=== ff_excitation_gen ===
ff_excitation_gen, the clock network:
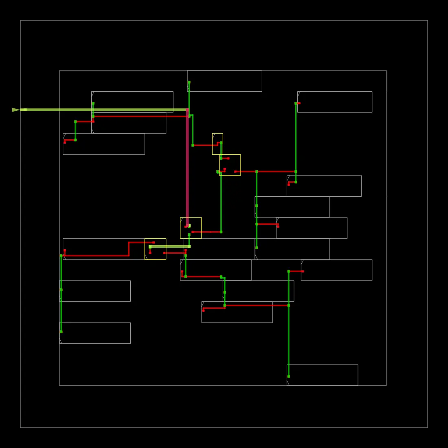

==> config.mk <==
export PLATFORM = sky130hd
export DESIGN_NAME = ff_excitation_gen
export DESIGN_NICKNAME = d
export VERILOG_FILES = /design/src/rtl/ff_excitation_gen.sv
export SDC_FILE = /design/constraint.sdc
export NUM_CORES = 1
export LEC_CHECK = 0
export CAP_MARGIN = 20
export CORE_MARGIN = 5
export CORE_UTILIZATION = 46
export CTS_CLUSTER_DIAMETER = 120
export DETAILED_ROUTE_END_ITERATION = 12
export GPL_TIMING_DRIVEN = 0
export PLACE_DENSITY = 0.75
export SLEW_MARGIN = 40
export SYNTH_ARGS = -nofsm -noshare
export SYNTH_HDL_FRONTEND = slang
export SYNTH_SLANG_ARGS = --single-unit
==> constraint.sdc <==
create_clock -name clk -period 1.7 [get_ports clk]
set_clock_uncertainty 0.1 [all_clocks]
set_input_delay 0.255 -clock clk [delete_from_list [all_inputs] [get_ports clk]]
set_output_delay 0.255 -clock clk [all_outputs]
set_load 0.1 [all_outputs]
==> src/rtl/ff_excitation_gen.sv <==
// Excitation generator that drives an external SR/JK/T/D flip-flop to a desired next q,
// then reads q back after a settle window and reports match/mismatch.
module ff_excitation_gen #(
    parameter int CNT_W  = 8,
    parameter int SETTLE = 1
) (
    input  logic             clk,
    input  logic             rst,
    input  logic [1:0]       mode,
    input  logic             tgt_valid,
    input  logic             tgt_bit,
    output logic             tgt_ready,
    input  logic             ff_q,
    output logic             s_j,
    output logic             r_k,
    output logic             t,
    output logic             chk_valid,
    output logic             chk_ok,
    output logic [CNT_W-1:0] err_cnt,
    output logic             busy
);

    localparam int WAIT_W = (SETTLE > 1) ? $clog2(SETTLE) : 1;

    localparam logic [1:0] MODE_SR = 2'b00;
    localparam logic [1:0] MODE_JK = 2'b01;
    localparam logic [1:0] MODE_T  = 2'b10;
    localparam logic [1:0] MODE_D  = 2'b11;

    typedef enum logic [1:0] {
        IDLE,
        DRIVE,
        WAIT
    } state_t;

    state_t             state, state_next;
    logic [1:0]         mode_q, mode_next;
    logic               tgt_q, tgt_next;
    logic [WAIT_W-1:0]  wait_cnt, wait_next;
    logic               s_j_next, r_k_next, t_next;
    logic               chk_valid_next, chk_ok_next;
    logic [CNT_W-1:0]   err_next;

    always_comb begin
        // NOTE: every variable gets a default before the case so no path leaves it unassigned (no latch).
        state_next     = state;
        mode_next      = mode_q;
        tgt_next       = tgt_q;
        wait_next      = wait_cnt;
        s_j_next       = s_j;
        r_k_next       = r_k;
        t_next         = t;
        chk_valid_next = 1'b0;
        chk_ok_next    = chk_ok;
        err_next       = err_cnt;

        case (state)
            IDLE: begin
                if (tgt_valid) begin
                    state_next = DRIVE;
                    mode_next  = mode;
                    tgt_next   = tgt_bit;
                    s_j_next   = 1'b0;
                    r_k_next   = 1'b0;
                    t_next     = 1'b0;
                    // Don't-care excitation terms resolve to 0, so S=R=1 / J=K=1 never occur.
                    case (mode)
                        MODE_SR, MODE_JK: begin
                            s_j_next = tgt_bit & ~ff_q;
                            r_k_next = ~tgt_bit & ff_q;
                        end
                        MODE_T:  t_next   = tgt_bit ^ ff_q;
                        default: s_j_next = tgt_bit;
                    endcase
                end
            end

            DRIVE: begin
                state_next = WAIT;
                wait_next  = WAIT_W'(SETTLE - 1);
                r_k_next   = 1'b0;
                t_next     = 1'b0;
                // A D flip-flop resamples every edge, so D mode keeps presenting the target.
                if (mode_q != MODE_D) begin
                    s_j_next = 1'b0;
                end
            end

            WAIT: begin
                if (wait_cnt == '0) begin
                    state_next     = IDLE;
                    chk_valid_next = 1'b1;
                    chk_ok_next    = (ff_q == tgt_q);
                    if ((ff_q != tgt_q) && (err_cnt != '1)) begin
                        err_next = err_cnt + CNT_W'(1);
                    end
                end else begin
                    wait_next = wait_cnt - WAIT_W'(1);
                end
            end

            default: state_next = IDLE;
        endcase
    end

    always_ff @(posedge clk or posedge rst) begin
        if (rst) begin
            state     <= IDLE;
            mode_q    <= MODE_SR;
            tgt_q     <= 1'b0;
            wait_cnt  <= '0;
            s_j       <= 1'b0;
            r_k       <= 1'b0;
            t         <= 1'b0;
            chk_valid <= 1'b0;
            chk_ok    <= 1'b0;
            err_cnt   <= '0;
        end else begin
            // NOTE: non-blocking assignments so every register updates from pre-edge values.
            state     <= state_next;
            mode_q    <= mode_next;
            tgt_q     <= tgt_next;
            wait_cnt  <= wait_next;
            s_j       <= s_j_next;
            r_k       <= r_k_next;
            t         <= t_next;
            chk_valid <= chk_valid_next;
            chk_ok    <= chk_ok_next;
            err_cnt   <= err_next;
        end
    end

    assign tgt_ready = (state == IDLE);
    assign busy      = ~tgt_ready;

endmodule
=== alu8_nibble_seq_flat ===
File: src/rtl/alu8_nibble_seq_pkg.sv
// Shared definitions for the 8-bit two-pass nibble sequencer and its 4-bit ALU slice.
package alu8_pkg;

  localparam int NIB_W     = 4;
  localparam int DATA_W    = 2 * NIB_W;
  localparam int ALU_SEL_W = 3;

  localparam logic [ALU_SEL_W-1:0] ALU_SEL_ADD = 3'b000;
  localparam logic [ALU_SEL_W-1:0] ALU_SEL_AND = 3'b100;

  typedef enum logic [1:0] {
    ST_IDLE = 2'd0,
    ST_LO   = 2'd1,
    ST_HI   = 2'd2,
    ST_DONE = 2'd3
  } seq_state_e;

endpackage

File: src/rtl/alu8_nibble_seq_if.sv
// Request, slice and result signals of alu8_nibble_seq; slave is the sequencer side.
interface alu8_nibble_seq_if #(
  parameter int NIB_W  = alu8_pkg::NIB_W,
  parameter int DATA_W = alu8_pkg::DATA_W
) ();

  logic              in_valid;
  logic              in_ready;
  logic [DATA_W-1:0] in_a;
  logic [DATA_W-1:0] in_b;
  logic [2:0]        in_op;
  logic              in_cin;

  logic [NIB_W-1:0]  alu_a;
  logic [NIB_W-1:0]  alu_b;
  logic              alu_cin;
  logic [2:0]        alu_s;
  logic [NIB_W-1:0]  alu_out;
  logic              alu_cout;

  logic              out_valid;
  logic              out_ready;
  logic [DATA_W-1:0] out_result;
  logic              out_cout;
  logic              out_zero;

  modport slave (
    input  in_valid, in_a, in_b, in_op, in_cin, alu_out, alu_cout, out_ready,
    output in_ready, alu_a, alu_b, alu_cin, alu_s, out_valid, out_result, out_cout, out_zero
  );

  modport master (
    output in_valid, in_a, in_b, in_op, in_cin, alu_out, alu_cout, out_ready,
    input  in_ready, alu_a, alu_b, alu_cin, alu_s, out_valid, out_result, out_cout, out_zero
  );

endinterface

File: src/rtl/alu8_nibble_seq.sv
// Runs one 8-bit op through a 4-bit ALU slice: low nibble, then high nibble with carry chained.
// Optional zero flag is built only when ALU8_SEQ_ZERO_FLAG_EN is defined.
module alu8_nibble_seq
  import alu8_pkg::*;
#(
  parameter int NIB_W  = alu8_pkg::NIB_W,
  parameter int DATA_W = alu8_pkg::DATA_W
) (
  input logic               clk,
  input logic               rst_n,
  alu8_nibble_seq_if.slave  bus
);

  seq_state_e            state_q, state_d;
  logic [DATA_W-1:0]     a_q, a_d;
  logic [DATA_W-1:0]     b_q, b_d;
  logic [ALU_SEL_W-1:0]  op_q, op_d;
  logic                  cin_q, cin_d;
  logic                  carry_q, carry_d;
  logic [DATA_W-1:0]     res_q, res_d;
  logic                  cout_q, cout_d;
  logic                  zero_q, zero_d;

  // State and datapath registers
  always_ff @(posedge clk or negedge rst_n) begin
    if (!rst_n) begin
      state_q <= ST_IDLE;
      a_q     <= {DATA_W{1'b0}};
      b_q     <= {DATA_W{1'b0}};
      op_q    <= {ALU_SEL_W{1'b0}};
      cin_q   <= 1'b0;
      carry_q <= 1'b0;
      res_q   <= {DATA_W{1'b0}};
      cout_q  <= 1'b0;
      zero_q  <= 1'b0;
    end else begin
      state_q <= state_d;
      a_q     <= a_d;
      b_q     <= b_d;
      op_q    <= op_d;
      cin_q   <= cin_d;
      carry_q <= carry_d;
      res_q   <= res_d;
      cout_q  <= cout_d;
      zero_q  <= zero_d;
    end
  end

  // Next-state and capture logic
  always_comb begin
    state_d = state_q;
    a_d     = a_q;
    b_d     = b_q;
    op_d    = op_q;
    cin_d   = cin_q;
    carry_d = carry_q;
    res_d   = res_q;
    cout_d  = cout_q;
    zero_d  = zero_q;
    case (state_q)
      ST_IDLE: begin
        if (bus.in_valid) begin
          a_d     = bus.in_a;
          b_d     = bus.in_b;
          op_d    = bus.in_op;
          cin_d   = bus.in_cin;
          state_d = ST_LO;
        end else begin
          state_d = ST_IDLE;
        end
      end
      ST_LO: begin
        res_d[NIB_W-1:0] = bus.alu_out;
        carry_d          = bus.alu_cout;
        state_d          = ST_HI;
      end
      ST_HI: begin
        res_d[DATA_W-1:NIB_W] = bus.alu_out;
        cout_d                = bus.alu_cout;
`ifdef ALU8_SEQ_ZERO_FLAG_EN
        zero_d = ({bus.alu_out, res_q[NIB_W-1:0]} == {DATA_W{1'b0}});
`else
        zero_d = 1'b0;
`endif
        state_d = ST_DONE;
      end
      ST_DONE: begin
        if (bus.out_ready) begin
          state_d = ST_IDLE;
        end else begin
          state_d = ST_DONE;
        end
      end
      default: begin
        state_d = ST_IDLE;
      end
    endcase
  end

  // Slice drive is decoded purely from state and registers, never from in_*
  always_comb begin
    bus.alu_a   = {NIB_W{1'b0}};
    bus.alu_b   = {NIB_W{1'b0}};
    bus.alu_cin = 1'b0;
    bus.alu_s   = {ALU_SEL_W{1'b0}};
    case (state_q)
      ST_LO: begin
        bus.alu_a   = a_q[NIB_W-1:0];
        bus.alu_b   = b_q[NIB_W-1:0];
        bus.alu_cin = cin_q;
        bus.alu_s   = op_q;
      end
      ST_HI: begin
        bus.alu_a   = a_q[DATA_W-1:NIB_W];
        bus.alu_b   = b_q[DATA_W-1:NIB_W];
        bus.alu_cin = carry_q;
        bus.alu_s   = op_q;
      end
      default: begin
        bus.alu_a   = {NIB_W{1'b0}};
        bus.alu_b   = {NIB_W{1'b0}};
        bus.alu_cin = 1'b0;
        bus.alu_s   = {ALU_SEL_W{1'b0}};
      end
    endcase
  end

  assign bus.in_ready   = (state_q == ST_IDLE);
  assign bus.out_valid  = (state_q == ST_DONE);
  assign bus.out_result = res_q;
  assign bus.out_cout   = cout_q;
  assign bus.out_zero   = zero_q;

endmodule

File: src/flat_wrapper.sv
// flat-port wrapper written by rule: the top's interface ports become plain ports
module alu8_nibble_seq_flat import alu8_pkg::*;
#(
  parameter int NIB_W  = alu8_pkg::NIB_W,
  parameter int DATA_W = alu8_pkg::DATA_W
)
  (clk, rst_n, bus_in_valid, bus_in_a, bus_in_b, bus_in_op, bus_in_cin, bus_alu_out, bus_alu_cout, bus_out_ready, bus_in_ready, bus_alu_a, bus_alu_b, bus_alu_cin, bus_alu_s, bus_out_valid, bus_out_result, bus_out_cout, bus_out_zero);
  alu8_nibble_seq_if #(.NIB_W(NIB_W), .DATA_W(DATA_W)) bus_i ();
  input logic clk;
  input logic rst_n;
  input wire logic [$bits(bus_i.in_valid)-1:0] bus_in_valid;
  input wire logic [$bits(bus_i.in_a)-1:0] bus_in_a;
  input wire logic [$bits(bus_i.in_b)-1:0] bus_in_b;
  input wire logic [$bits(bus_i.in_op)-1:0] bus_in_op;
  input wire logic [$bits(bus_i.in_cin)-1:0] bus_in_cin;
  input wire logic [$bits(bus_i.alu_out)-1:0] bus_alu_out;
  input wire logic [$bits(bus_i.alu_cout)-1:0] bus_alu_cout;
  input wire logic [$bits(bus_i.out_ready)-1:0] bus_out_ready;
  output wire logic [$bits(bus_i.in_ready)-1:0] bus_in_ready;
  output wire logic [$bits(bus_i.alu_a)-1:0] bus_alu_a;
  output wire logic [$bits(bus_i.alu_b)-1:0] bus_alu_b;
  output wire logic [$bits(bus_i.alu_cin)-1:0] bus_alu_cin;
  output wire logic [$bits(bus_i.alu_s)-1:0] bus_alu_s;
  output wire logic [$bits(bus_i.out_valid)-1:0] bus_out_valid;
  output wire logic [$bits(bus_i.out_result)-1:0] bus_out_result;
  output wire logic [$bits(bus_i.out_cout)-1:0] bus_out_cout;
  output wire logic [$bits(bus_i.out_zero)-1:0] bus_out_zero;
  assign bus_i.in_valid = bus_in_valid;
  assign bus_i.in_a = bus_in_a;
  assign bus_i.in_b = bus_in_b;
  assign bus_i.in_op = bus_in_op;
  assign bus_i.in_cin = bus_in_cin;
  assign bus_i.alu_out = bus_alu_out;
  assign bus_i.alu_cout = bus_alu_cout;
  assign bus_i.out_ready = bus_out_ready;
  assign bus_in_ready = bus_i.in_ready;
  assign bus_alu_a = bus_i.alu_a;
  assign bus_alu_b = bus_i.alu_b;
  assign bus_alu_cin = bus_i.alu_cin;
  assign bus_alu_s = bus_i.alu_s;
  assign bus_out_valid = bus_i.out_valid;
  assign bus_out_result = bus_i.out_result;
  assign bus_out_cout = bus_i.out_cout;
  assign bus_out_zero = bus_i.out_zero;
  alu8_nibble_seq #(.NIB_W(NIB_W), .DATA_W(DATA_W)) u_core (.clk(clk), .rst_n(rst_n), .bus(bus_i));
endmodule
File: config.mk
export PLATFORM = sky130hd
export DESIGN_NAME = alu8_nibble_seq_flat
export DESIGN_NICKNAME = d
export VERILOG_FILES = /design/src/rtl/alu8_nibble_seq_pkg.sv /design/src/rtl/alu8_nibble_seq_if.sv /design/src/rtl/alu8_nibble_seq.sv /design/src/flat_wrapper.sv
export SDC_FILE = /design/constraint.sdc
export NUM_CORES = 1
export LEC_CHECK = 0
export CAP_MARGIN = 15
export CORE_MARGIN = 2
export CORE_UTILIZATION = 60
export CTS_BUF_LIST = sky130_fd_sc_hd__clkbuf_4 sky130_fd_sc_hd__clkbuf_8 sky130_fd_sc_hd__clkbuf_16
export DETAILED_ROUTE_END_ITERATION = 10
export DONT_BUFFER_PORTS = 1
export GPL_ROUTABILITY_DRIVEN = 0
export PLACE_DENSITY = 0.87
export SLEW_MARGIN = 10
export SYNTH_ARGS = -nofsm -noshare
export SYNTH_HDL_FRONTEND = slang
export SYNTH_SLANG_ARGS = --single-unit
File: constraint.sdc
create_clock -name clk -period 1.84 [get_ports clk]
set_input_delay 0.368 -clock clk [delete_from_list [all_inputs] [get_ports clk]]
set_output_delay 0.368 -clock clk [all_outputs]
set_load 0.02 [all_outputs]
=== log_scale_muldiv_flat ===
File: src/rtl/log_scale_muldiv_if.sv
// Request/response handshake bundle for log_scale_muldiv.
// master drives operands and out_ready; slave returns in_ready, result and flags.
interface log_scale_muldiv_if #(
    parameter int FLOAT_LEN = 16
);
    logic                 in_valid;
    logic                 in_ready;
    logic [FLOAT_LEN-1:0] a;
    logic [FLOAT_LEN-1:0] b;
    logic                 op;
    logic                 out_valid;
    logic                 out_ready;
    logic [FLOAT_LEN-1:0] result;
    logic [3:0]           flags;

    modport master (
        output in_valid, a, b, op, out_ready,
        input  in_ready, out_valid, result, flags
    );

    modport slave (
        input  in_valid, a, b, op, out_ready,
        output in_ready, out_valid, result, flags
    );
endinterface

File: src/rtl/log_scale_muldiv.sv
// Float multiply/divide via log2/exp2 lookup tables loaded at configuration time.
// Latency: accepted at edge N, result valid after edge N+3; one result per cycle.
// Backpressure: whole pipeline freezes while out_valid && !out_ready; in_ready follows.
module log_scale_muldiv #(
    parameter int EXP_LEN  = 5,
    parameter int MANT_LEN = 10,
    parameter int LUT_AW   = 7
) (
    input  logic                clk,
    input  logic                rst,
    input  logic                lut_wr_en,
    input  logic                lut_sel,
    input  logic [LUT_AW-1:0]   lut_wr_addr,
    input  logic [MANT_LEN-1:0] lut_wr_data,
    input  logic                lut_cfg_done,
    log_scale_muldiv_if.slave   io
);
    localparam int FLOAT_LEN = 1 + EXP_LEN + MANT_LEN;
    localparam int BIAS      = 2**(EXP_LEN-1) - 1;
    localparam int EW        = EXP_LEN + 3;
    localparam int LW        = MANT_LEN + 2;

    localparam logic signed [LW-1:0] L_ONE  = LW'(2**MANT_LEN);
    localparam logic signed [EW-1:0] EF_OVF = EW'(2**EXP_LEN - 1);
    localparam logic signed [EW-1:0] EF_SUB = EW'(1 - MANT_LEN);
    localparam logic signed [EW-1:0] EF_ONE = EW'(1);

    typedef enum logic {LOAD, RUN} state_t;

    typedef struct packed {
        logic                 vld;
        logic [FLOAT_LEN-1:0] res;
        logic [3:0]           flags;
    } spc_t;

    state_t state_q, state_d;

    always_ff @(posedge clk) begin
        if (rst) state_q <= LOAD;
        else     state_q <= state_d;
    end

    always_comb begin
        state_d = state_q;
        if (state_q == LOAD && lut_cfg_done) state_d = RUN;
    end

    logic adv, accept;
    assign adv         = !io.out_valid || io.out_ready;
    assign io.in_ready = (state_q == RUN) && adv;
    assign accept      = io.in_valid && io.in_ready;

    logic [MANT_LEN-1:0] log2tab [2**LUT_AW];
    logic [MANT_LEN-1:0] exp2tab [2**LUT_AW];

    always_ff @(posedge clk) begin
        if (!rst && state_q == LOAD && lut_wr_en) begin
            if (lut_sel) exp2tab[lut_wr_addr] <= lut_wr_data;
            else         log2tab[lut_wr_addr] <= lut_wr_data;
        end
    end

    // stage registers
    logic                 s0_vld, s0_op;
    logic [FLOAT_LEN-1:0] s0_a, s0_b;
    logic                 s1_vld, s1_op, s1_sign;
    logic signed [EW-1:0] s1_ea, s1_eb;
    logic [MANT_LEN-1:0]  s1_la, s1_lb;
    spc_t                 s1_spc;
    logic                 s2_vld, s2_sign;
    logic signed [EW-1:0] s2_e;
    logic [MANT_LEN-1:0]  s2_m;
    spc_t                 s2_spc;

    // stage 1: operand decode, log lookup, special-case classification
    logic [EXP_LEN-1:0]   xa, xb;
    logic [MANT_LEN-1:0]  ma, mb;
    logic                 sign_c, za, zb, ia, ib, na, nb;
    logic signed [EW-1:0] ea_c, eb_c;
    spc_t                 spc_c;

    assign xa     = s0_a[FLOAT_LEN-2 -: EXP_LEN];
    assign xb     = s0_b[FLOAT_LEN-2 -: EXP_LEN];
    assign ma     = s0_a[MANT_LEN-1:0];
    assign mb     = s0_b[MANT_LEN-1:0];
    assign sign_c = s0_a[FLOAT_LEN-1] ^ s0_b[FLOAT_LEN-1];
    assign za     = (xa == '0);
    assign zb     = (xb == '0);
    assign ia     = (xa == '1) && (ma == '0);
    assign ib     = (xb == '1) && (mb == '0);
    assign na     = (xa == '1) && (ma != '0);
    assign nb     = (xb == '1) && (mb != '0);
    assign ea_c   = EW'(xa) - EW'(BIAS);
    assign eb_c   = EW'(xb) - EW'(BIAS);

    always_comb begin
        logic nan_v, inf_v, dz_v, zero_v;
        spc_c  = '0;
        nan_v  = 1'b0;
        inf_v  = 1'b0;
        dz_v   = 1'b0;
        zero_v = 1'b0;
        if (!s0_op) begin
            if (na || nb || (ia && zb) || (za && ib)) nan_v  = 1'b1;
            else if (ia || ib)                        inf_v  = 1'b1;
            else if (za || zb)                        zero_v = 1'b1;
        end else begin
            if (na || nb || (za && zb) || (ia && ib)) nan_v  = 1'b1;
            else if (ia)                              inf_v  = 1'b1;
            else if (zb)                              dz_v   = 1'b1;
            else if (za || ib)                        zero_v = 1'b1;
        end
        if (nan_v) begin
            spc_c.vld   = 1'b1;
            spc_c.res   = {sign_c, {EXP_LEN{1'b1}}, 1'b1, {(MANT_LEN-1){1'b0}}};
            spc_c.flags = 4'b1000;
        end else if (inf_v || dz_v) begin
            spc_c.vld   = 1'b1;
            spc_c.res   = {sign_c, {EXP_LEN{1'b1}}, {MANT_LEN{1'b0}}};
            spc_c.flags = dz_v ? 4'b0100 : 4'b0000;
        end else if (zero_v) begin
            spc_c.vld   = 1'b1;
            spc_c.res   = {sign_c, {(FLOAT_LEN-1){1'b0}}};
        end
    end

    // stage 2: combine exponents and logs, renormalise the log fraction, exp lookup
    logic signed [EW-1:0] e_c, e_n;
    logic signed [LW-1:0] l_c, l_n;

    assign e_c = s1_op ? (s1_ea - s1_eb) : (s1_ea + s1_eb);
    assign l_c = s1_op ? (LW'(s1_la) - LW'(s1_lb)) : (LW'(s1_la) + LW'(s1_lb));

    always_comb begin
        e_n = e_c;
        l_n = l_c;
        if (l_c[LW-1]) begin
            e_n = e_c - EW'(1);
            l_n = l_c + L_ONE;
        end else if (l_c >= L_ONE) begin
            e_n = e_c + EW'(1);
            l_n = l_c - L_ONE;
        end
    end

    // stage 3: rebias and pack, special result wins
    logic signed [EW-1:0]  ef;
    logic [EW-1:0]         sh;
    logic [MANT_LEN:0]     mfull, sub;
    logic [FLOAT_LEN-1:0]  res_c;
    logic [3:0]            flg_c;

    assign ef    = s2_e + EW'(BIAS);
    assign sh    = EW'(1) - ef;
    assign mfull = {1'b1, s2_m};
    assign sub   = mfull >> sh;

    always_comb begin
        res_c = '0;
        flg_c = '0;
        if (s2_spc.vld) begin
            res_c = s2_spc.res;
            flg_c = s2_spc.flags;
        end else if (ef >= EF_OVF) begin
            res_c = {s2_sign, {EXP_LEN{1'b1}}, {MANT_LEN{1'b0}}};
            flg_c = 4'b0010;
        end else if (ef < EF_SUB) begin
            res_c = {s2_sign, {(FLOAT_LEN-1){1'b0}}};
            flg_c = 4'b0001;
        end else if (ef < EF_ONE) begin
            res_c = {s2_sign, {EXP_LEN{1'b0}}, sub[MANT_LEN-1:0]};
        end else begin
            res_c = {s2_sign, ef[EXP_LEN-1:0], s2_m};
        end
    end

    logic unused_bits;
    assign unused_bits = ^{l_n, sub};

    always_ff @(posedge clk) begin
        if (rst) begin
            s0_vld       <= 1'b0;
            s1_vld       <= 1'b0;
            s2_vld       <= 1'b0;
            io.out_valid <= 1'b0;
            io.result    <= '0;
            io.flags     <= '0;
        end else if (adv) begin
            s0_vld       <= accept;
            s0_a         <= io.a;
            s0_b         <= io.b;
            s0_op        <= io.op;
            s1_vld       <= s0_vld;
            s1_op        <= s0_op;
            s1_sign      <= sign_c;
            s1_ea        <= ea_c;
            s1_eb        <= eb_c;
            s1_la        <= log2tab[ma[MANT_LEN-1 -: LUT_AW]];
            s1_lb        <= log2tab[mb[MANT_LEN-1 -: LUT_AW]];
            s1_spc       <= spc_c;
            s2_vld       <= s1_vld;
            s2_sign      <= s1_sign;
            s2_e         <= e_n;
            s2_m         <= exp2tab[l_n[MANT_LEN-1 -: LUT_AW]];
            s2_spc       <= s1_spc;
            io.out_valid <= s2_vld;
            io.result    <= res_c;
            io.flags     <= flg_c;
        end
    end
endmodule

File: src/flat_wrapper.sv
// flat-port wrapper written by rule: the top's interface ports become plain ports
module log_scale_muldiv_flat 
#(
    parameter int EXP_LEN  = 5,
    parameter int MANT_LEN = 10,
    parameter int LUT_AW   = 7
)
  (clk, rst, lut_wr_en, lut_sel, lut_wr_addr, lut_wr_data, lut_cfg_done, io_in_valid, io_a, io_b, io_op, io_out_ready, io_in_ready, io_out_valid, io_result, io_flags);
  log_scale_muldiv_if io_i ();
  input  logic clk;
  input  logic rst;
  input  logic lut_wr_en;
  input  logic lut_sel;
  input  logic [LUT_AW-1:0] lut_wr_addr;
  input  logic [MANT_LEN-1:0] lut_wr_data;
  input  logic lut_cfg_done;
  input wire logic [$bits(io_i.in_valid)-1:0] io_in_valid;
  input wire logic [$bits(io_i.a)-1:0] io_a;
  input wire logic [$bits(io_i.b)-1:0] io_b;
  input wire logic [$bits(io_i.op)-1:0] io_op;
  input wire logic [$bits(io_i.out_ready)-1:0] io_out_ready;
  output wire logic [$bits(io_i.in_ready)-1:0] io_in_ready;
  output wire logic [$bits(io_i.out_valid)-1:0] io_out_valid;
  output wire logic [$bits(io_i.result)-1:0] io_result;
  output wire logic [$bits(io_i.flags)-1:0] io_flags;
  assign io_i.in_valid = io_in_valid;
  assign io_i.a = io_a;
  assign io_i.b = io_b;
  assign io_i.op = io_op;
  assign io_i.out_ready = io_out_ready;
  assign io_in_ready = io_i.in_ready;
  assign io_out_valid = io_i.out_valid;
  assign io_result = io_i.result;
  assign io_flags = io_i.flags;
  log_scale_muldiv #(.EXP_LEN(EXP_LEN), .MANT_LEN(MANT_LEN), .LUT_AW(LUT_AW)) u_core (.clk(clk), .rst(rst), .lut_wr_en(lut_wr_en), .lut_sel(lut_sel), .lut_wr_addr(lut_wr_addr), .lut_wr_data(lut_wr_data), .lut_cfg_done(lut_cfg_done), .io(io_i));
endmodule
File: config.mk
export PLATFORM = sky130hd
export DESIGN_NAME = log_scale_muldiv_flat
export DESIGN_NICKNAME = d
export VERILOG_FILES = /design/src/rtl/log_scale_muldiv_if.sv /design/src/rtl/log_scale_muldiv.sv /design/src/flat_wrapper.sv
export SDC_FILE = /design/constraint.sdc
export NUM_CORES = 2
export LEC_CHECK = 0
export CORE_MARGIN = 5
export CORE_UTILIZATION = 39
export DETAILED_ROUTE_END_ITERATION = 7
export GPL_TIMING_DRIVEN = 0
export PLACE_DENSITY = 0.61
export SLEW_MARGIN = 10
export SYNTH_ARGS = -nofsm -noshare
export SYNTH_HDL_FRONTEND = slang
export SYNTH_SLANG_ARGS = --single-unit
File: constraint.sdc
create_clock -name clk -period 5.85 [get_ports clk]
set_clock_uncertainty 0.15 [all_clocks]
set_input_delay 1.17 -clock clk [delete_from_list [all_inputs] [get_ports clk]]
set_output_delay 1.17 -clock clk [all_outputs]
set_load 0.03 [all_outputs]
log_scale_muldiv_flat, the clock network:
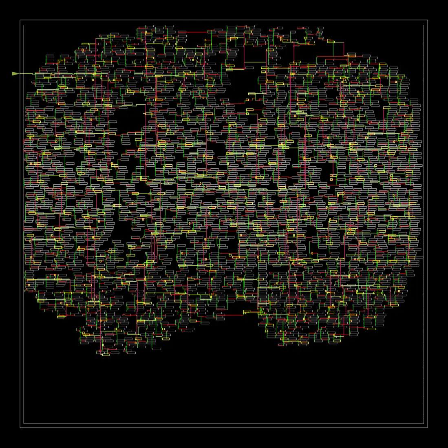
num sequential: 2681
total CTS buffers: 283
Sink Count: 2681
Late-Pin Clk Latency: 0.91 ns

log_scale_muldiv_flat, PDN straps and rails:
Pins as bars on the die edge.
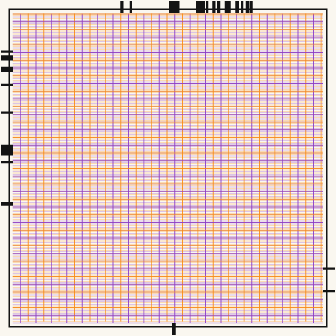
VSS -> purple
VDD -> orange
rows = 200
signal pins = 79
met5 straps = 40
met1 rails = 201
met4 straps = 40

==> ci_impl_report.md, log_scale_muldiv_flat <==
### Metrics collected by this job

| Metric | Value |
|---|---|
| Area leader share | 68.5% |
| I/O pin count | 79 |
| CTS tree | done |
| # setup viols final | 6 |
| Max transition margin | -4.29% |
| Yosys Chip Area | 0.116 mm² |
| Max-slew violations | 33 |
| Top FF cell, synth | edfxtp_1 |
| Met2 wire length | 188000 µm |
| Dpl cells | 10800 |
| Vias in the first global route | 68800 |
| Outcome | complete, but fails checks |
| Pwr/cell area | 371 mW/mm² |
| Final Worst Setup Slack | -0.259 ns |
| Crit path launch | u_core.s0_b[6] |
| Mapped cell area | 0.116 mm² |
| Power Total | 49100 µW |
| Sequential power | 21400 µW |
| Most numerous cell in the Yosys netlist | edfxtp_1 |
| Failing checks | capacitance limit, slew limit, setup timing |
| Avg Inst Size Synth | 17.4 µm² |
| Max-Cap Viols | 3 |
| Final net count | 7195 |
| WHS Path Cells | 0 |
| GRT Overall Usage | 26.0% |
| Worst Hold End | u_core.s2_spc[13] |
| Number of setup buffers added after CTS | 0 |
| Layout filler cell count | 25500 |
| Final core occ | 44.5% |
| Die height | 556 µm |
-- log_scale_muldiv_flat: critical path, stage by stage (launching register included) --
cell	delay, ns
edfxtp_1	0.56
buf_2	0.63
buf_2	0.72
clkbuf_2	0.73
clkbuf_1	1.00
o211ai_1	0.42
a21oi_1	0.52
a21oi_1	0.14
o21ai_0	0.82
-- log_scale_muldiv_flat: registers in the layout, summed over array words and instances (netlist names), 8 cells and up --
| signal | cells |
|---|---|
| u_core.exp2tab | 1280 |
| u_core.io.result | 16 |
| u_core.log2tab | 1280 |
| u_core.s0_a | 16 |
| u_core.s0_b | 16 |
| u_core.s1_la | 10 |
| u_core.s1_lb | 10 |
| u_core.s2_e | 8 |
| u_core.s2_m | 10 |
-- log_scale_muldiv_flat: logic make-up (layout without fill, tap and decap cells) --
family,count (synthesis),after routing,synth area share (%)
simple gates,1508,1508,5.54
fa+ha+maj,41,41,0.460
flops,2681,2681,68.9
compound gates,770,770,4.63
mux,1144,1144,18.2
xor+xnor,39,39,0.313
buf+inv,513,1121,1.97
other cells,0,14,0
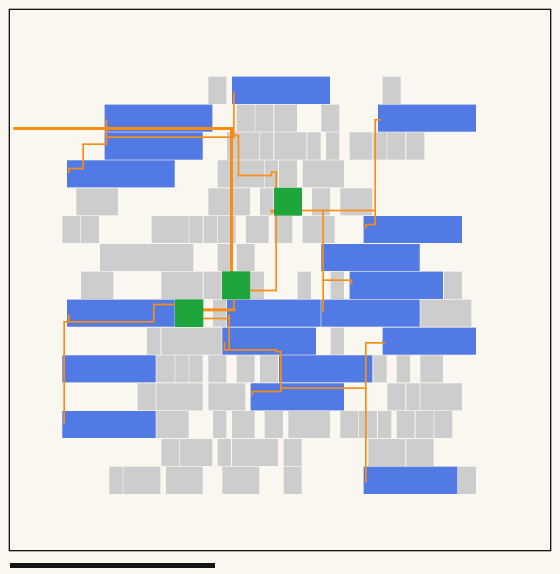
ff_excitation_gen: clock network drawn from the DEF
The bar under the picture is 20 µm long.
clock-net drivers -> green  # count 3
flip-flops -> blue  # count 18
clock wires -> orange  # length 195 µm
routed clock nets = 4

Notes on 'the clock network' of ff_excitation_gen above:
Late-Pin Clk Latency: 0.29 ns
Sink Count: 18
num sequential: 18
clock buffer count: 4
total CTS buffers: 3

==> ci_impl_report.md, ff_excitation_gen <==
### Metrics collected by this job

| Metric | Value |
|---|---|
| Max transition margin | 55.7% |
| # hold bufs at CTS | 0 |
| Outcome | completed |
| Tap cell count | 25 |
| Top FF cell, synth | dfrtp_1 |
| Comb gate area | 395 µm² |
| Reg area | 469 µm² |
| GRT Overall Usage | 13.2% |
| Comb/total area | 36.2% |
| Max-slew violations | 0 |
| Flops after synth | 18 |
| Synth Area in Adders | 4.47% |
| Yosys simple share | 21.0% |
| Mapped cell area | 840 µm² |
| Fin cells | 133 |
| Final clock-cell share | 2.40% |
| Yosys Chip Area | 840 µm² |
| HPWL Detailed | 1200 µm |
| Reg2Reg Depth | 4 |
| Max-Cap Viols | 0 |
| Largest cell class by area | sequential cells |
| Synth top cells by count | 18 x dfrtp_1, 11 x nand2_1, 8 x inv_1 |
| Clock transition at path regs | 0.10 ns |
| Yosys Warn Count | 0 |
| Chip area | 0.00278 mm² |
| Most numerous cell in the Yosys netlist | dfrtp_1 |
| Final net count | 119 |
| I/O pin count | 22 |
| Initial core utilization | 48.6% |
| Startpoint Class | flip-flop |
| HP Class | primary input to async pin |
| Ys async rst share | 100% |
| Via total after detailed routing | 653 |
| Worst Tran Pin Value | 0.664 ns |
| Reg2Reg Setup Slack | 0.07 ns |
| Core area | 0.00173 mm² |
| Syn nets | 93 |
| Routed wire per std cell | 11.7 µm |
| Non-CTS inverters | 8 |
| Worst Path Arrival | 1.71 ns |
| Flop share of the area | 42.9% |
| Layout area overhead | 30.3% |
[ff_excitation_gen: critical path, cell delays in order, from the launching register on]
cell and delay (ns):
dfrtp_1 0.42, xnor2_2 0.16, or3_4 0.42, nor2_2 0.09, mux2_2 0.34
[ff_excitation_gen: flip-flops by register name (all words and copies together), names as in the netlist]
signal / flops
chk_valid: 1
state: 2
mode_q: 2
tgt_q: 1
err_cnt: 8
s_j: 1
r_k: 1
t: 1
chk_ok: 1
[ff_excitation_gen: routing by layer]
layer	vias to the layer above	share of wire (%)	wire (µm)	global-route usage (%)
met5	-	0	0	0
met4	0	0.90	14	3.83
met3	2	2.6	41	3.42
met2	6	48	743	19.2
met1	313	49	757	19.1
li1	332	-	-	-
[ff_excitation_gen: power breakdown]
group / internal, µW / switching [µW]
clock network: 91.0 / 123
logic: 188 / 812
registers: 561 / 127
total: 840 / 1060
[ff_excitation_gen: cells in the final DEF, fill, tap and decap left out, drive strengths merged, types with 2 or more instances in the layout]
cell	count
dfrtp	18
o21ai	6
xnor2	3
nand3	6
xor2	2
nand2b	2
ha	3
nand2	11
a21oi	5
nor2	6
buf	14
mux2	3
clkdlybuf4s50	5
and3	2
clkbuf	6
inv	8
alu8_nibble_seq_flat, the clock network:
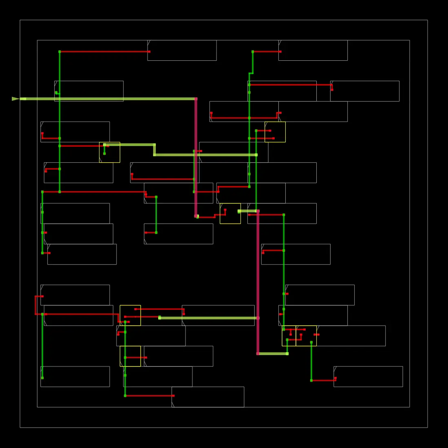
Sink Count: 32
total CTS buffers: 5
clock buffer count: 6
P_clk: 376 µW
Final Skew: 0.0105 ns

alu8_nibble_seq_flat, clock network drawn from the DEF:
The bar under the picture is 20 µm long.
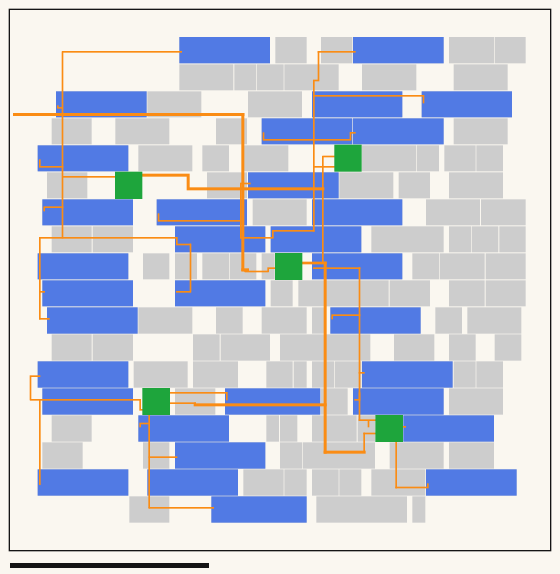
clock wires -> orange  # length 362 µm
flip-flops -> blue  # count 32
clock-net drivers -> green  # count 5
routed clock nets = 6

==> ci_impl_report.md, alu8_nibble_seq_flat <==
### Metrics collected by this job

| Metric | Value |
|---|---|
| Outcome | complete, but fails checks |
| Failing checks | setup timing |
| Number of setup buffers added after CTS | 8 |
| Detailed Routing Iterations Pass 1 | 4 |
| RSZ-0062 raised after global routing | yes |
| HP Class | primary input to flip-flop |
| Final Worst Setup Slack | -0.0972 ns |
| Final net count | 165 |
| Total wire length | 3410 µm |
| Switch Pwr | 1630 µW |
| Yosys Chip Area | 0.00152 mm² |
| # setup viols final | 8 |
| Seq share, synth | 52.6% |
| Met1 wire length | 1330 µm |
| Dpl cells | 141 |
| Vias in the first global route | 1000 |
| Clk buf depth | 2 |
| Logic power comb | 2340 µW |
| RR Endpoint | u_core.carry_q |
| Max-Cap Viols | 0 |
| Row count | 18 |
| Data required, critical path | 1.47 ns |
| HPWL Detailed | 2020 µm |
[alu8_nibble_seq_flat: state kept, by name, indices dropped and copies added, names as in the netlist]
| signal | cells |
|---|---|
| u_core.op_q | 3 |
| u_core.bus.out_cout | 1 |
| u_core.cin_q | 1 |
| u_core.b_q | 8 |
| u_core.carry_q | 1 |
| u_core.a_q | 8 |
| u_core.state_q | 2 |
| u_core.bus.out_result | 8 |
[alu8_nibble_seq_flat: synth_stat cells]
master    instances  area (µm²)
dfrtp_1          32         801
mux2_4           20         300
mux2_2           10         113
nor2b_1          10        62.6
a22oi_1           9        67.6
ha_1              5        62.6
and2_1            3        18.8
inv_1             3        11.3
buf_4             2        15.0
buf_6             2        22.5
nor2_1            2        7.51
a21oi_1           1        5.00
a31oi_1           1        6.26
buf_2             1        5.00
clkbuf_1          1        3.75
clkbuf_2          1        5.00
conb_1            1        3.75
nand2_2           1        6.26
nand2b_1          1        6.26
[alu8_nibble_seq_flat: cell type report]
cell class	count	area, µm²	area share, %
Clock inverter	1	5.00	0.265
Timing Repair Buffer	25	238	12.6
Sequential cell	32	803	42.5
Tap cell	30	37.5	1.98
Inverter	3	13.8	0.728
Clock buffer	6	45.0	2.38
Multi-Input combinational cell	64	749	39.6

=== msb_read_requester ===
$ cat src/rtl/msb_read_requester.sv
`default_nettype none
// ============================================================================
// msb_read_requester: burst read initiator for the multi-stream buffer, with a
// credit-limited request issue path and a response FIFO toward downstream.
// Optional request/stall counters are built when MSB_RDREQ_STATS_EN is defined.
// Revision: 1.0
// ============================================================================
module msb_read_requester #(
    parameter int ST_WIDTH   = 4,
    parameter int CL_WIDTH   = 4,
    parameter int OF_WIDTH   = 3,
    parameter int DATA_WIDTH = 128,
    parameter int LEN_WIDTH  = 8,
    parameter int FIFO_DEPTH = 8
) (
    input  logic                  clk1x,
    input  logic                  reset_n,
    input  logic                  cmd_v,
    output logic                  cmd_r,
    input  logic [ST_WIDTH-1:0]   cmd_st,
    input  logic [CL_WIDTH-1:0]   cmd_cl,
    input  logic [OF_WIDTH-1:0]   cmd_of,
    input  logic [LEN_WIDTH-1:0]  cmd_len,
    output logic                  o_v,
    input  logic                  i_r,
    output logic [ST_WIDTH-1:0]   o_ra_st,
    output logic [CL_WIDTH-1:0]   o_ra_cl,
    output logic [OF_WIDTH-1:0]   o_ra_of,
    input  logic                  i_v,
    output logic                  o_r,
    input  logic [DATA_WIDTH-1:0] i_rd,
    output logic                  o_dv,
    input  logic                  i_dr,
    output logic [DATA_WIDTH-1:0] o_dd,
    output logic                  o_dlast,
    output logic                  o_done,
    output logic                  o_err,
    output logic [31:0]           o_stat_req,
    output logic [31:0]           o_stat_stall
);
    localparam int c_PTR_W = $clog2(FIFO_DEPTH);
    localparam int c_CNT_W = c_PTR_W + 1;
    localparam logic [c_CNT_W-1:0]   c_DEPTH   = c_CNT_W'(FIFO_DEPTH);
    localparam logic [c_CNT_W-1:0]   c_CNT_ONE = c_CNT_W'(1);
    localparam logic [c_PTR_W-1:0]   c_PTR_ONE = c_PTR_W'(1);
    localparam logic [LEN_WIDTH-1:0] c_LEN_ONE = LEN_WIDTH'(1);
    localparam logic [CL_WIDTH-1:0]  c_CL_ONE  = CL_WIDTH'(1);
    localparam logic [OF_WIDTH-1:0]  c_OF_TWO  = OF_WIDTH'(2);
    localparam logic [OF_WIDTH-1:0]  c_OF_MASK = ~OF_WIDTH'(1);

    typedef enum logic [1:0] {
        S_IDLE  = 2'd0,
        S_ISSUE = 2'd1,
        S_DRAIN = 2'd2
    } state_t;

    state_t                 r_state;
    logic [ST_WIDTH-1:0]    r_st;
    logic [CL_WIDTH-1:0]    r_cl;
    logic [OF_WIDTH-1:0]    r_of;
    logic [LEN_WIDTH-1:0]   r_len;
    logic [LEN_WIDTH-1:0]   r_remaining;
    logic [LEN_WIDTH-1:0]   r_popped;
    logic [c_CNT_W-1:0]     r_reserved;
    logic [c_CNT_W-1:0]     r_count;
    logic [c_PTR_W-1:0]     r_wptr;
    logic [c_PTR_W-1:0]     r_rptr;
    logic [DATA_WIDTH-1:0]  r_mem [FIFO_DEPTH];
    logic                   r_done;
    logic                   r_err;

    logic w_full, w_empty, w_issue, w_pop, w_wr, w_last, w_of_wrap;

    assign w_full    = (r_count == c_DEPTH);
    assign w_empty   = (r_count == '0);
    assign w_issue   = o_v && i_r;
    assign w_pop     = o_dv && i_dr;
    assign w_wr      = i_v && !w_full;
    assign w_of_wrap = &r_of[OF_WIDTH-1:1];
    // Current beat is the last when it would bring the popped count up to len.
    assign w_last    = (({1'b0, r_popped} + {{LEN_WIDTH{1'b0}}, 1'b1}) == {1'b0, r_len});

    assign cmd_r   = (r_state == S_IDLE);
    assign o_v     = (r_state == S_ISSUE) && (r_reserved < c_DEPTH);
    assign o_ra_st = r_st;
    assign o_ra_cl = r_cl;
    assign o_ra_of = r_of;
    assign o_r     = !w_full;
    assign o_dv    = !w_empty;
    assign o_dd    = o_dv ? r_mem[r_rptr] : '0;
    assign o_dlast = o_dv && w_last;
    assign o_done  = r_done;
    assign o_err   = r_err;

    always_ff @(posedge clk1x or negedge reset_n) begin
        if (!reset_n) begin
            r_state     <= S_IDLE;
            r_st        <= '0;
            r_cl        <= '0;
            r_of        <= '0;
            r_len       <= '0;
            r_remaining <= '0;
            r_popped    <= '0;
            r_done      <= 1'b0;
        end else begin
            r_done <= 1'b0;
            if (w_pop) begin
                r_popped <= r_popped + c_LEN_ONE;
            end
            case (r_state)
                S_IDLE: begin
                    if (cmd_v) begin
                        r_st        <= cmd_st;
                        r_cl        <= cmd_cl;
                        r_of        <= cmd_of & c_OF_MASK;
                        r_len       <= cmd_len;
                        r_remaining <= cmd_len;
                        r_popped    <= '0;
                        if (cmd_len == '0) begin
                            r_done <= 1'b1;
                        end else begin
                            r_state <= S_ISSUE;
                        end
                    end
                end
                S_ISSUE: begin
                    if (w_issue) begin
                        r_remaining <= r_remaining - c_LEN_ONE;
                        if (w_of_wrap) begin
                            r_of <= '0;
                            r_cl <= r_cl + c_CL_ONE;
                        end else begin
                            r_of <= r_of + c_OF_TWO;
                        end
                        if (r_remaining == c_LEN_ONE) begin
                            r_state <= S_DRAIN;
                        end
                    end
                end
                S_DRAIN: begin
                    if (w_pop && w_last) begin
                        r_state <= S_IDLE;
                        r_done  <= 1'b1;
                    end
                end
                default: r_state <= S_IDLE;
            endcase
        end
    end

    // Credits: a request holds a slot until its beat leaves downstream.
    always_ff @(posedge clk1x or negedge reset_n) begin
        if (!reset_n) begin
            r_reserved <= '0;
            r_count    <= '0;
            r_wptr     <= '0;
            r_rptr     <= '0;
            r_err      <= 1'b0;
        end else begin
            case ({w_issue, w_pop})
                2'b10:   r_reserved <= r_reserved + c_CNT_ONE;
                2'b01:   r_reserved <= r_reserved - c_CNT_ONE;
                default: r_reserved <= r_reserved;
            endcase
            case ({w_wr, w_pop})
                2'b10:   r_count <= r_count + c_CNT_ONE;
                2'b01:   r_count <= r_count - c_CNT_ONE;
                default: r_count <= r_count;
            endcase
            if (w_wr) begin
                r_wptr <= r_wptr + c_PTR_ONE;
            end
            if (w_pop) begin
                r_rptr <= r_rptr + c_PTR_ONE;
            end
            if (i_v && w_full) begin
                r_err <= 1'b1;
            end
        end
    end

    always_ff @(posedge clk1x) begin
        if (w_wr) begin
            r_mem[r_wptr] <= i_rd;
        end
    end

`ifdef MSB_RDREQ_STATS_EN
    logic [31:0] r_stat_req;
    logic [31:0] r_stat_stall;

    always_ff @(posedge clk1x or negedge reset_n) begin
        if (!reset_n) begin
            r_stat_req   <= '0;
            r_stat_stall <= '0;
        end else begin
            if (w_issue) begin
                r_stat_req <= r_stat_req + 32'd1;
            end
            if (o_v && !i_r) begin
                r_stat_stall <= r_stat_stall + 32'd1;
            end
        end
    end

    assign o_stat_req   = r_stat_req;
    assign o_stat_stall = r_stat_stall;
`else
    assign o_stat_req   = '0;
    assign o_stat_stall = '0;
`endif

endmodule
`default_nettype wire

$ cat config.mk
export PLATFORM = sky130hd
export DESIGN_NAME = msb_read_requester
export DESIGN_NICKNAME = d
export VERILOG_FILES = /design/src/rtl/msb_read_requester.sv
export SDC_FILE = /design/constraint.sdc
export NUM_CORES = 1
export LEC_CHECK = 0
export CAP_MARGIN = 25
export CORE_ASPECT_RATIO = 1.25
export CORE_UTILIZATION = 67
export DETAILED_ROUTE_END_ITERATION = 6
export DONT_BUFFER_PORTS = 1
export PLACE_DENSITY_LB_ADDON = 0.12
export SLEW_MARGIN = 15
export SYNTH_ARGS = -nofsm -noshare
export SYNTH_HDL_FRONTEND = slang
export SYNTH_SLANG_ARGS = --single-unit
$ cat constraint.sdc
create_clock -name clk1x -period 32.8 [get_ports clk1x]
set_input_delay 9.84 -clock clk1x [delete_from_list [all_inputs] [get_ports clk1x]]
set_output_delay 9.84 -clock clk1x [all_outputs]
set_load 0.02 [all_outputs]
=== s27_bist_ctrl ===
[config.mk]
export PLATFORM = sky130hd
export DESIGN_NAME = s27_bist_ctrl
export DESIGN_NICKNAME = d
export VERILOG_FILES = /design/src/rtl/s27_bist_ctrl.sv
export SDC_FILE = /design/constraint.sdc
export NUM_CORES = 1
export LEC_CHECK = 0
export CORE_MARGIN = 3
export CORE_UTILIZATION = 34
export CTS_CLUSTER_DIAMETER = 50
export DETAILED_ROUTE_END_ITERATION = 8
export SETUP_SLACK_MARGIN = 0.2
export SYNTH_ARGS = -nofsm -noshare
export SYNTH_HDL_FRONTEND = slang
export SYNTH_SLANG_ARGS = --single-unit
[constraint.sdc]
create_clock -name ck_i -period 8.3 [get_ports ck_i]
set_clock_uncertainty 0.15 [all_clocks]
set_input_delay 1.245 -clock ck_i [delete_from_list [all_inputs] [get_ports ck_i]]
set_output_delay 1.245 -clock ck_i [all_outputs]
set_load 0.01 [all_outputs]
[src/rtl/s27_bist_ctrl.sv]
// BIST sequencer for the s27 benchmark core: flushes core state with a fixed vector,
// drives LFSR patterns, compacts G17 into a CCITT MISR and reports the signature check.
module s27_bist_ctrl #(
  parameter int unsigned  NPAT      = 64,
  parameter int unsigned  INIT_CYC  = 4,
  parameter logic [3:0]   INIT_VEC  = 4'b0110,
  parameter logic [3:0]   LFSR_SEED = 4'b0001,
  parameter logic [15:0]  GOLDEN    = 16'h0000
) (
  input  logic        ck_i,
  input  logic        rst_i,
  input  logic        start_i,
  input  logic        cut_g17_i,
  output logic [3:0]  cut_g_o,
  output logic        cut_ce_o,
  output logic        busy_o,
  output logic        done_o,
  output logic        pass_o,
  output logic [15:0] sig_o
);

  typedef enum logic [1:0] {S_IDLE, S_INIT, S_RUN, S_DONE} state_e;

  localparam logic [15:0] INIT_LAST = 16'(INIT_CYC - 1);
  localparam logic [15:0] NPAT_LAST = 16'(NPAT - 1);
  localparam bit          SKIP_RUN  = (NPAT == 0);

  state_e      state_q, state_d;
  logic [15:0] cnt_q, cnt_d;
  logic [3:0]  lfsr_q, lfsr_d;
  logic [15:0] sig_q, sig_d;
  logic [3:0]  cut_g_q, cut_g_d;
  logic        cut_ce_q, cut_ce_d;
  logic        busy_q, busy_d;
  logic        done_q, done_d;
  logic        pass_q, pass_d;

  logic [3:0]  lfsr_next;
  logic [15:0] misr_next;

  assign lfsr_next = {lfsr_q[2:0], lfsr_q[3] ^ lfsr_q[2]};
  assign misr_next = {sig_q[14:0], 1'b0}
                   ^ (sig_q[15] ? 16'h1021 : 16'h0000)
                   ^ {15'b0, cut_g17_i};

  always_comb begin
    state_d  = state_q;
    cnt_d    = cnt_q;
    lfsr_d   = lfsr_q;
    sig_d    = sig_q;
    cut_g_d  = 4'b0000;
    cut_ce_d = 1'b0;
    busy_d   = 1'b0;
    done_d   = 1'b0;
    pass_d   = 1'b0;

    case (state_q)
      S_IDLE, S_DONE: begin
        if (start_i) begin
          state_d = S_INIT;
          lfsr_d  = LFSR_SEED;
          sig_d   = 16'h0000;
          cnt_d   = 16'h0000;
        end
      end
      S_INIT: begin
        if (cnt_q == INIT_LAST) begin
          cnt_d   = 16'h0000;
          state_d = SKIP_RUN ? S_DONE : S_RUN;
        end else begin
          cnt_d = cnt_q + 16'd1;
        end
      end
      S_RUN: begin
        sig_d  = misr_next;
        lfsr_d = lfsr_next;
        if (cnt_q == NPAT_LAST) begin
          cnt_d   = 16'h0000;
          state_d = S_DONE;
        end else begin
          cnt_d = cnt_q + 16'd1;
        end
      end
      default: state_d = S_IDLE;
    endcase

    // Outputs are decoded from the next state so every port comes straight off a flop.
    case (state_d)
      S_INIT: begin
        cut_g_d  = INIT_VEC;
        cut_ce_d = 1'b1;
        busy_d   = 1'b1;
      end
      S_RUN: begin
        cut_g_d  = lfsr_d;
        cut_ce_d = 1'b1;
        busy_d   = 1'b1;
      end
      S_DONE: begin
        done_d = 1'b1;
        pass_d = (sig_d == GOLDEN);
      end
      default: ;
    endcase
  end

  always_ff @(posedge ck_i or posedge rst_i) begin
    if (rst_i) begin
      state_q  <= S_IDLE;
      cnt_q    <= 16'h0000;
      lfsr_q   <= LFSR_SEED;
      sig_q    <= 16'h0000;
      cut_g_q  <= 4'b0000;
      cut_ce_q <= 1'b0;
      busy_q   <= 1'b0;
      done_q   <= 1'b0;
      pass_q   <= 1'b0;
    end else begin
      state_q  <= state_d;
      cnt_q    <= cnt_d;
      lfsr_q   <= lfsr_d;
      sig_q    <= sig_d;
      cut_g_q  <= cut_g_d;
      cut_ce_q <= cut_ce_d;
      busy_q   <= busy_d;
      done_q   <= done_d;
      pass_q   <= pass_d;
    end
  end

  assign cut_g_o  = cut_g_q;
  assign cut_ce_o = cut_ce_q;
  assign busy_o   = busy_q;
  assign done_o   = done_q;
  assign pass_o   = pass_q;
  assign sig_o    = sig_q;

endmodule

=== sr_pulse_sequencer_flat ===
[config.mk]
export PLATFORM = sky130hd
export DESIGN_NAME = sr_pulse_sequencer_flat
export DESIGN_NICKNAME = d
export VERILOG_FILES = /design/src/rtl/sr_pulse_pkg.sv /design/src/rtl/sr_pulse_sequencer_if.sv /design/src/rtl/sr_cmd_fifo.sv /design/src/rtl/sr_pulse_sequencer.sv /design/src/flat_wrapper.sv
export SDC_FILE = /design/constraint.sdc
export NUM_CORES = 1
export LEC_CHECK = 0
export CORE_MARGIN = 5
export CORE_UTILIZATION = 53
export DETAILED_ROUTE_END_ITERATION = 10
export PLACE_DENSITY = 0.77
export SLEW_MARGIN = 20
export SYNTH_ARGS = -nofsm -noshare
export SYNTH_HDL_FRONTEND = slang
export SYNTH_SLANG_ARGS = --single-unit
[constraint.sdc]
create_clock -name clk -period 2.7 [get_ports clk]
set_input_delay 0.27 -clock clk [delete_from_list [all_inputs] [get_ports clk]]
set_output_delay 0.27 -clock clk [all_outputs]
set_load 0.02 [all_outputs]
[src/rtl/sr_pulse_pkg.sv]
// sr_pulse_pkg: op encodings, FSM states and counter sizing shared by the SR pulse sequencer files
package sr_pulse_pkg;
   typedef enum logic [1:0] {
      OP_HOLD = 2'b00,
      OP_CLR  = 2'b01,
      OP_SET  = 2'b10,
      OP_TOG  = 2'b11
   } op_e;
   typedef enum logic [1:0] {
      ST_IDLE,
      ST_DRIVE,
      ST_GAP
   } state_e;
   // One shared down-counter serves both DRIVE and GAP; it holds at most max(pulse,gap)-1.
   function automatic int cnt_w(int pulse, int gap);
      int m;
      m = pulse > gap ? pulse : gap;
      return m < 2 ? 1 : $clog2(m);
   endfunction
endpackage

[src/rtl/sr_pulse_sequencer_if.sv]
// sr_pulse_sequencer_if: command and SR-drive bundle of the pulse sequencer
//   master (command source / flop side): cmd_valid, cmd_op, q_fb out; cmd_ready, s, r, busy, fifo_count (, err) in
//   slave  (sequencer):                   the reverse directions
//   err exists only when SR_CHECK_EN is defined
interface sr_pulse_sequencer_if
   import sr_pulse_pkg::*;
#(
   parameter int DEPTH = 4
);
   logic                   cmd_valid;
   logic                   cmd_ready;
   op_e                    cmd_op;
   logic                   q_fb;
   logic                   s;
   logic                   r;
   logic                   busy;
   logic [$clog2(DEPTH):0] fifo_count;
`ifdef SR_CHECK_EN
   logic                   err;
   modport master (output cmd_valid, cmd_op, q_fb, input cmd_ready, s, r, busy, fifo_count, err);
   modport slave  (input cmd_valid, cmd_op, q_fb, output cmd_ready, s, r, busy, fifo_count, err);
`else
   modport master (output cmd_valid, cmd_op, q_fb, input cmd_ready, s, r, busy, fifo_count);
   modport slave  (input cmd_valid, cmd_op, q_fb, output cmd_ready, s, r, busy, fifo_count);
`endif
endinterface

[src/rtl/sr_cmd_fifo.sv]
// sr_cmd_fifo: DEPTH-deep command FIFO of 2-bit ops
//   clk, rst (async, active-low) | push, din in | pop in, dout out (head entry) | full, empty, count out
//   push must only be issued when !full and pop only when !empty
module sr_cmd_fifo
   import sr_pulse_pkg::*;
#(
   parameter int DEPTH = 4,
   localparam int AW = $clog2(DEPTH)
) (
   input  logic        clk,
   input  logic        rst,
   input  logic        push,
   input  logic        pop,
   input  op_e         din,
   output op_e         dout,
   output logic        full,
   output logic        empty,
   output logic [AW:0] count
);
   op_e           r_mem [DEPTH];
   logic [AW-1:0] r_wp;
   logic [AW-1:0] r_rp;
   logic [AW:0]   r_cnt;
   always_ff @(posedge clk or negedge rst)
      if (!rst) begin
         r_wp  <= '0;
         r_rp  <= '0;
         r_cnt <= '0;
      end else begin
         if (push) r_wp <= r_wp + 1'b1;
         if (pop) r_rp <= r_rp + 1'b1;
         r_cnt <= (push && !pop) ? r_cnt + 1'b1 : (pop && !push) ? r_cnt - 1'b1 : r_cnt;
      end
   always_ff @(posedge clk)
      if (push) r_mem[r_wp] <= din;
   assign dout  = r_mem[r_rp];
   // DEPTH is a power of two, so the extra count bit alone flags full.
   assign full  = r_cnt[AW];
   assign empty = r_cnt == '0;
   assign count = r_cnt;
endmodule

[src/rtl/sr_pulse_sequencer.sv]
// sr_pulse_sequencer: queues SR commands and replays each as a fixed-width s/r pulse plus guard gap
//   clk, rst (async, active-low) plain ports; everything else on io (sr_pulse_sequencer_if.slave):
//   cmd_valid/cmd_ready/cmd_op command push, q_fb flop feedback, s/r registered drives,
//   busy, fifo_count, err (sticky feedback mismatch, only when SR_CHECK_EN is defined)
module sr_pulse_sequencer
   import sr_pulse_pkg::*;
#(
   parameter int DEPTH        = 4,
   parameter int PULSE_CYCLES = 2,
   parameter int GAP_CYCLES   = 1
) (
   input logic                clk,
   input logic                rst,
   sr_pulse_sequencer_if.slave io
);
   localparam int CW = cnt_w(PULSE_CYCLES, GAP_CYCLES);
   state_e          r_state;
   logic [CW-1:0]   r_cnt;
   logic            r_s;
   logic            r_r;
   logic            w_push;
   logic            w_pop;
   logic            w_full;
   logic            w_empty;
   op_e             w_op;
`ifdef SR_CHECK_EN
   logic            r_err;
`endif
   assign w_push = io.cmd_valid && !w_full;
   assign w_pop  = r_state == ST_IDLE && !w_empty;
   sr_cmd_fifo #(.DEPTH(DEPTH)) u_fifo (
      .clk   (clk),
      .rst   (rst),
      .push  (w_push),
      .pop   (w_pop),
      .din   (io.cmd_op),
      .dout  (w_op),
      .full  (w_full),
      .empty (w_empty),
      .count (io.fifo_count)
   );
   // s and r are loaded from one decode of the op, so at most one of them is ever set.
   always_ff @(posedge clk or negedge rst)
      if (!rst) begin
         r_state <= ST_IDLE;
         r_cnt   <= '0;
         r_s     <= 1'b0;
         r_r     <= 1'b0;
`ifdef SR_CHECK_EN
         r_err   <= 1'b0;
`endif
      end else begin
         case (r_state)
            ST_IDLE:
               if (w_pop) begin
                  r_state <= ST_DRIVE;
                  r_cnt   <= CW'(PULSE_CYCLES - 1);
                  r_s     <= w_op == OP_SET || (w_op == OP_TOG && !io.q_fb);
                  r_r     <= w_op == OP_CLR || (w_op == OP_TOG && io.q_fb);
               end
            ST_DRIVE:
               if (r_cnt != '0) r_cnt <= r_cnt - 1'b1;
               else begin
                  r_state <= GAP_CYCLES == 0 ? ST_IDLE : ST_GAP;
                  r_cnt   <= CW'(GAP_CYCLES - 1);
                  r_s     <= 1'b0;
                  r_r     <= 1'b0;
`ifdef SR_CHECK_EN
                  // The live pulse encodes the expected q: s pulse -> 1, r pulse -> 0; HOLD drives neither.
                  if ((r_s || r_r) && io.q_fb != r_s) r_err <= 1'b1;
`endif
               end
            ST_GAP:
               if (r_cnt != '0) r_cnt <= r_cnt - 1'b1;
               else r_state <= ST_IDLE;
            default: r_state <= ST_IDLE;
         endcase
      end
   assign io.s         = r_s;
   assign io.r         = r_r;
   assign io.cmd_ready = !w_full;
   assign io.busy      = r_state != ST_IDLE || !w_empty;
`ifdef SR_CHECK_EN
   assign io.err       = r_err;
`endif
endmodule

[src/flat_wrapper.sv]
// flat-port wrapper written by rule: the top's interface ports become plain ports
module sr_pulse_sequencer_flat import sr_pulse_pkg::*;
#(
   parameter int DEPTH        = 4,
   parameter int PULSE_CYCLES = 2,
   parameter int GAP_CYCLES   = 1
)
  (clk, rst, io_cmd_valid, io_cmd_op, io_q_fb, io_cmd_ready, io_s, io_r, io_busy, io_fifo_count);
  sr_pulse_sequencer_if #(.DEPTH(DEPTH)) io_i ();
  input logic clk;
  input logic rst;
  input wire logic [$bits(io_i.cmd_valid)-1:0] io_cmd_valid;
  input wire logic [$bits(io_i.cmd_op)-1:0] io_cmd_op;
  input wire logic [$bits(io_i.q_fb)-1:0] io_q_fb;
  output wire logic [$bits(io_i.cmd_ready)-1:0] io_cmd_ready;
  output wire logic [$bits(io_i.s)-1:0] io_s;
  output wire logic [$bits(io_i.r)-1:0] io_r;
  output wire logic [$bits(io_i.busy)-1:0] io_busy;
  output wire logic [$bits(io_i.fifo_count)-1:0] io_fifo_count;
  assign io_i.cmd_valid = io_cmd_valid;
  assign io_i.cmd_op = io_cmd_op;
  assign io_i.q_fb = io_q_fb;
  assign io_cmd_ready = io_i.cmd_ready;
  assign io_s = io_i.s;
  assign io_r = io_i.r;
  assign io_busy = io_i.busy;
  assign io_fifo_count = io_i.fifo_count;
  sr_pulse_sequencer #(.DEPTH(DEPTH), .PULSE_CYCLES(PULSE_CYCLES), .GAP_CYCLES(GAP_CYCLES)) u_core (.clk(clk), .rst(rst), .io(io_i));
endmodule
=== button_event_decoder ===
## src/rtl/button_event_decoder.sv

```systemverilog
// Turns a debounced button level into single-cycle short/long/double/repeat events.
// All gesture timing is counted in milliseconds derived from CLK_HZ.
module button_event_decoder #(
    parameter int   CLK_HZ          = 100_000_000,
    parameter logic ACTIVE_LEVEL    = 1'b0,
    parameter int   LONG_PRESS_MS   = 1000,
    parameter int   DOUBLE_CLICK_MS = 300,
    parameter int   REPEAT_MS       = 200
) (
    input  logic       clk,
    input  logic       rst,
    input  logic       enable,
    input  logic       btn_level,
    output logic       btn_held,
    output logic       short_press,
    output logic       long_press,
    output logic       double_click,
    output logic       repeat_tick,
    output logic       event_valid,
    output logic [1:0] event_code
);

    localparam int DIV = CLK_HZ / 1000;
    localparam int PW  = (DIV > 1) ? $clog2(DIV) : 1;

    typedef enum logic [2:0] {IDLE, PRESS1, HOLD, WAIT2, PRESS2} state_t;

    state_t          state, state_d;
    logic [PW-1:0]   pre_cnt;
    logic            ms_tick;
    logic [15:0]     ms_cnt;
    logic [15:0]     rep_cnt;
    logic            pressed;
    // ev_d bit order: {repeat, double, long, short}
    logic [3:0]      ev_d;
    logic [1:0]      code_d;

    assign pressed = (btn_level == ACTIVE_LEVEL);
    assign ms_tick = (pre_cnt == PW'(DIV - 1));

    // Free-running prescaler; deliberately not tied to state changes.
    always_ff @(posedge clk) begin
        if (rst) pre_cnt <= '0;
        else     pre_cnt <= ms_tick ? '0 : pre_cnt + PW'(1);
    end

    always_comb begin
        state_d = state;
        ev_d    = 4'b0000;
        if (!enable) begin
            state_d = IDLE;
        end else begin
            case (state)
                IDLE: if (pressed) state_d = PRESS1;
                PRESS1: begin
                    if (!pressed) begin
                        if (DOUBLE_CLICK_MS != 0) begin
                            state_d = WAIT2;
                        end else begin
                            state_d = IDLE;
                            ev_d[0] = 1'b1;
                        end
                    end else if (ms_tick && ms_cnt == 16'(LONG_PRESS_MS - 1)) begin
                        state_d = HOLD;
                        ev_d[1] = 1'b1;
                    end
                end
                HOLD: begin
                    if (!pressed)
                        state_d = IDLE;
                    else if (REPEAT_MS != 0 && ms_tick && rep_cnt == 16'(REPEAT_MS - 1))
                        ev_d[3] = 1'b1;
                end
                WAIT2: begin
                    if (pressed) begin
                        state_d = PRESS2;
                    end else if (ms_tick && ms_cnt == 16'(DOUBLE_CLICK_MS - 1)) begin
                        state_d = IDLE;
                        ev_d[0] = 1'b1;
                    end
                end
                PRESS2: begin
                    if (!pressed) begin
                        state_d = IDLE;
                        ev_d[2] = 1'b1;
                    end
                end
                default: state_d = IDLE;
            endcase
        end
    end

    always_comb begin
        code_d = 2'd0;
        if (ev_d[3])      code_d = 2'd3;
        else if (ev_d[2]) code_d = 2'd2;
        else if (ev_d[1]) code_d = 2'd1;
    end

    always_ff @(posedge clk) begin
        if (rst) state <= IDLE;
        else     state <= state_d;
    end

    // Per-state ms counter, restarted on every transition; saturates.
    always_ff @(posedge clk) begin
        if (rst || !enable || state_d != state) ms_cnt <= '0;
        else if (ms_tick && ms_cnt != 16'hFFFF) ms_cnt <= ms_cnt + 16'd1;
    end

    // Only counts ticks while staying in HOLD, so the entry tick is excluded.
    always_ff @(posedge clk) begin
        if (rst || state != HOLD || state_d != HOLD) rep_cnt <= '0;
        else if (ev_d[3])                            rep_cnt <= '0;
        else if (ms_tick)                            rep_cnt <= rep_cnt + 16'd1;
    end

    always_ff @(posedge clk) begin
        if (rst) begin
            btn_held     <= 1'b0;
            short_press  <= 1'b0;
            long_press   <= 1'b0;
            double_click <= 1'b0;
            repeat_tick  <= 1'b0;
            event_valid  <= 1'b0;
            event_code   <= 2'd0;
        end else begin
            btn_held     <= (state_d == PRESS1) || (state_d == HOLD) || (state_d == PRESS2);
            short_press  <= ev_d[0];
            long_press   <= ev_d[1];
            double_click <= ev_d[2];
            repeat_tick  <= ev_d[3];
            event_valid  <= |ev_d;
            if (|ev_d) event_code <= code_d;
        end
    end

endmodule
```

## config.mk

```make
export PLATFORM = sky130hd
export DESIGN_NAME = button_event_decoder
export DESIGN_NICKNAME = d
export VERILOG_FILES = /design/src/rtl/button_event_decoder.sv
export SDC_FILE = /design/constraint.sdc
export NUM_CORES = 1
export LEC_CHECK = 0
export ABC_AREA = 1
export CAP_MARGIN = 5
export CORE_MARGIN = 8
export CORE_UTILIZATION = 35
export DETAILED_ROUTE_END_ITERATION = 7
export SLEW_MARGIN = 5
export SYNTH_ARGS = -nofsm -noshare
export SYNTH_HDL_FRONTEND = slang
export SYNTH_SLANG_ARGS = --single-unit
```

## constraint.sdc

```tcl
create_clock -name clk -period 2.07 [get_ports clk]
set_input_delay 0.414 -clock clk [delete_from_list [all_inputs] [get_ports clk]]
set_output_delay 0.414 -clock clk [all_outputs]
set_load 0.01 [all_outputs]
```

sr_pulse_sequencer_flat, placement by cell class:
The bar under the picture is 20 µm long.
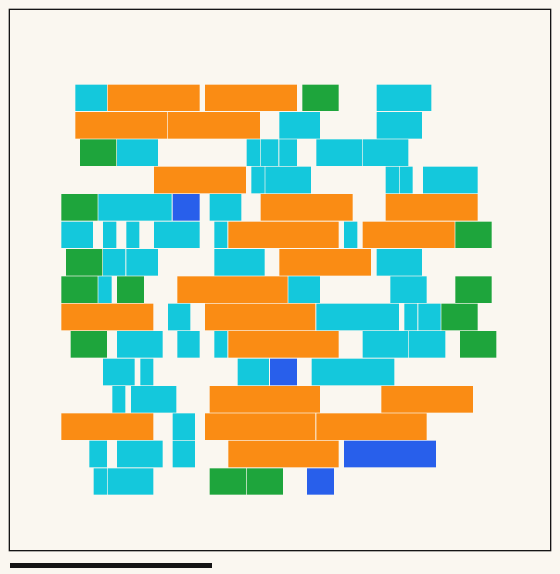
remaining logic cells -> cyan  # cells 51, share of their area 39%
clock drivers and dummy loads -> blue  # cells 4, share of their area 4.1%
remaining buffers and delay cells -> green  # cells 13, share of their area 11%
sequential cells -> orange  # cells 20, share of their area 46%

==> ci_impl_report.md, sr_pulse_sequencer_flat <==
### Metrics collected by this job

| Metric | Value |
|---|---|
| Total CTS buffers | 3 |
| Critical Path Stages | 4 |
| Mapped cell area | 0.00101 mm² |
| Pre-CTS setup slack | 0.575 ns |
| Top delay family on crit path | buffers and inverters |
| Total wire length | 1560 µm |
| Pwr/cell area | 1190 mW/mm² |
| Worst Setup End Kind | primary output |
| Die height | 53.6 µm |
| Vias in the first global route | 614 |
| Worst hold slack | 0.312 ns |
| Outcome | completed |
| Pleak | 0.000506 µW |
| Top Layout Cells | 12 x clkdlybuf4s50_1, 12 x dfrtp_1, 10 x ha_1 |
| Power Total | 1430 µW |
| DR DRC count | 0 |
| Post-synth area hogs | dfrtp_1 30%, edfxtp_1 24%, ha_1 12% |
| Cell count in the Yosys report | 73 |
| Top Consumer | combinational cells |
| Max-Cap Viols | 0 |
| Share of cells above drive strength 1 | 15.9% |
| Via total after detailed routing | 562 |
| Initial core utilization | 57.1% |
| Comb gate area | 429 µm² |
| Row count | 15 |
| Max-slew violations | 0 |
| Fmax | 408 MHz |
| Sequential power | 525 µW |
| I/O pin count | 13 |
| HPWL Detailed | 1240 µm |
| Max stage delay on crit path | 0.56 ns |
| Detailed Routing Iterations Pass 1 | 2 |
| Initial antenna violation count | 0 |
| Crit path launch | u_core.r_state[1] |
| Area leader share | 29.8% |
==> sr_pulse_sequencer_flat: routing by layer <==
layer  global-route usage, %  vias to the layer above  wire length (µm)
met5                       0                        -                 0
met4                    8.94                        0                44
met3                    4.71                        5                83
met2                    22.9                       13               745
met1                    18.1                      268               683
li1                        -                      276                 -
==> sr_pulse_sequencer_flat: kinds of logic (layout without fill, tap and decap cells) <==
| logic type | Yosys count | in the layout | share of synthesized area (%) |
|---|---|---|---|
| DFF | 20 | 20 | 53.7 |
| and+or+nand+nor | 15 | 15 | 8.82 |
| adders and majority gates | 11 | 11 | 14.4 |
| buffers and inverters | 9 | 24 | 3.73 |
| AOI/OAI and AO/OA | 7 | 7 | 5.59 |
| xor gates and xnor gates | 6 | 6 | 5.22 |
| muxes | 5 | 5 | 8.57 |
==> sr_pulse_sequencer_flat: cell type report <==
cell class              instances  share of cell area, %
well taps                      25                   2.60
flip-flops and latches         20                   45.0
multi-input cells              44                   35.7
inverters                       7                   2.19
clock buffers                   4                   3.95
repair buffers                 13                   10.6
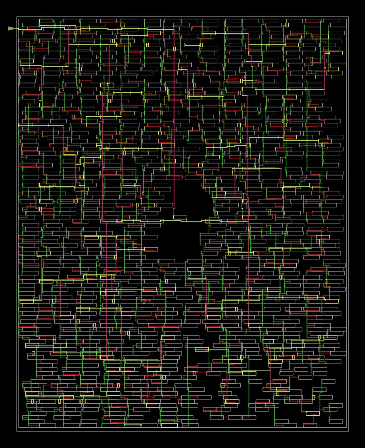
msb_read_requester: the clock network
Late-Pin Clk Latency: 0.65 ns
Final Skew: 0.0160 ns
total CTS buffers: 100
Sink Count: 1076
num sequential: 1076

==> ci_impl_report.md, msb_read_requester <==
### Metrics collected by this job

| Metric | Value |
|---|---|
| Syn Inst Count | 1979 |
| Synth Area in Adders | 0.483% |
| Pleak | 0.0151 µW |
| Crit Reg-Reg Startpoint | r_count[0] |
| Max-Cap Viols | 0 |
| Clk buf depth | 3 |
| Vias in the first global route | 19800 |
| Share of cells above drive strength 1 | 21.7% |
| Yosys Warn Count | 0 |
| Top FF cell, synth | edfxtp_1 |
| Comb gate area | 0.00928 mm² |
| WHS Path Cells | 1 |
| Fmax | 72.5 MHz |
| HPWL Detailed | 42800 µm |
| CTS tree | done |
| Cell count in the Yosys report | 1979 |
| Avg Inst Size Synth | 21.2 µm² |
| Max transition margin | 29.3% |
| DR top layer | met4 |
| Worst Tran Pin Value | 1.06 ns |
| # setup viols final | 0 |
| Tmin final | 13.80 ns |
| Met1 wire length | 30400 µm |
| Met2 global-route usage | 44.8% |
| CP Class | flip-flop to primary output |
| Detailed Routing Iterations Pass 1 | 4 |
| Pwr/cell area | 93.0 mW/mm² |
| GRT Overall Usage | 26.4% |
| Final net count | 2182 |
| GRT busiest layer | met2 |
| Setup Total Neg Slack | 0 ns |
| Core area | 0.0619 mm² |
| Outcome | completed |
| Post-cts resize count | 0 |
| Grt ovf | 0 |
| First-pass GRT wire length | 122000 µm |
## msb_read_requester: sequential cells by signal, summed over array words and instances (netlist names)
register	flops
o_ra_cl	4
o_err	1
r_mem	1024
o_ra_st	4
r_remaining	8
r_rptr	3
r_reserved	4
o_ra_of	2
r_wptr	3
r_popped	8
r_len	8
r_count	4
o_done	1
r_state	2
## msb_read_requester: worst register-to-register path, cell delays in order (launching register included)
cell	delay [ns]
dfrtp_1	0.46
nor3_1	0.10
nand2_1	0.29
nand2_1	0.19
or2_2	0.41
nor2_4	0.76
buf_4	0.96
buf_4	0.81
## msb_read_requester: area by class of cell
type                       count  area share (%)
tap                          832            2.27
inverter                      13           0.106
multi-input combinational    793            20.2
timing repair buffer          30           0.688
sequential                  1076            70.0
clock buffer                 123            5.79
clock inverter                57           0.934
## msb_read_requester: report_power, final
| part | switching [µW] | internal, µW | leakage [µW] |
|---|---|---|---|
| Clock | 479 | 613 | 0.00150 |
| Sequential | 99.8 | 1740 | 0.00992 |
| Combinational | 836 | 496 | 0.00363 |
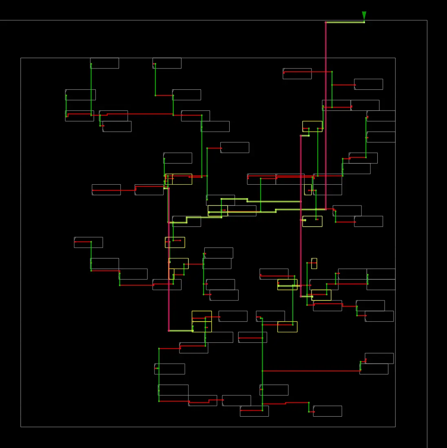
button_event_decoder: the clock network
Sink Count: 60
Final Skew: 0.0116 ns
Late-Pin Clk Latency: 0.34 ns
P_clk: 930 µW

==> ci_impl_report.md, button_event_decoder <==
### Metrics collected by this job

| Metric | Value |
|---|---|
| Outcome | completed |
| Top Consumer | registers |
| Detailed Routing Iterations Pass 1 | 4 |
| Fmax | 510 MHz |
| CP endpoint | ms_cnt[12] |
| Dominant logic cell type in the layout | nand2_1 |
| Final core occ | 43.2% |
| Vias in the first global route | 2710 |
| Vias per cell | 4.77 |
| Flops after synth | 60 |
| Post-synth area hogs | dfxtp_1 36%, nand2_1 9.9%, nor2_1 8.4% |
| Die height | 113 µm |
| Crit Reg-Reg Startpoint | pre_cnt[0] |
| Most numerous cell in the Yosys netlist | nand2_1 |
| Startpoint Class | flip-flop |
| First-pass GRT wire length | 11600 µm |
| Max stage delay on crit path | 0.35 ns |
| Worst hold slack | 0.442 ns |
| Unique cell types | 38 |
| Logic power comb | 103 µW |
| Post-synth EDFFs | 0 |
| Pin count of the biggest net entering global routing | 16 |
| Tool warnings | 27 |
| ANT nets after route | 0 |
| Chip area | 0.0128 mm² |
| Top delay family on crit path | simple AND/OR/NAND/NOR gates |
| Iteration-0 DRC Markers | 155 |
| Total wire length | 6730 µm |
| Grt ovf | 0 |
| Top FF cell, synth | dfxtp_1 |
| Port buffer count | 11 |
-- button_event_decoder: cells by family after synthesis --
logic type / count (synthesis) / share of synthesized area [%]
XOR/XNOR: 24 / 6.37
adder cells (fa/ha/maj): 3 / 1.14
flip-flops: 60 / 36.4
buffers and inverters: 74 / 9.26
AND-OR/OR-AND: 38 / 7.09
AND/OR/NAND/NOR: 259 / 39.7
-- button_event_decoder: final cells by class --
class | instances | area (µm²)
Fill cell | 947 | 5230
Timing Repair Buffer | 39 | 358
Multi-Input combinational cell | 324 | 1850
Tap cell | 111 | 139
Clock buffer | 13 | 159
Clock inverter | 2 | 10.0
Inverter | 67 | 253
Sequential cell | 60 | 1200
-- button_event_decoder: what timing repair did --
| item | CTS | global route |
|---|---|---|
| setup buffers | 0 | 4 |
| setup endpoints to repair | 0 | 32 |
| resized | 0 | 21 |
-- button_event_decoder: layer usage --
layer | GRT usage, % | routed length, µm | vias up
met1 | 13.3 | 3240 | 1353
met4 | 4.80 | 126 | 0
met2 | 17.9 | 3180 | 28
met5 | 0 | 0 | -
met3 | 2.34 | 181 | 11
li1 | - | - | 1544
s27_bist_ctrl, placement by cell class:
The bar under the picture is 20 µm long.
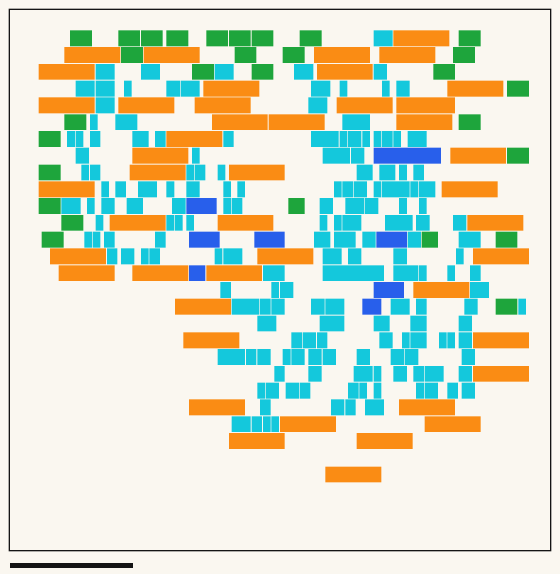
sequential cells -> orange  # cells 45, share of their area 43%
clock drivers and dummy loads -> blue  # cells 8, share of their area 4.4%
remaining logic cells -> cyan  # cells 173, share of their area 41%
remaining buffers and delay cells -> green  # cells 29, share of their area 11%

==> ci_impl_report.md, s27_bist_ctrl <==
### Metrics collected by this job

| Metric | Value |
|---|---|
| Worst Tran Pin Value | 0.918 ns |
| H-Tree Depth | 2 |
| CP Class | primary input to flip-flop |
| Clock share of power | 25.7% |
| Crit path launch | start_i |
| Crit-path max FO | 16 |
| Worst Hold End | lfsr_q[0] |
| Syn Inst Count | 228 |
| Outcome | completed |
| Clock transition at path regs | 0.09 ns |
| Detailed Routing Iterations Pass 1 | 4 |
| Logic pwr share | 27.8% |
| Pleak | 0.00126 µW |
| Yosys Chip Area | 0.00226 mm² |
| Final hold viol count | 0 |
| Port buffer count | 27 |
| Cell Area, Placed | 0.00259 mm² |
| Share of cells above drive strength 1 | 6.67% |
| Pwr/cell area | 237 mW/mm² |
| DR DRC count | 0 |
| Final net count | 265 |
| Final core occ | 42.4% |
s27_bist_ctrl: power groups by stage:
stage | Clock [µW] | Combinational [µW] | Sequential (µW)
CTS | 171 | 180 | 299
global route | 180 | 198 | 305
finish | 165 | 178 | 298
floorplan | 0 | 62.9 | 313
detailed placement | 0 | 179 | 303
global placement | 0 | 179 | 306
s27_bist_ctrl: routing by layer:
metal	vias to the layer above	wire, µm	part of all wire (%)	global-route usage (%)
met3	0	97	2.0	2.35
li1	898	-	-	-
met5	-	0	0	0
met1	872	2510	51	20.0
met4	0	0	0	2.65
met2	26	2310	47	20.4
s27_bist_ctrl: worst reg2reg max path, delay by kind of cell, from the launching register on:
family,cells,cell delay (ns)
AND-OR/OR-AND,2,0.74
adder cells (fa/ha/maj),2,0.52
buffers and inverters,1,0.06
flip-flops,1,0.43
AND/OR/NAND/NOR,4,1.24
s27_bist_ctrl: area by class of cell:
class	instances	area, µm²	area share, %
sequential	45	1130	41.7
multi-input combinational	164	1050	38.7
timing repair buffer	29	285	10.5
tap	77	96.3	3.56
clock buffer	5	68.8	2.54
clock inverter	3	46.3	1.71
inverter	9	33.8	1.25

## Gallery

PDN straps and rails.
Pins as bars on the die edge.
shot_01.png
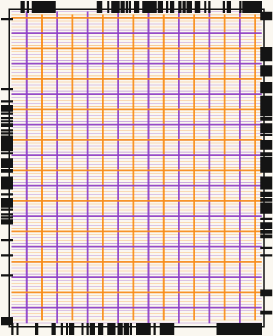
shot_02.png
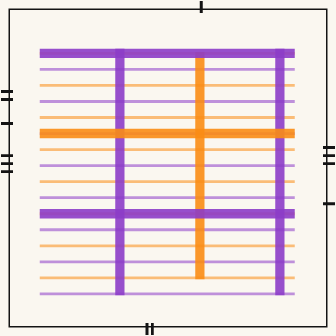
shot_03.png
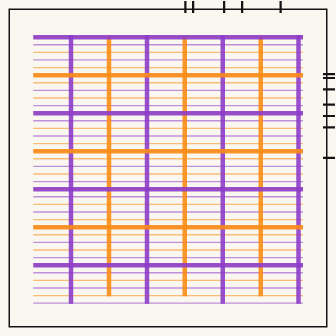
shot_04.png
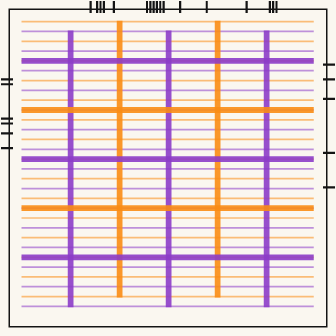
The one with the smallest die is shot_02.png.
The one with the most pins is shot_01.png.
| from | picture |
|---|---|
| msb_read_requester | shot_01.png |
| s27_bist_ctrl | shot_04.png |
| sr_pulse_sequencer_flat | shot_02.png |
| button_event_decoder | shot_03.png |

Key to shot_02.png:
VDD -> orange
VSS -> purple
rows = 15
met4 straps = 3



==> layout pictures side by side <==
Signal wires by layer.
Only two layers are drawn.
image #1
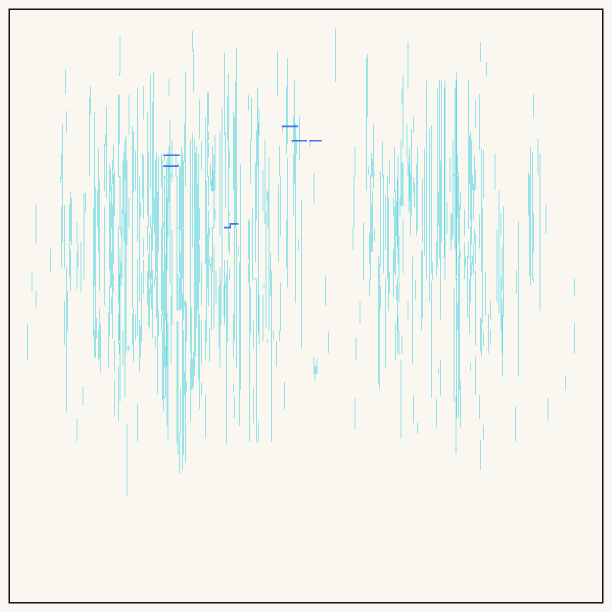
image #2
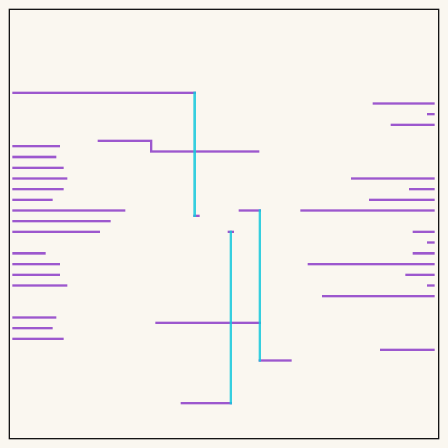
image #3
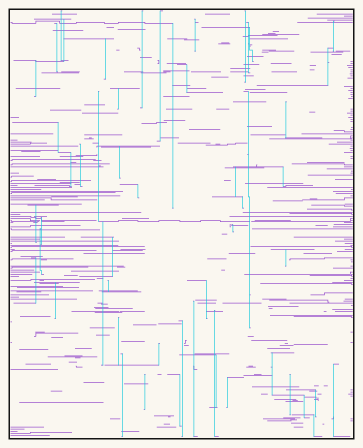
image #4
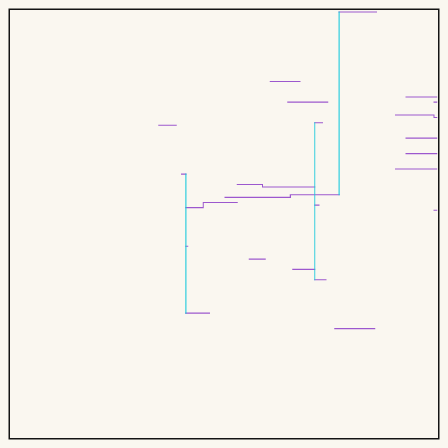
image #5
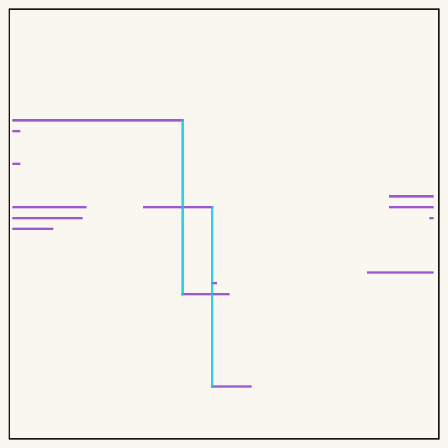
image #6
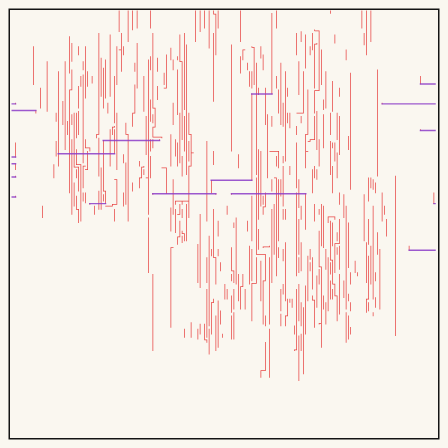
For button_event_decoder, see image #4.
For alu8_nibble_seq_flat, see image #2.
For s27_bist_ctrl, see image #6.
For log_scale_muldiv_flat, see image #1.
For msb_read_requester, see image #3.
For sr_pulse_sequencer_flat, see image #5.
- least wire: image #5

Key to image #6:
M2 -> red  # wire length 2310 µm
M3 -> purple  # wire length 97.3 µm


## Gallery

Clock network drawn from the DEF.
Plate I
The bar under the picture is 200 µm long.
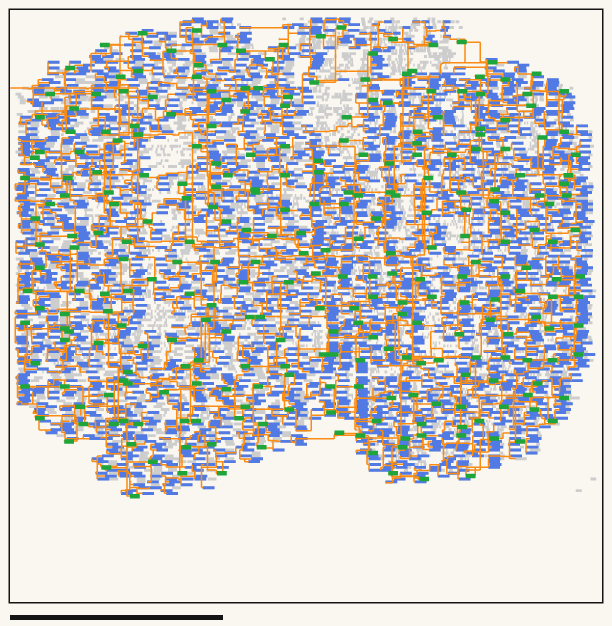
Plate II
The bar under the picture is 20 µm long.
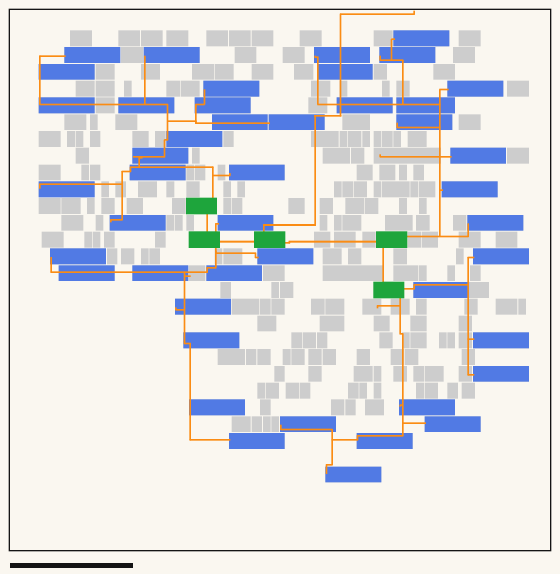
Plate III
The bar under the picture is 20 µm long.
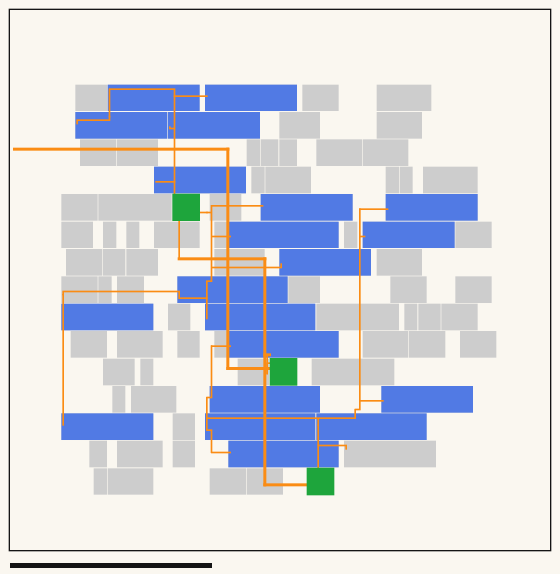
Plate IV
The bar under the picture is 20 µm long.
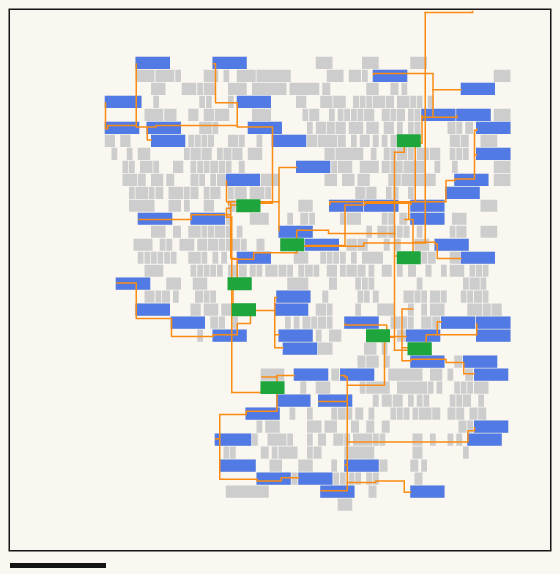
Plate V
The bar under the picture is 50 µm long.
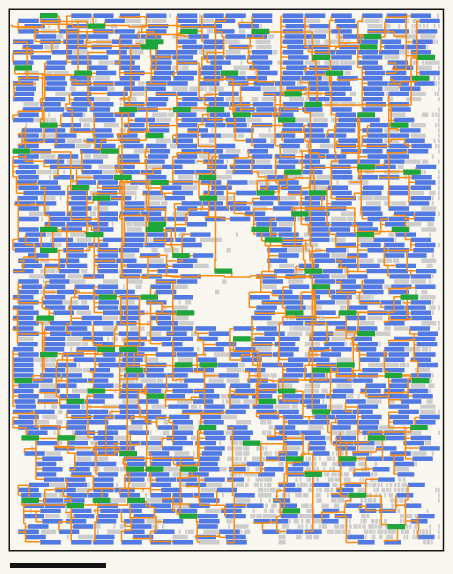
For button_event_decoder, see Plate IV.
For msb_read_requester, see Plate V.
For sr_pulse_sequencer_flat, see Plate III.
For s27_bist_ctrl, see Plate II.
For log_scale_muldiv_flat, see Plate I.
- most sequential cells: Plate I
- smallest die: Plate III

Key to Plate IV:
clock wires -> orange  # length 873 µm
flip-flops -> blue  # count 60
clock-net drivers -> green  # count 9
routed clock nets = 10

No activity file was given, so power comes from the tool's default toggle rates.
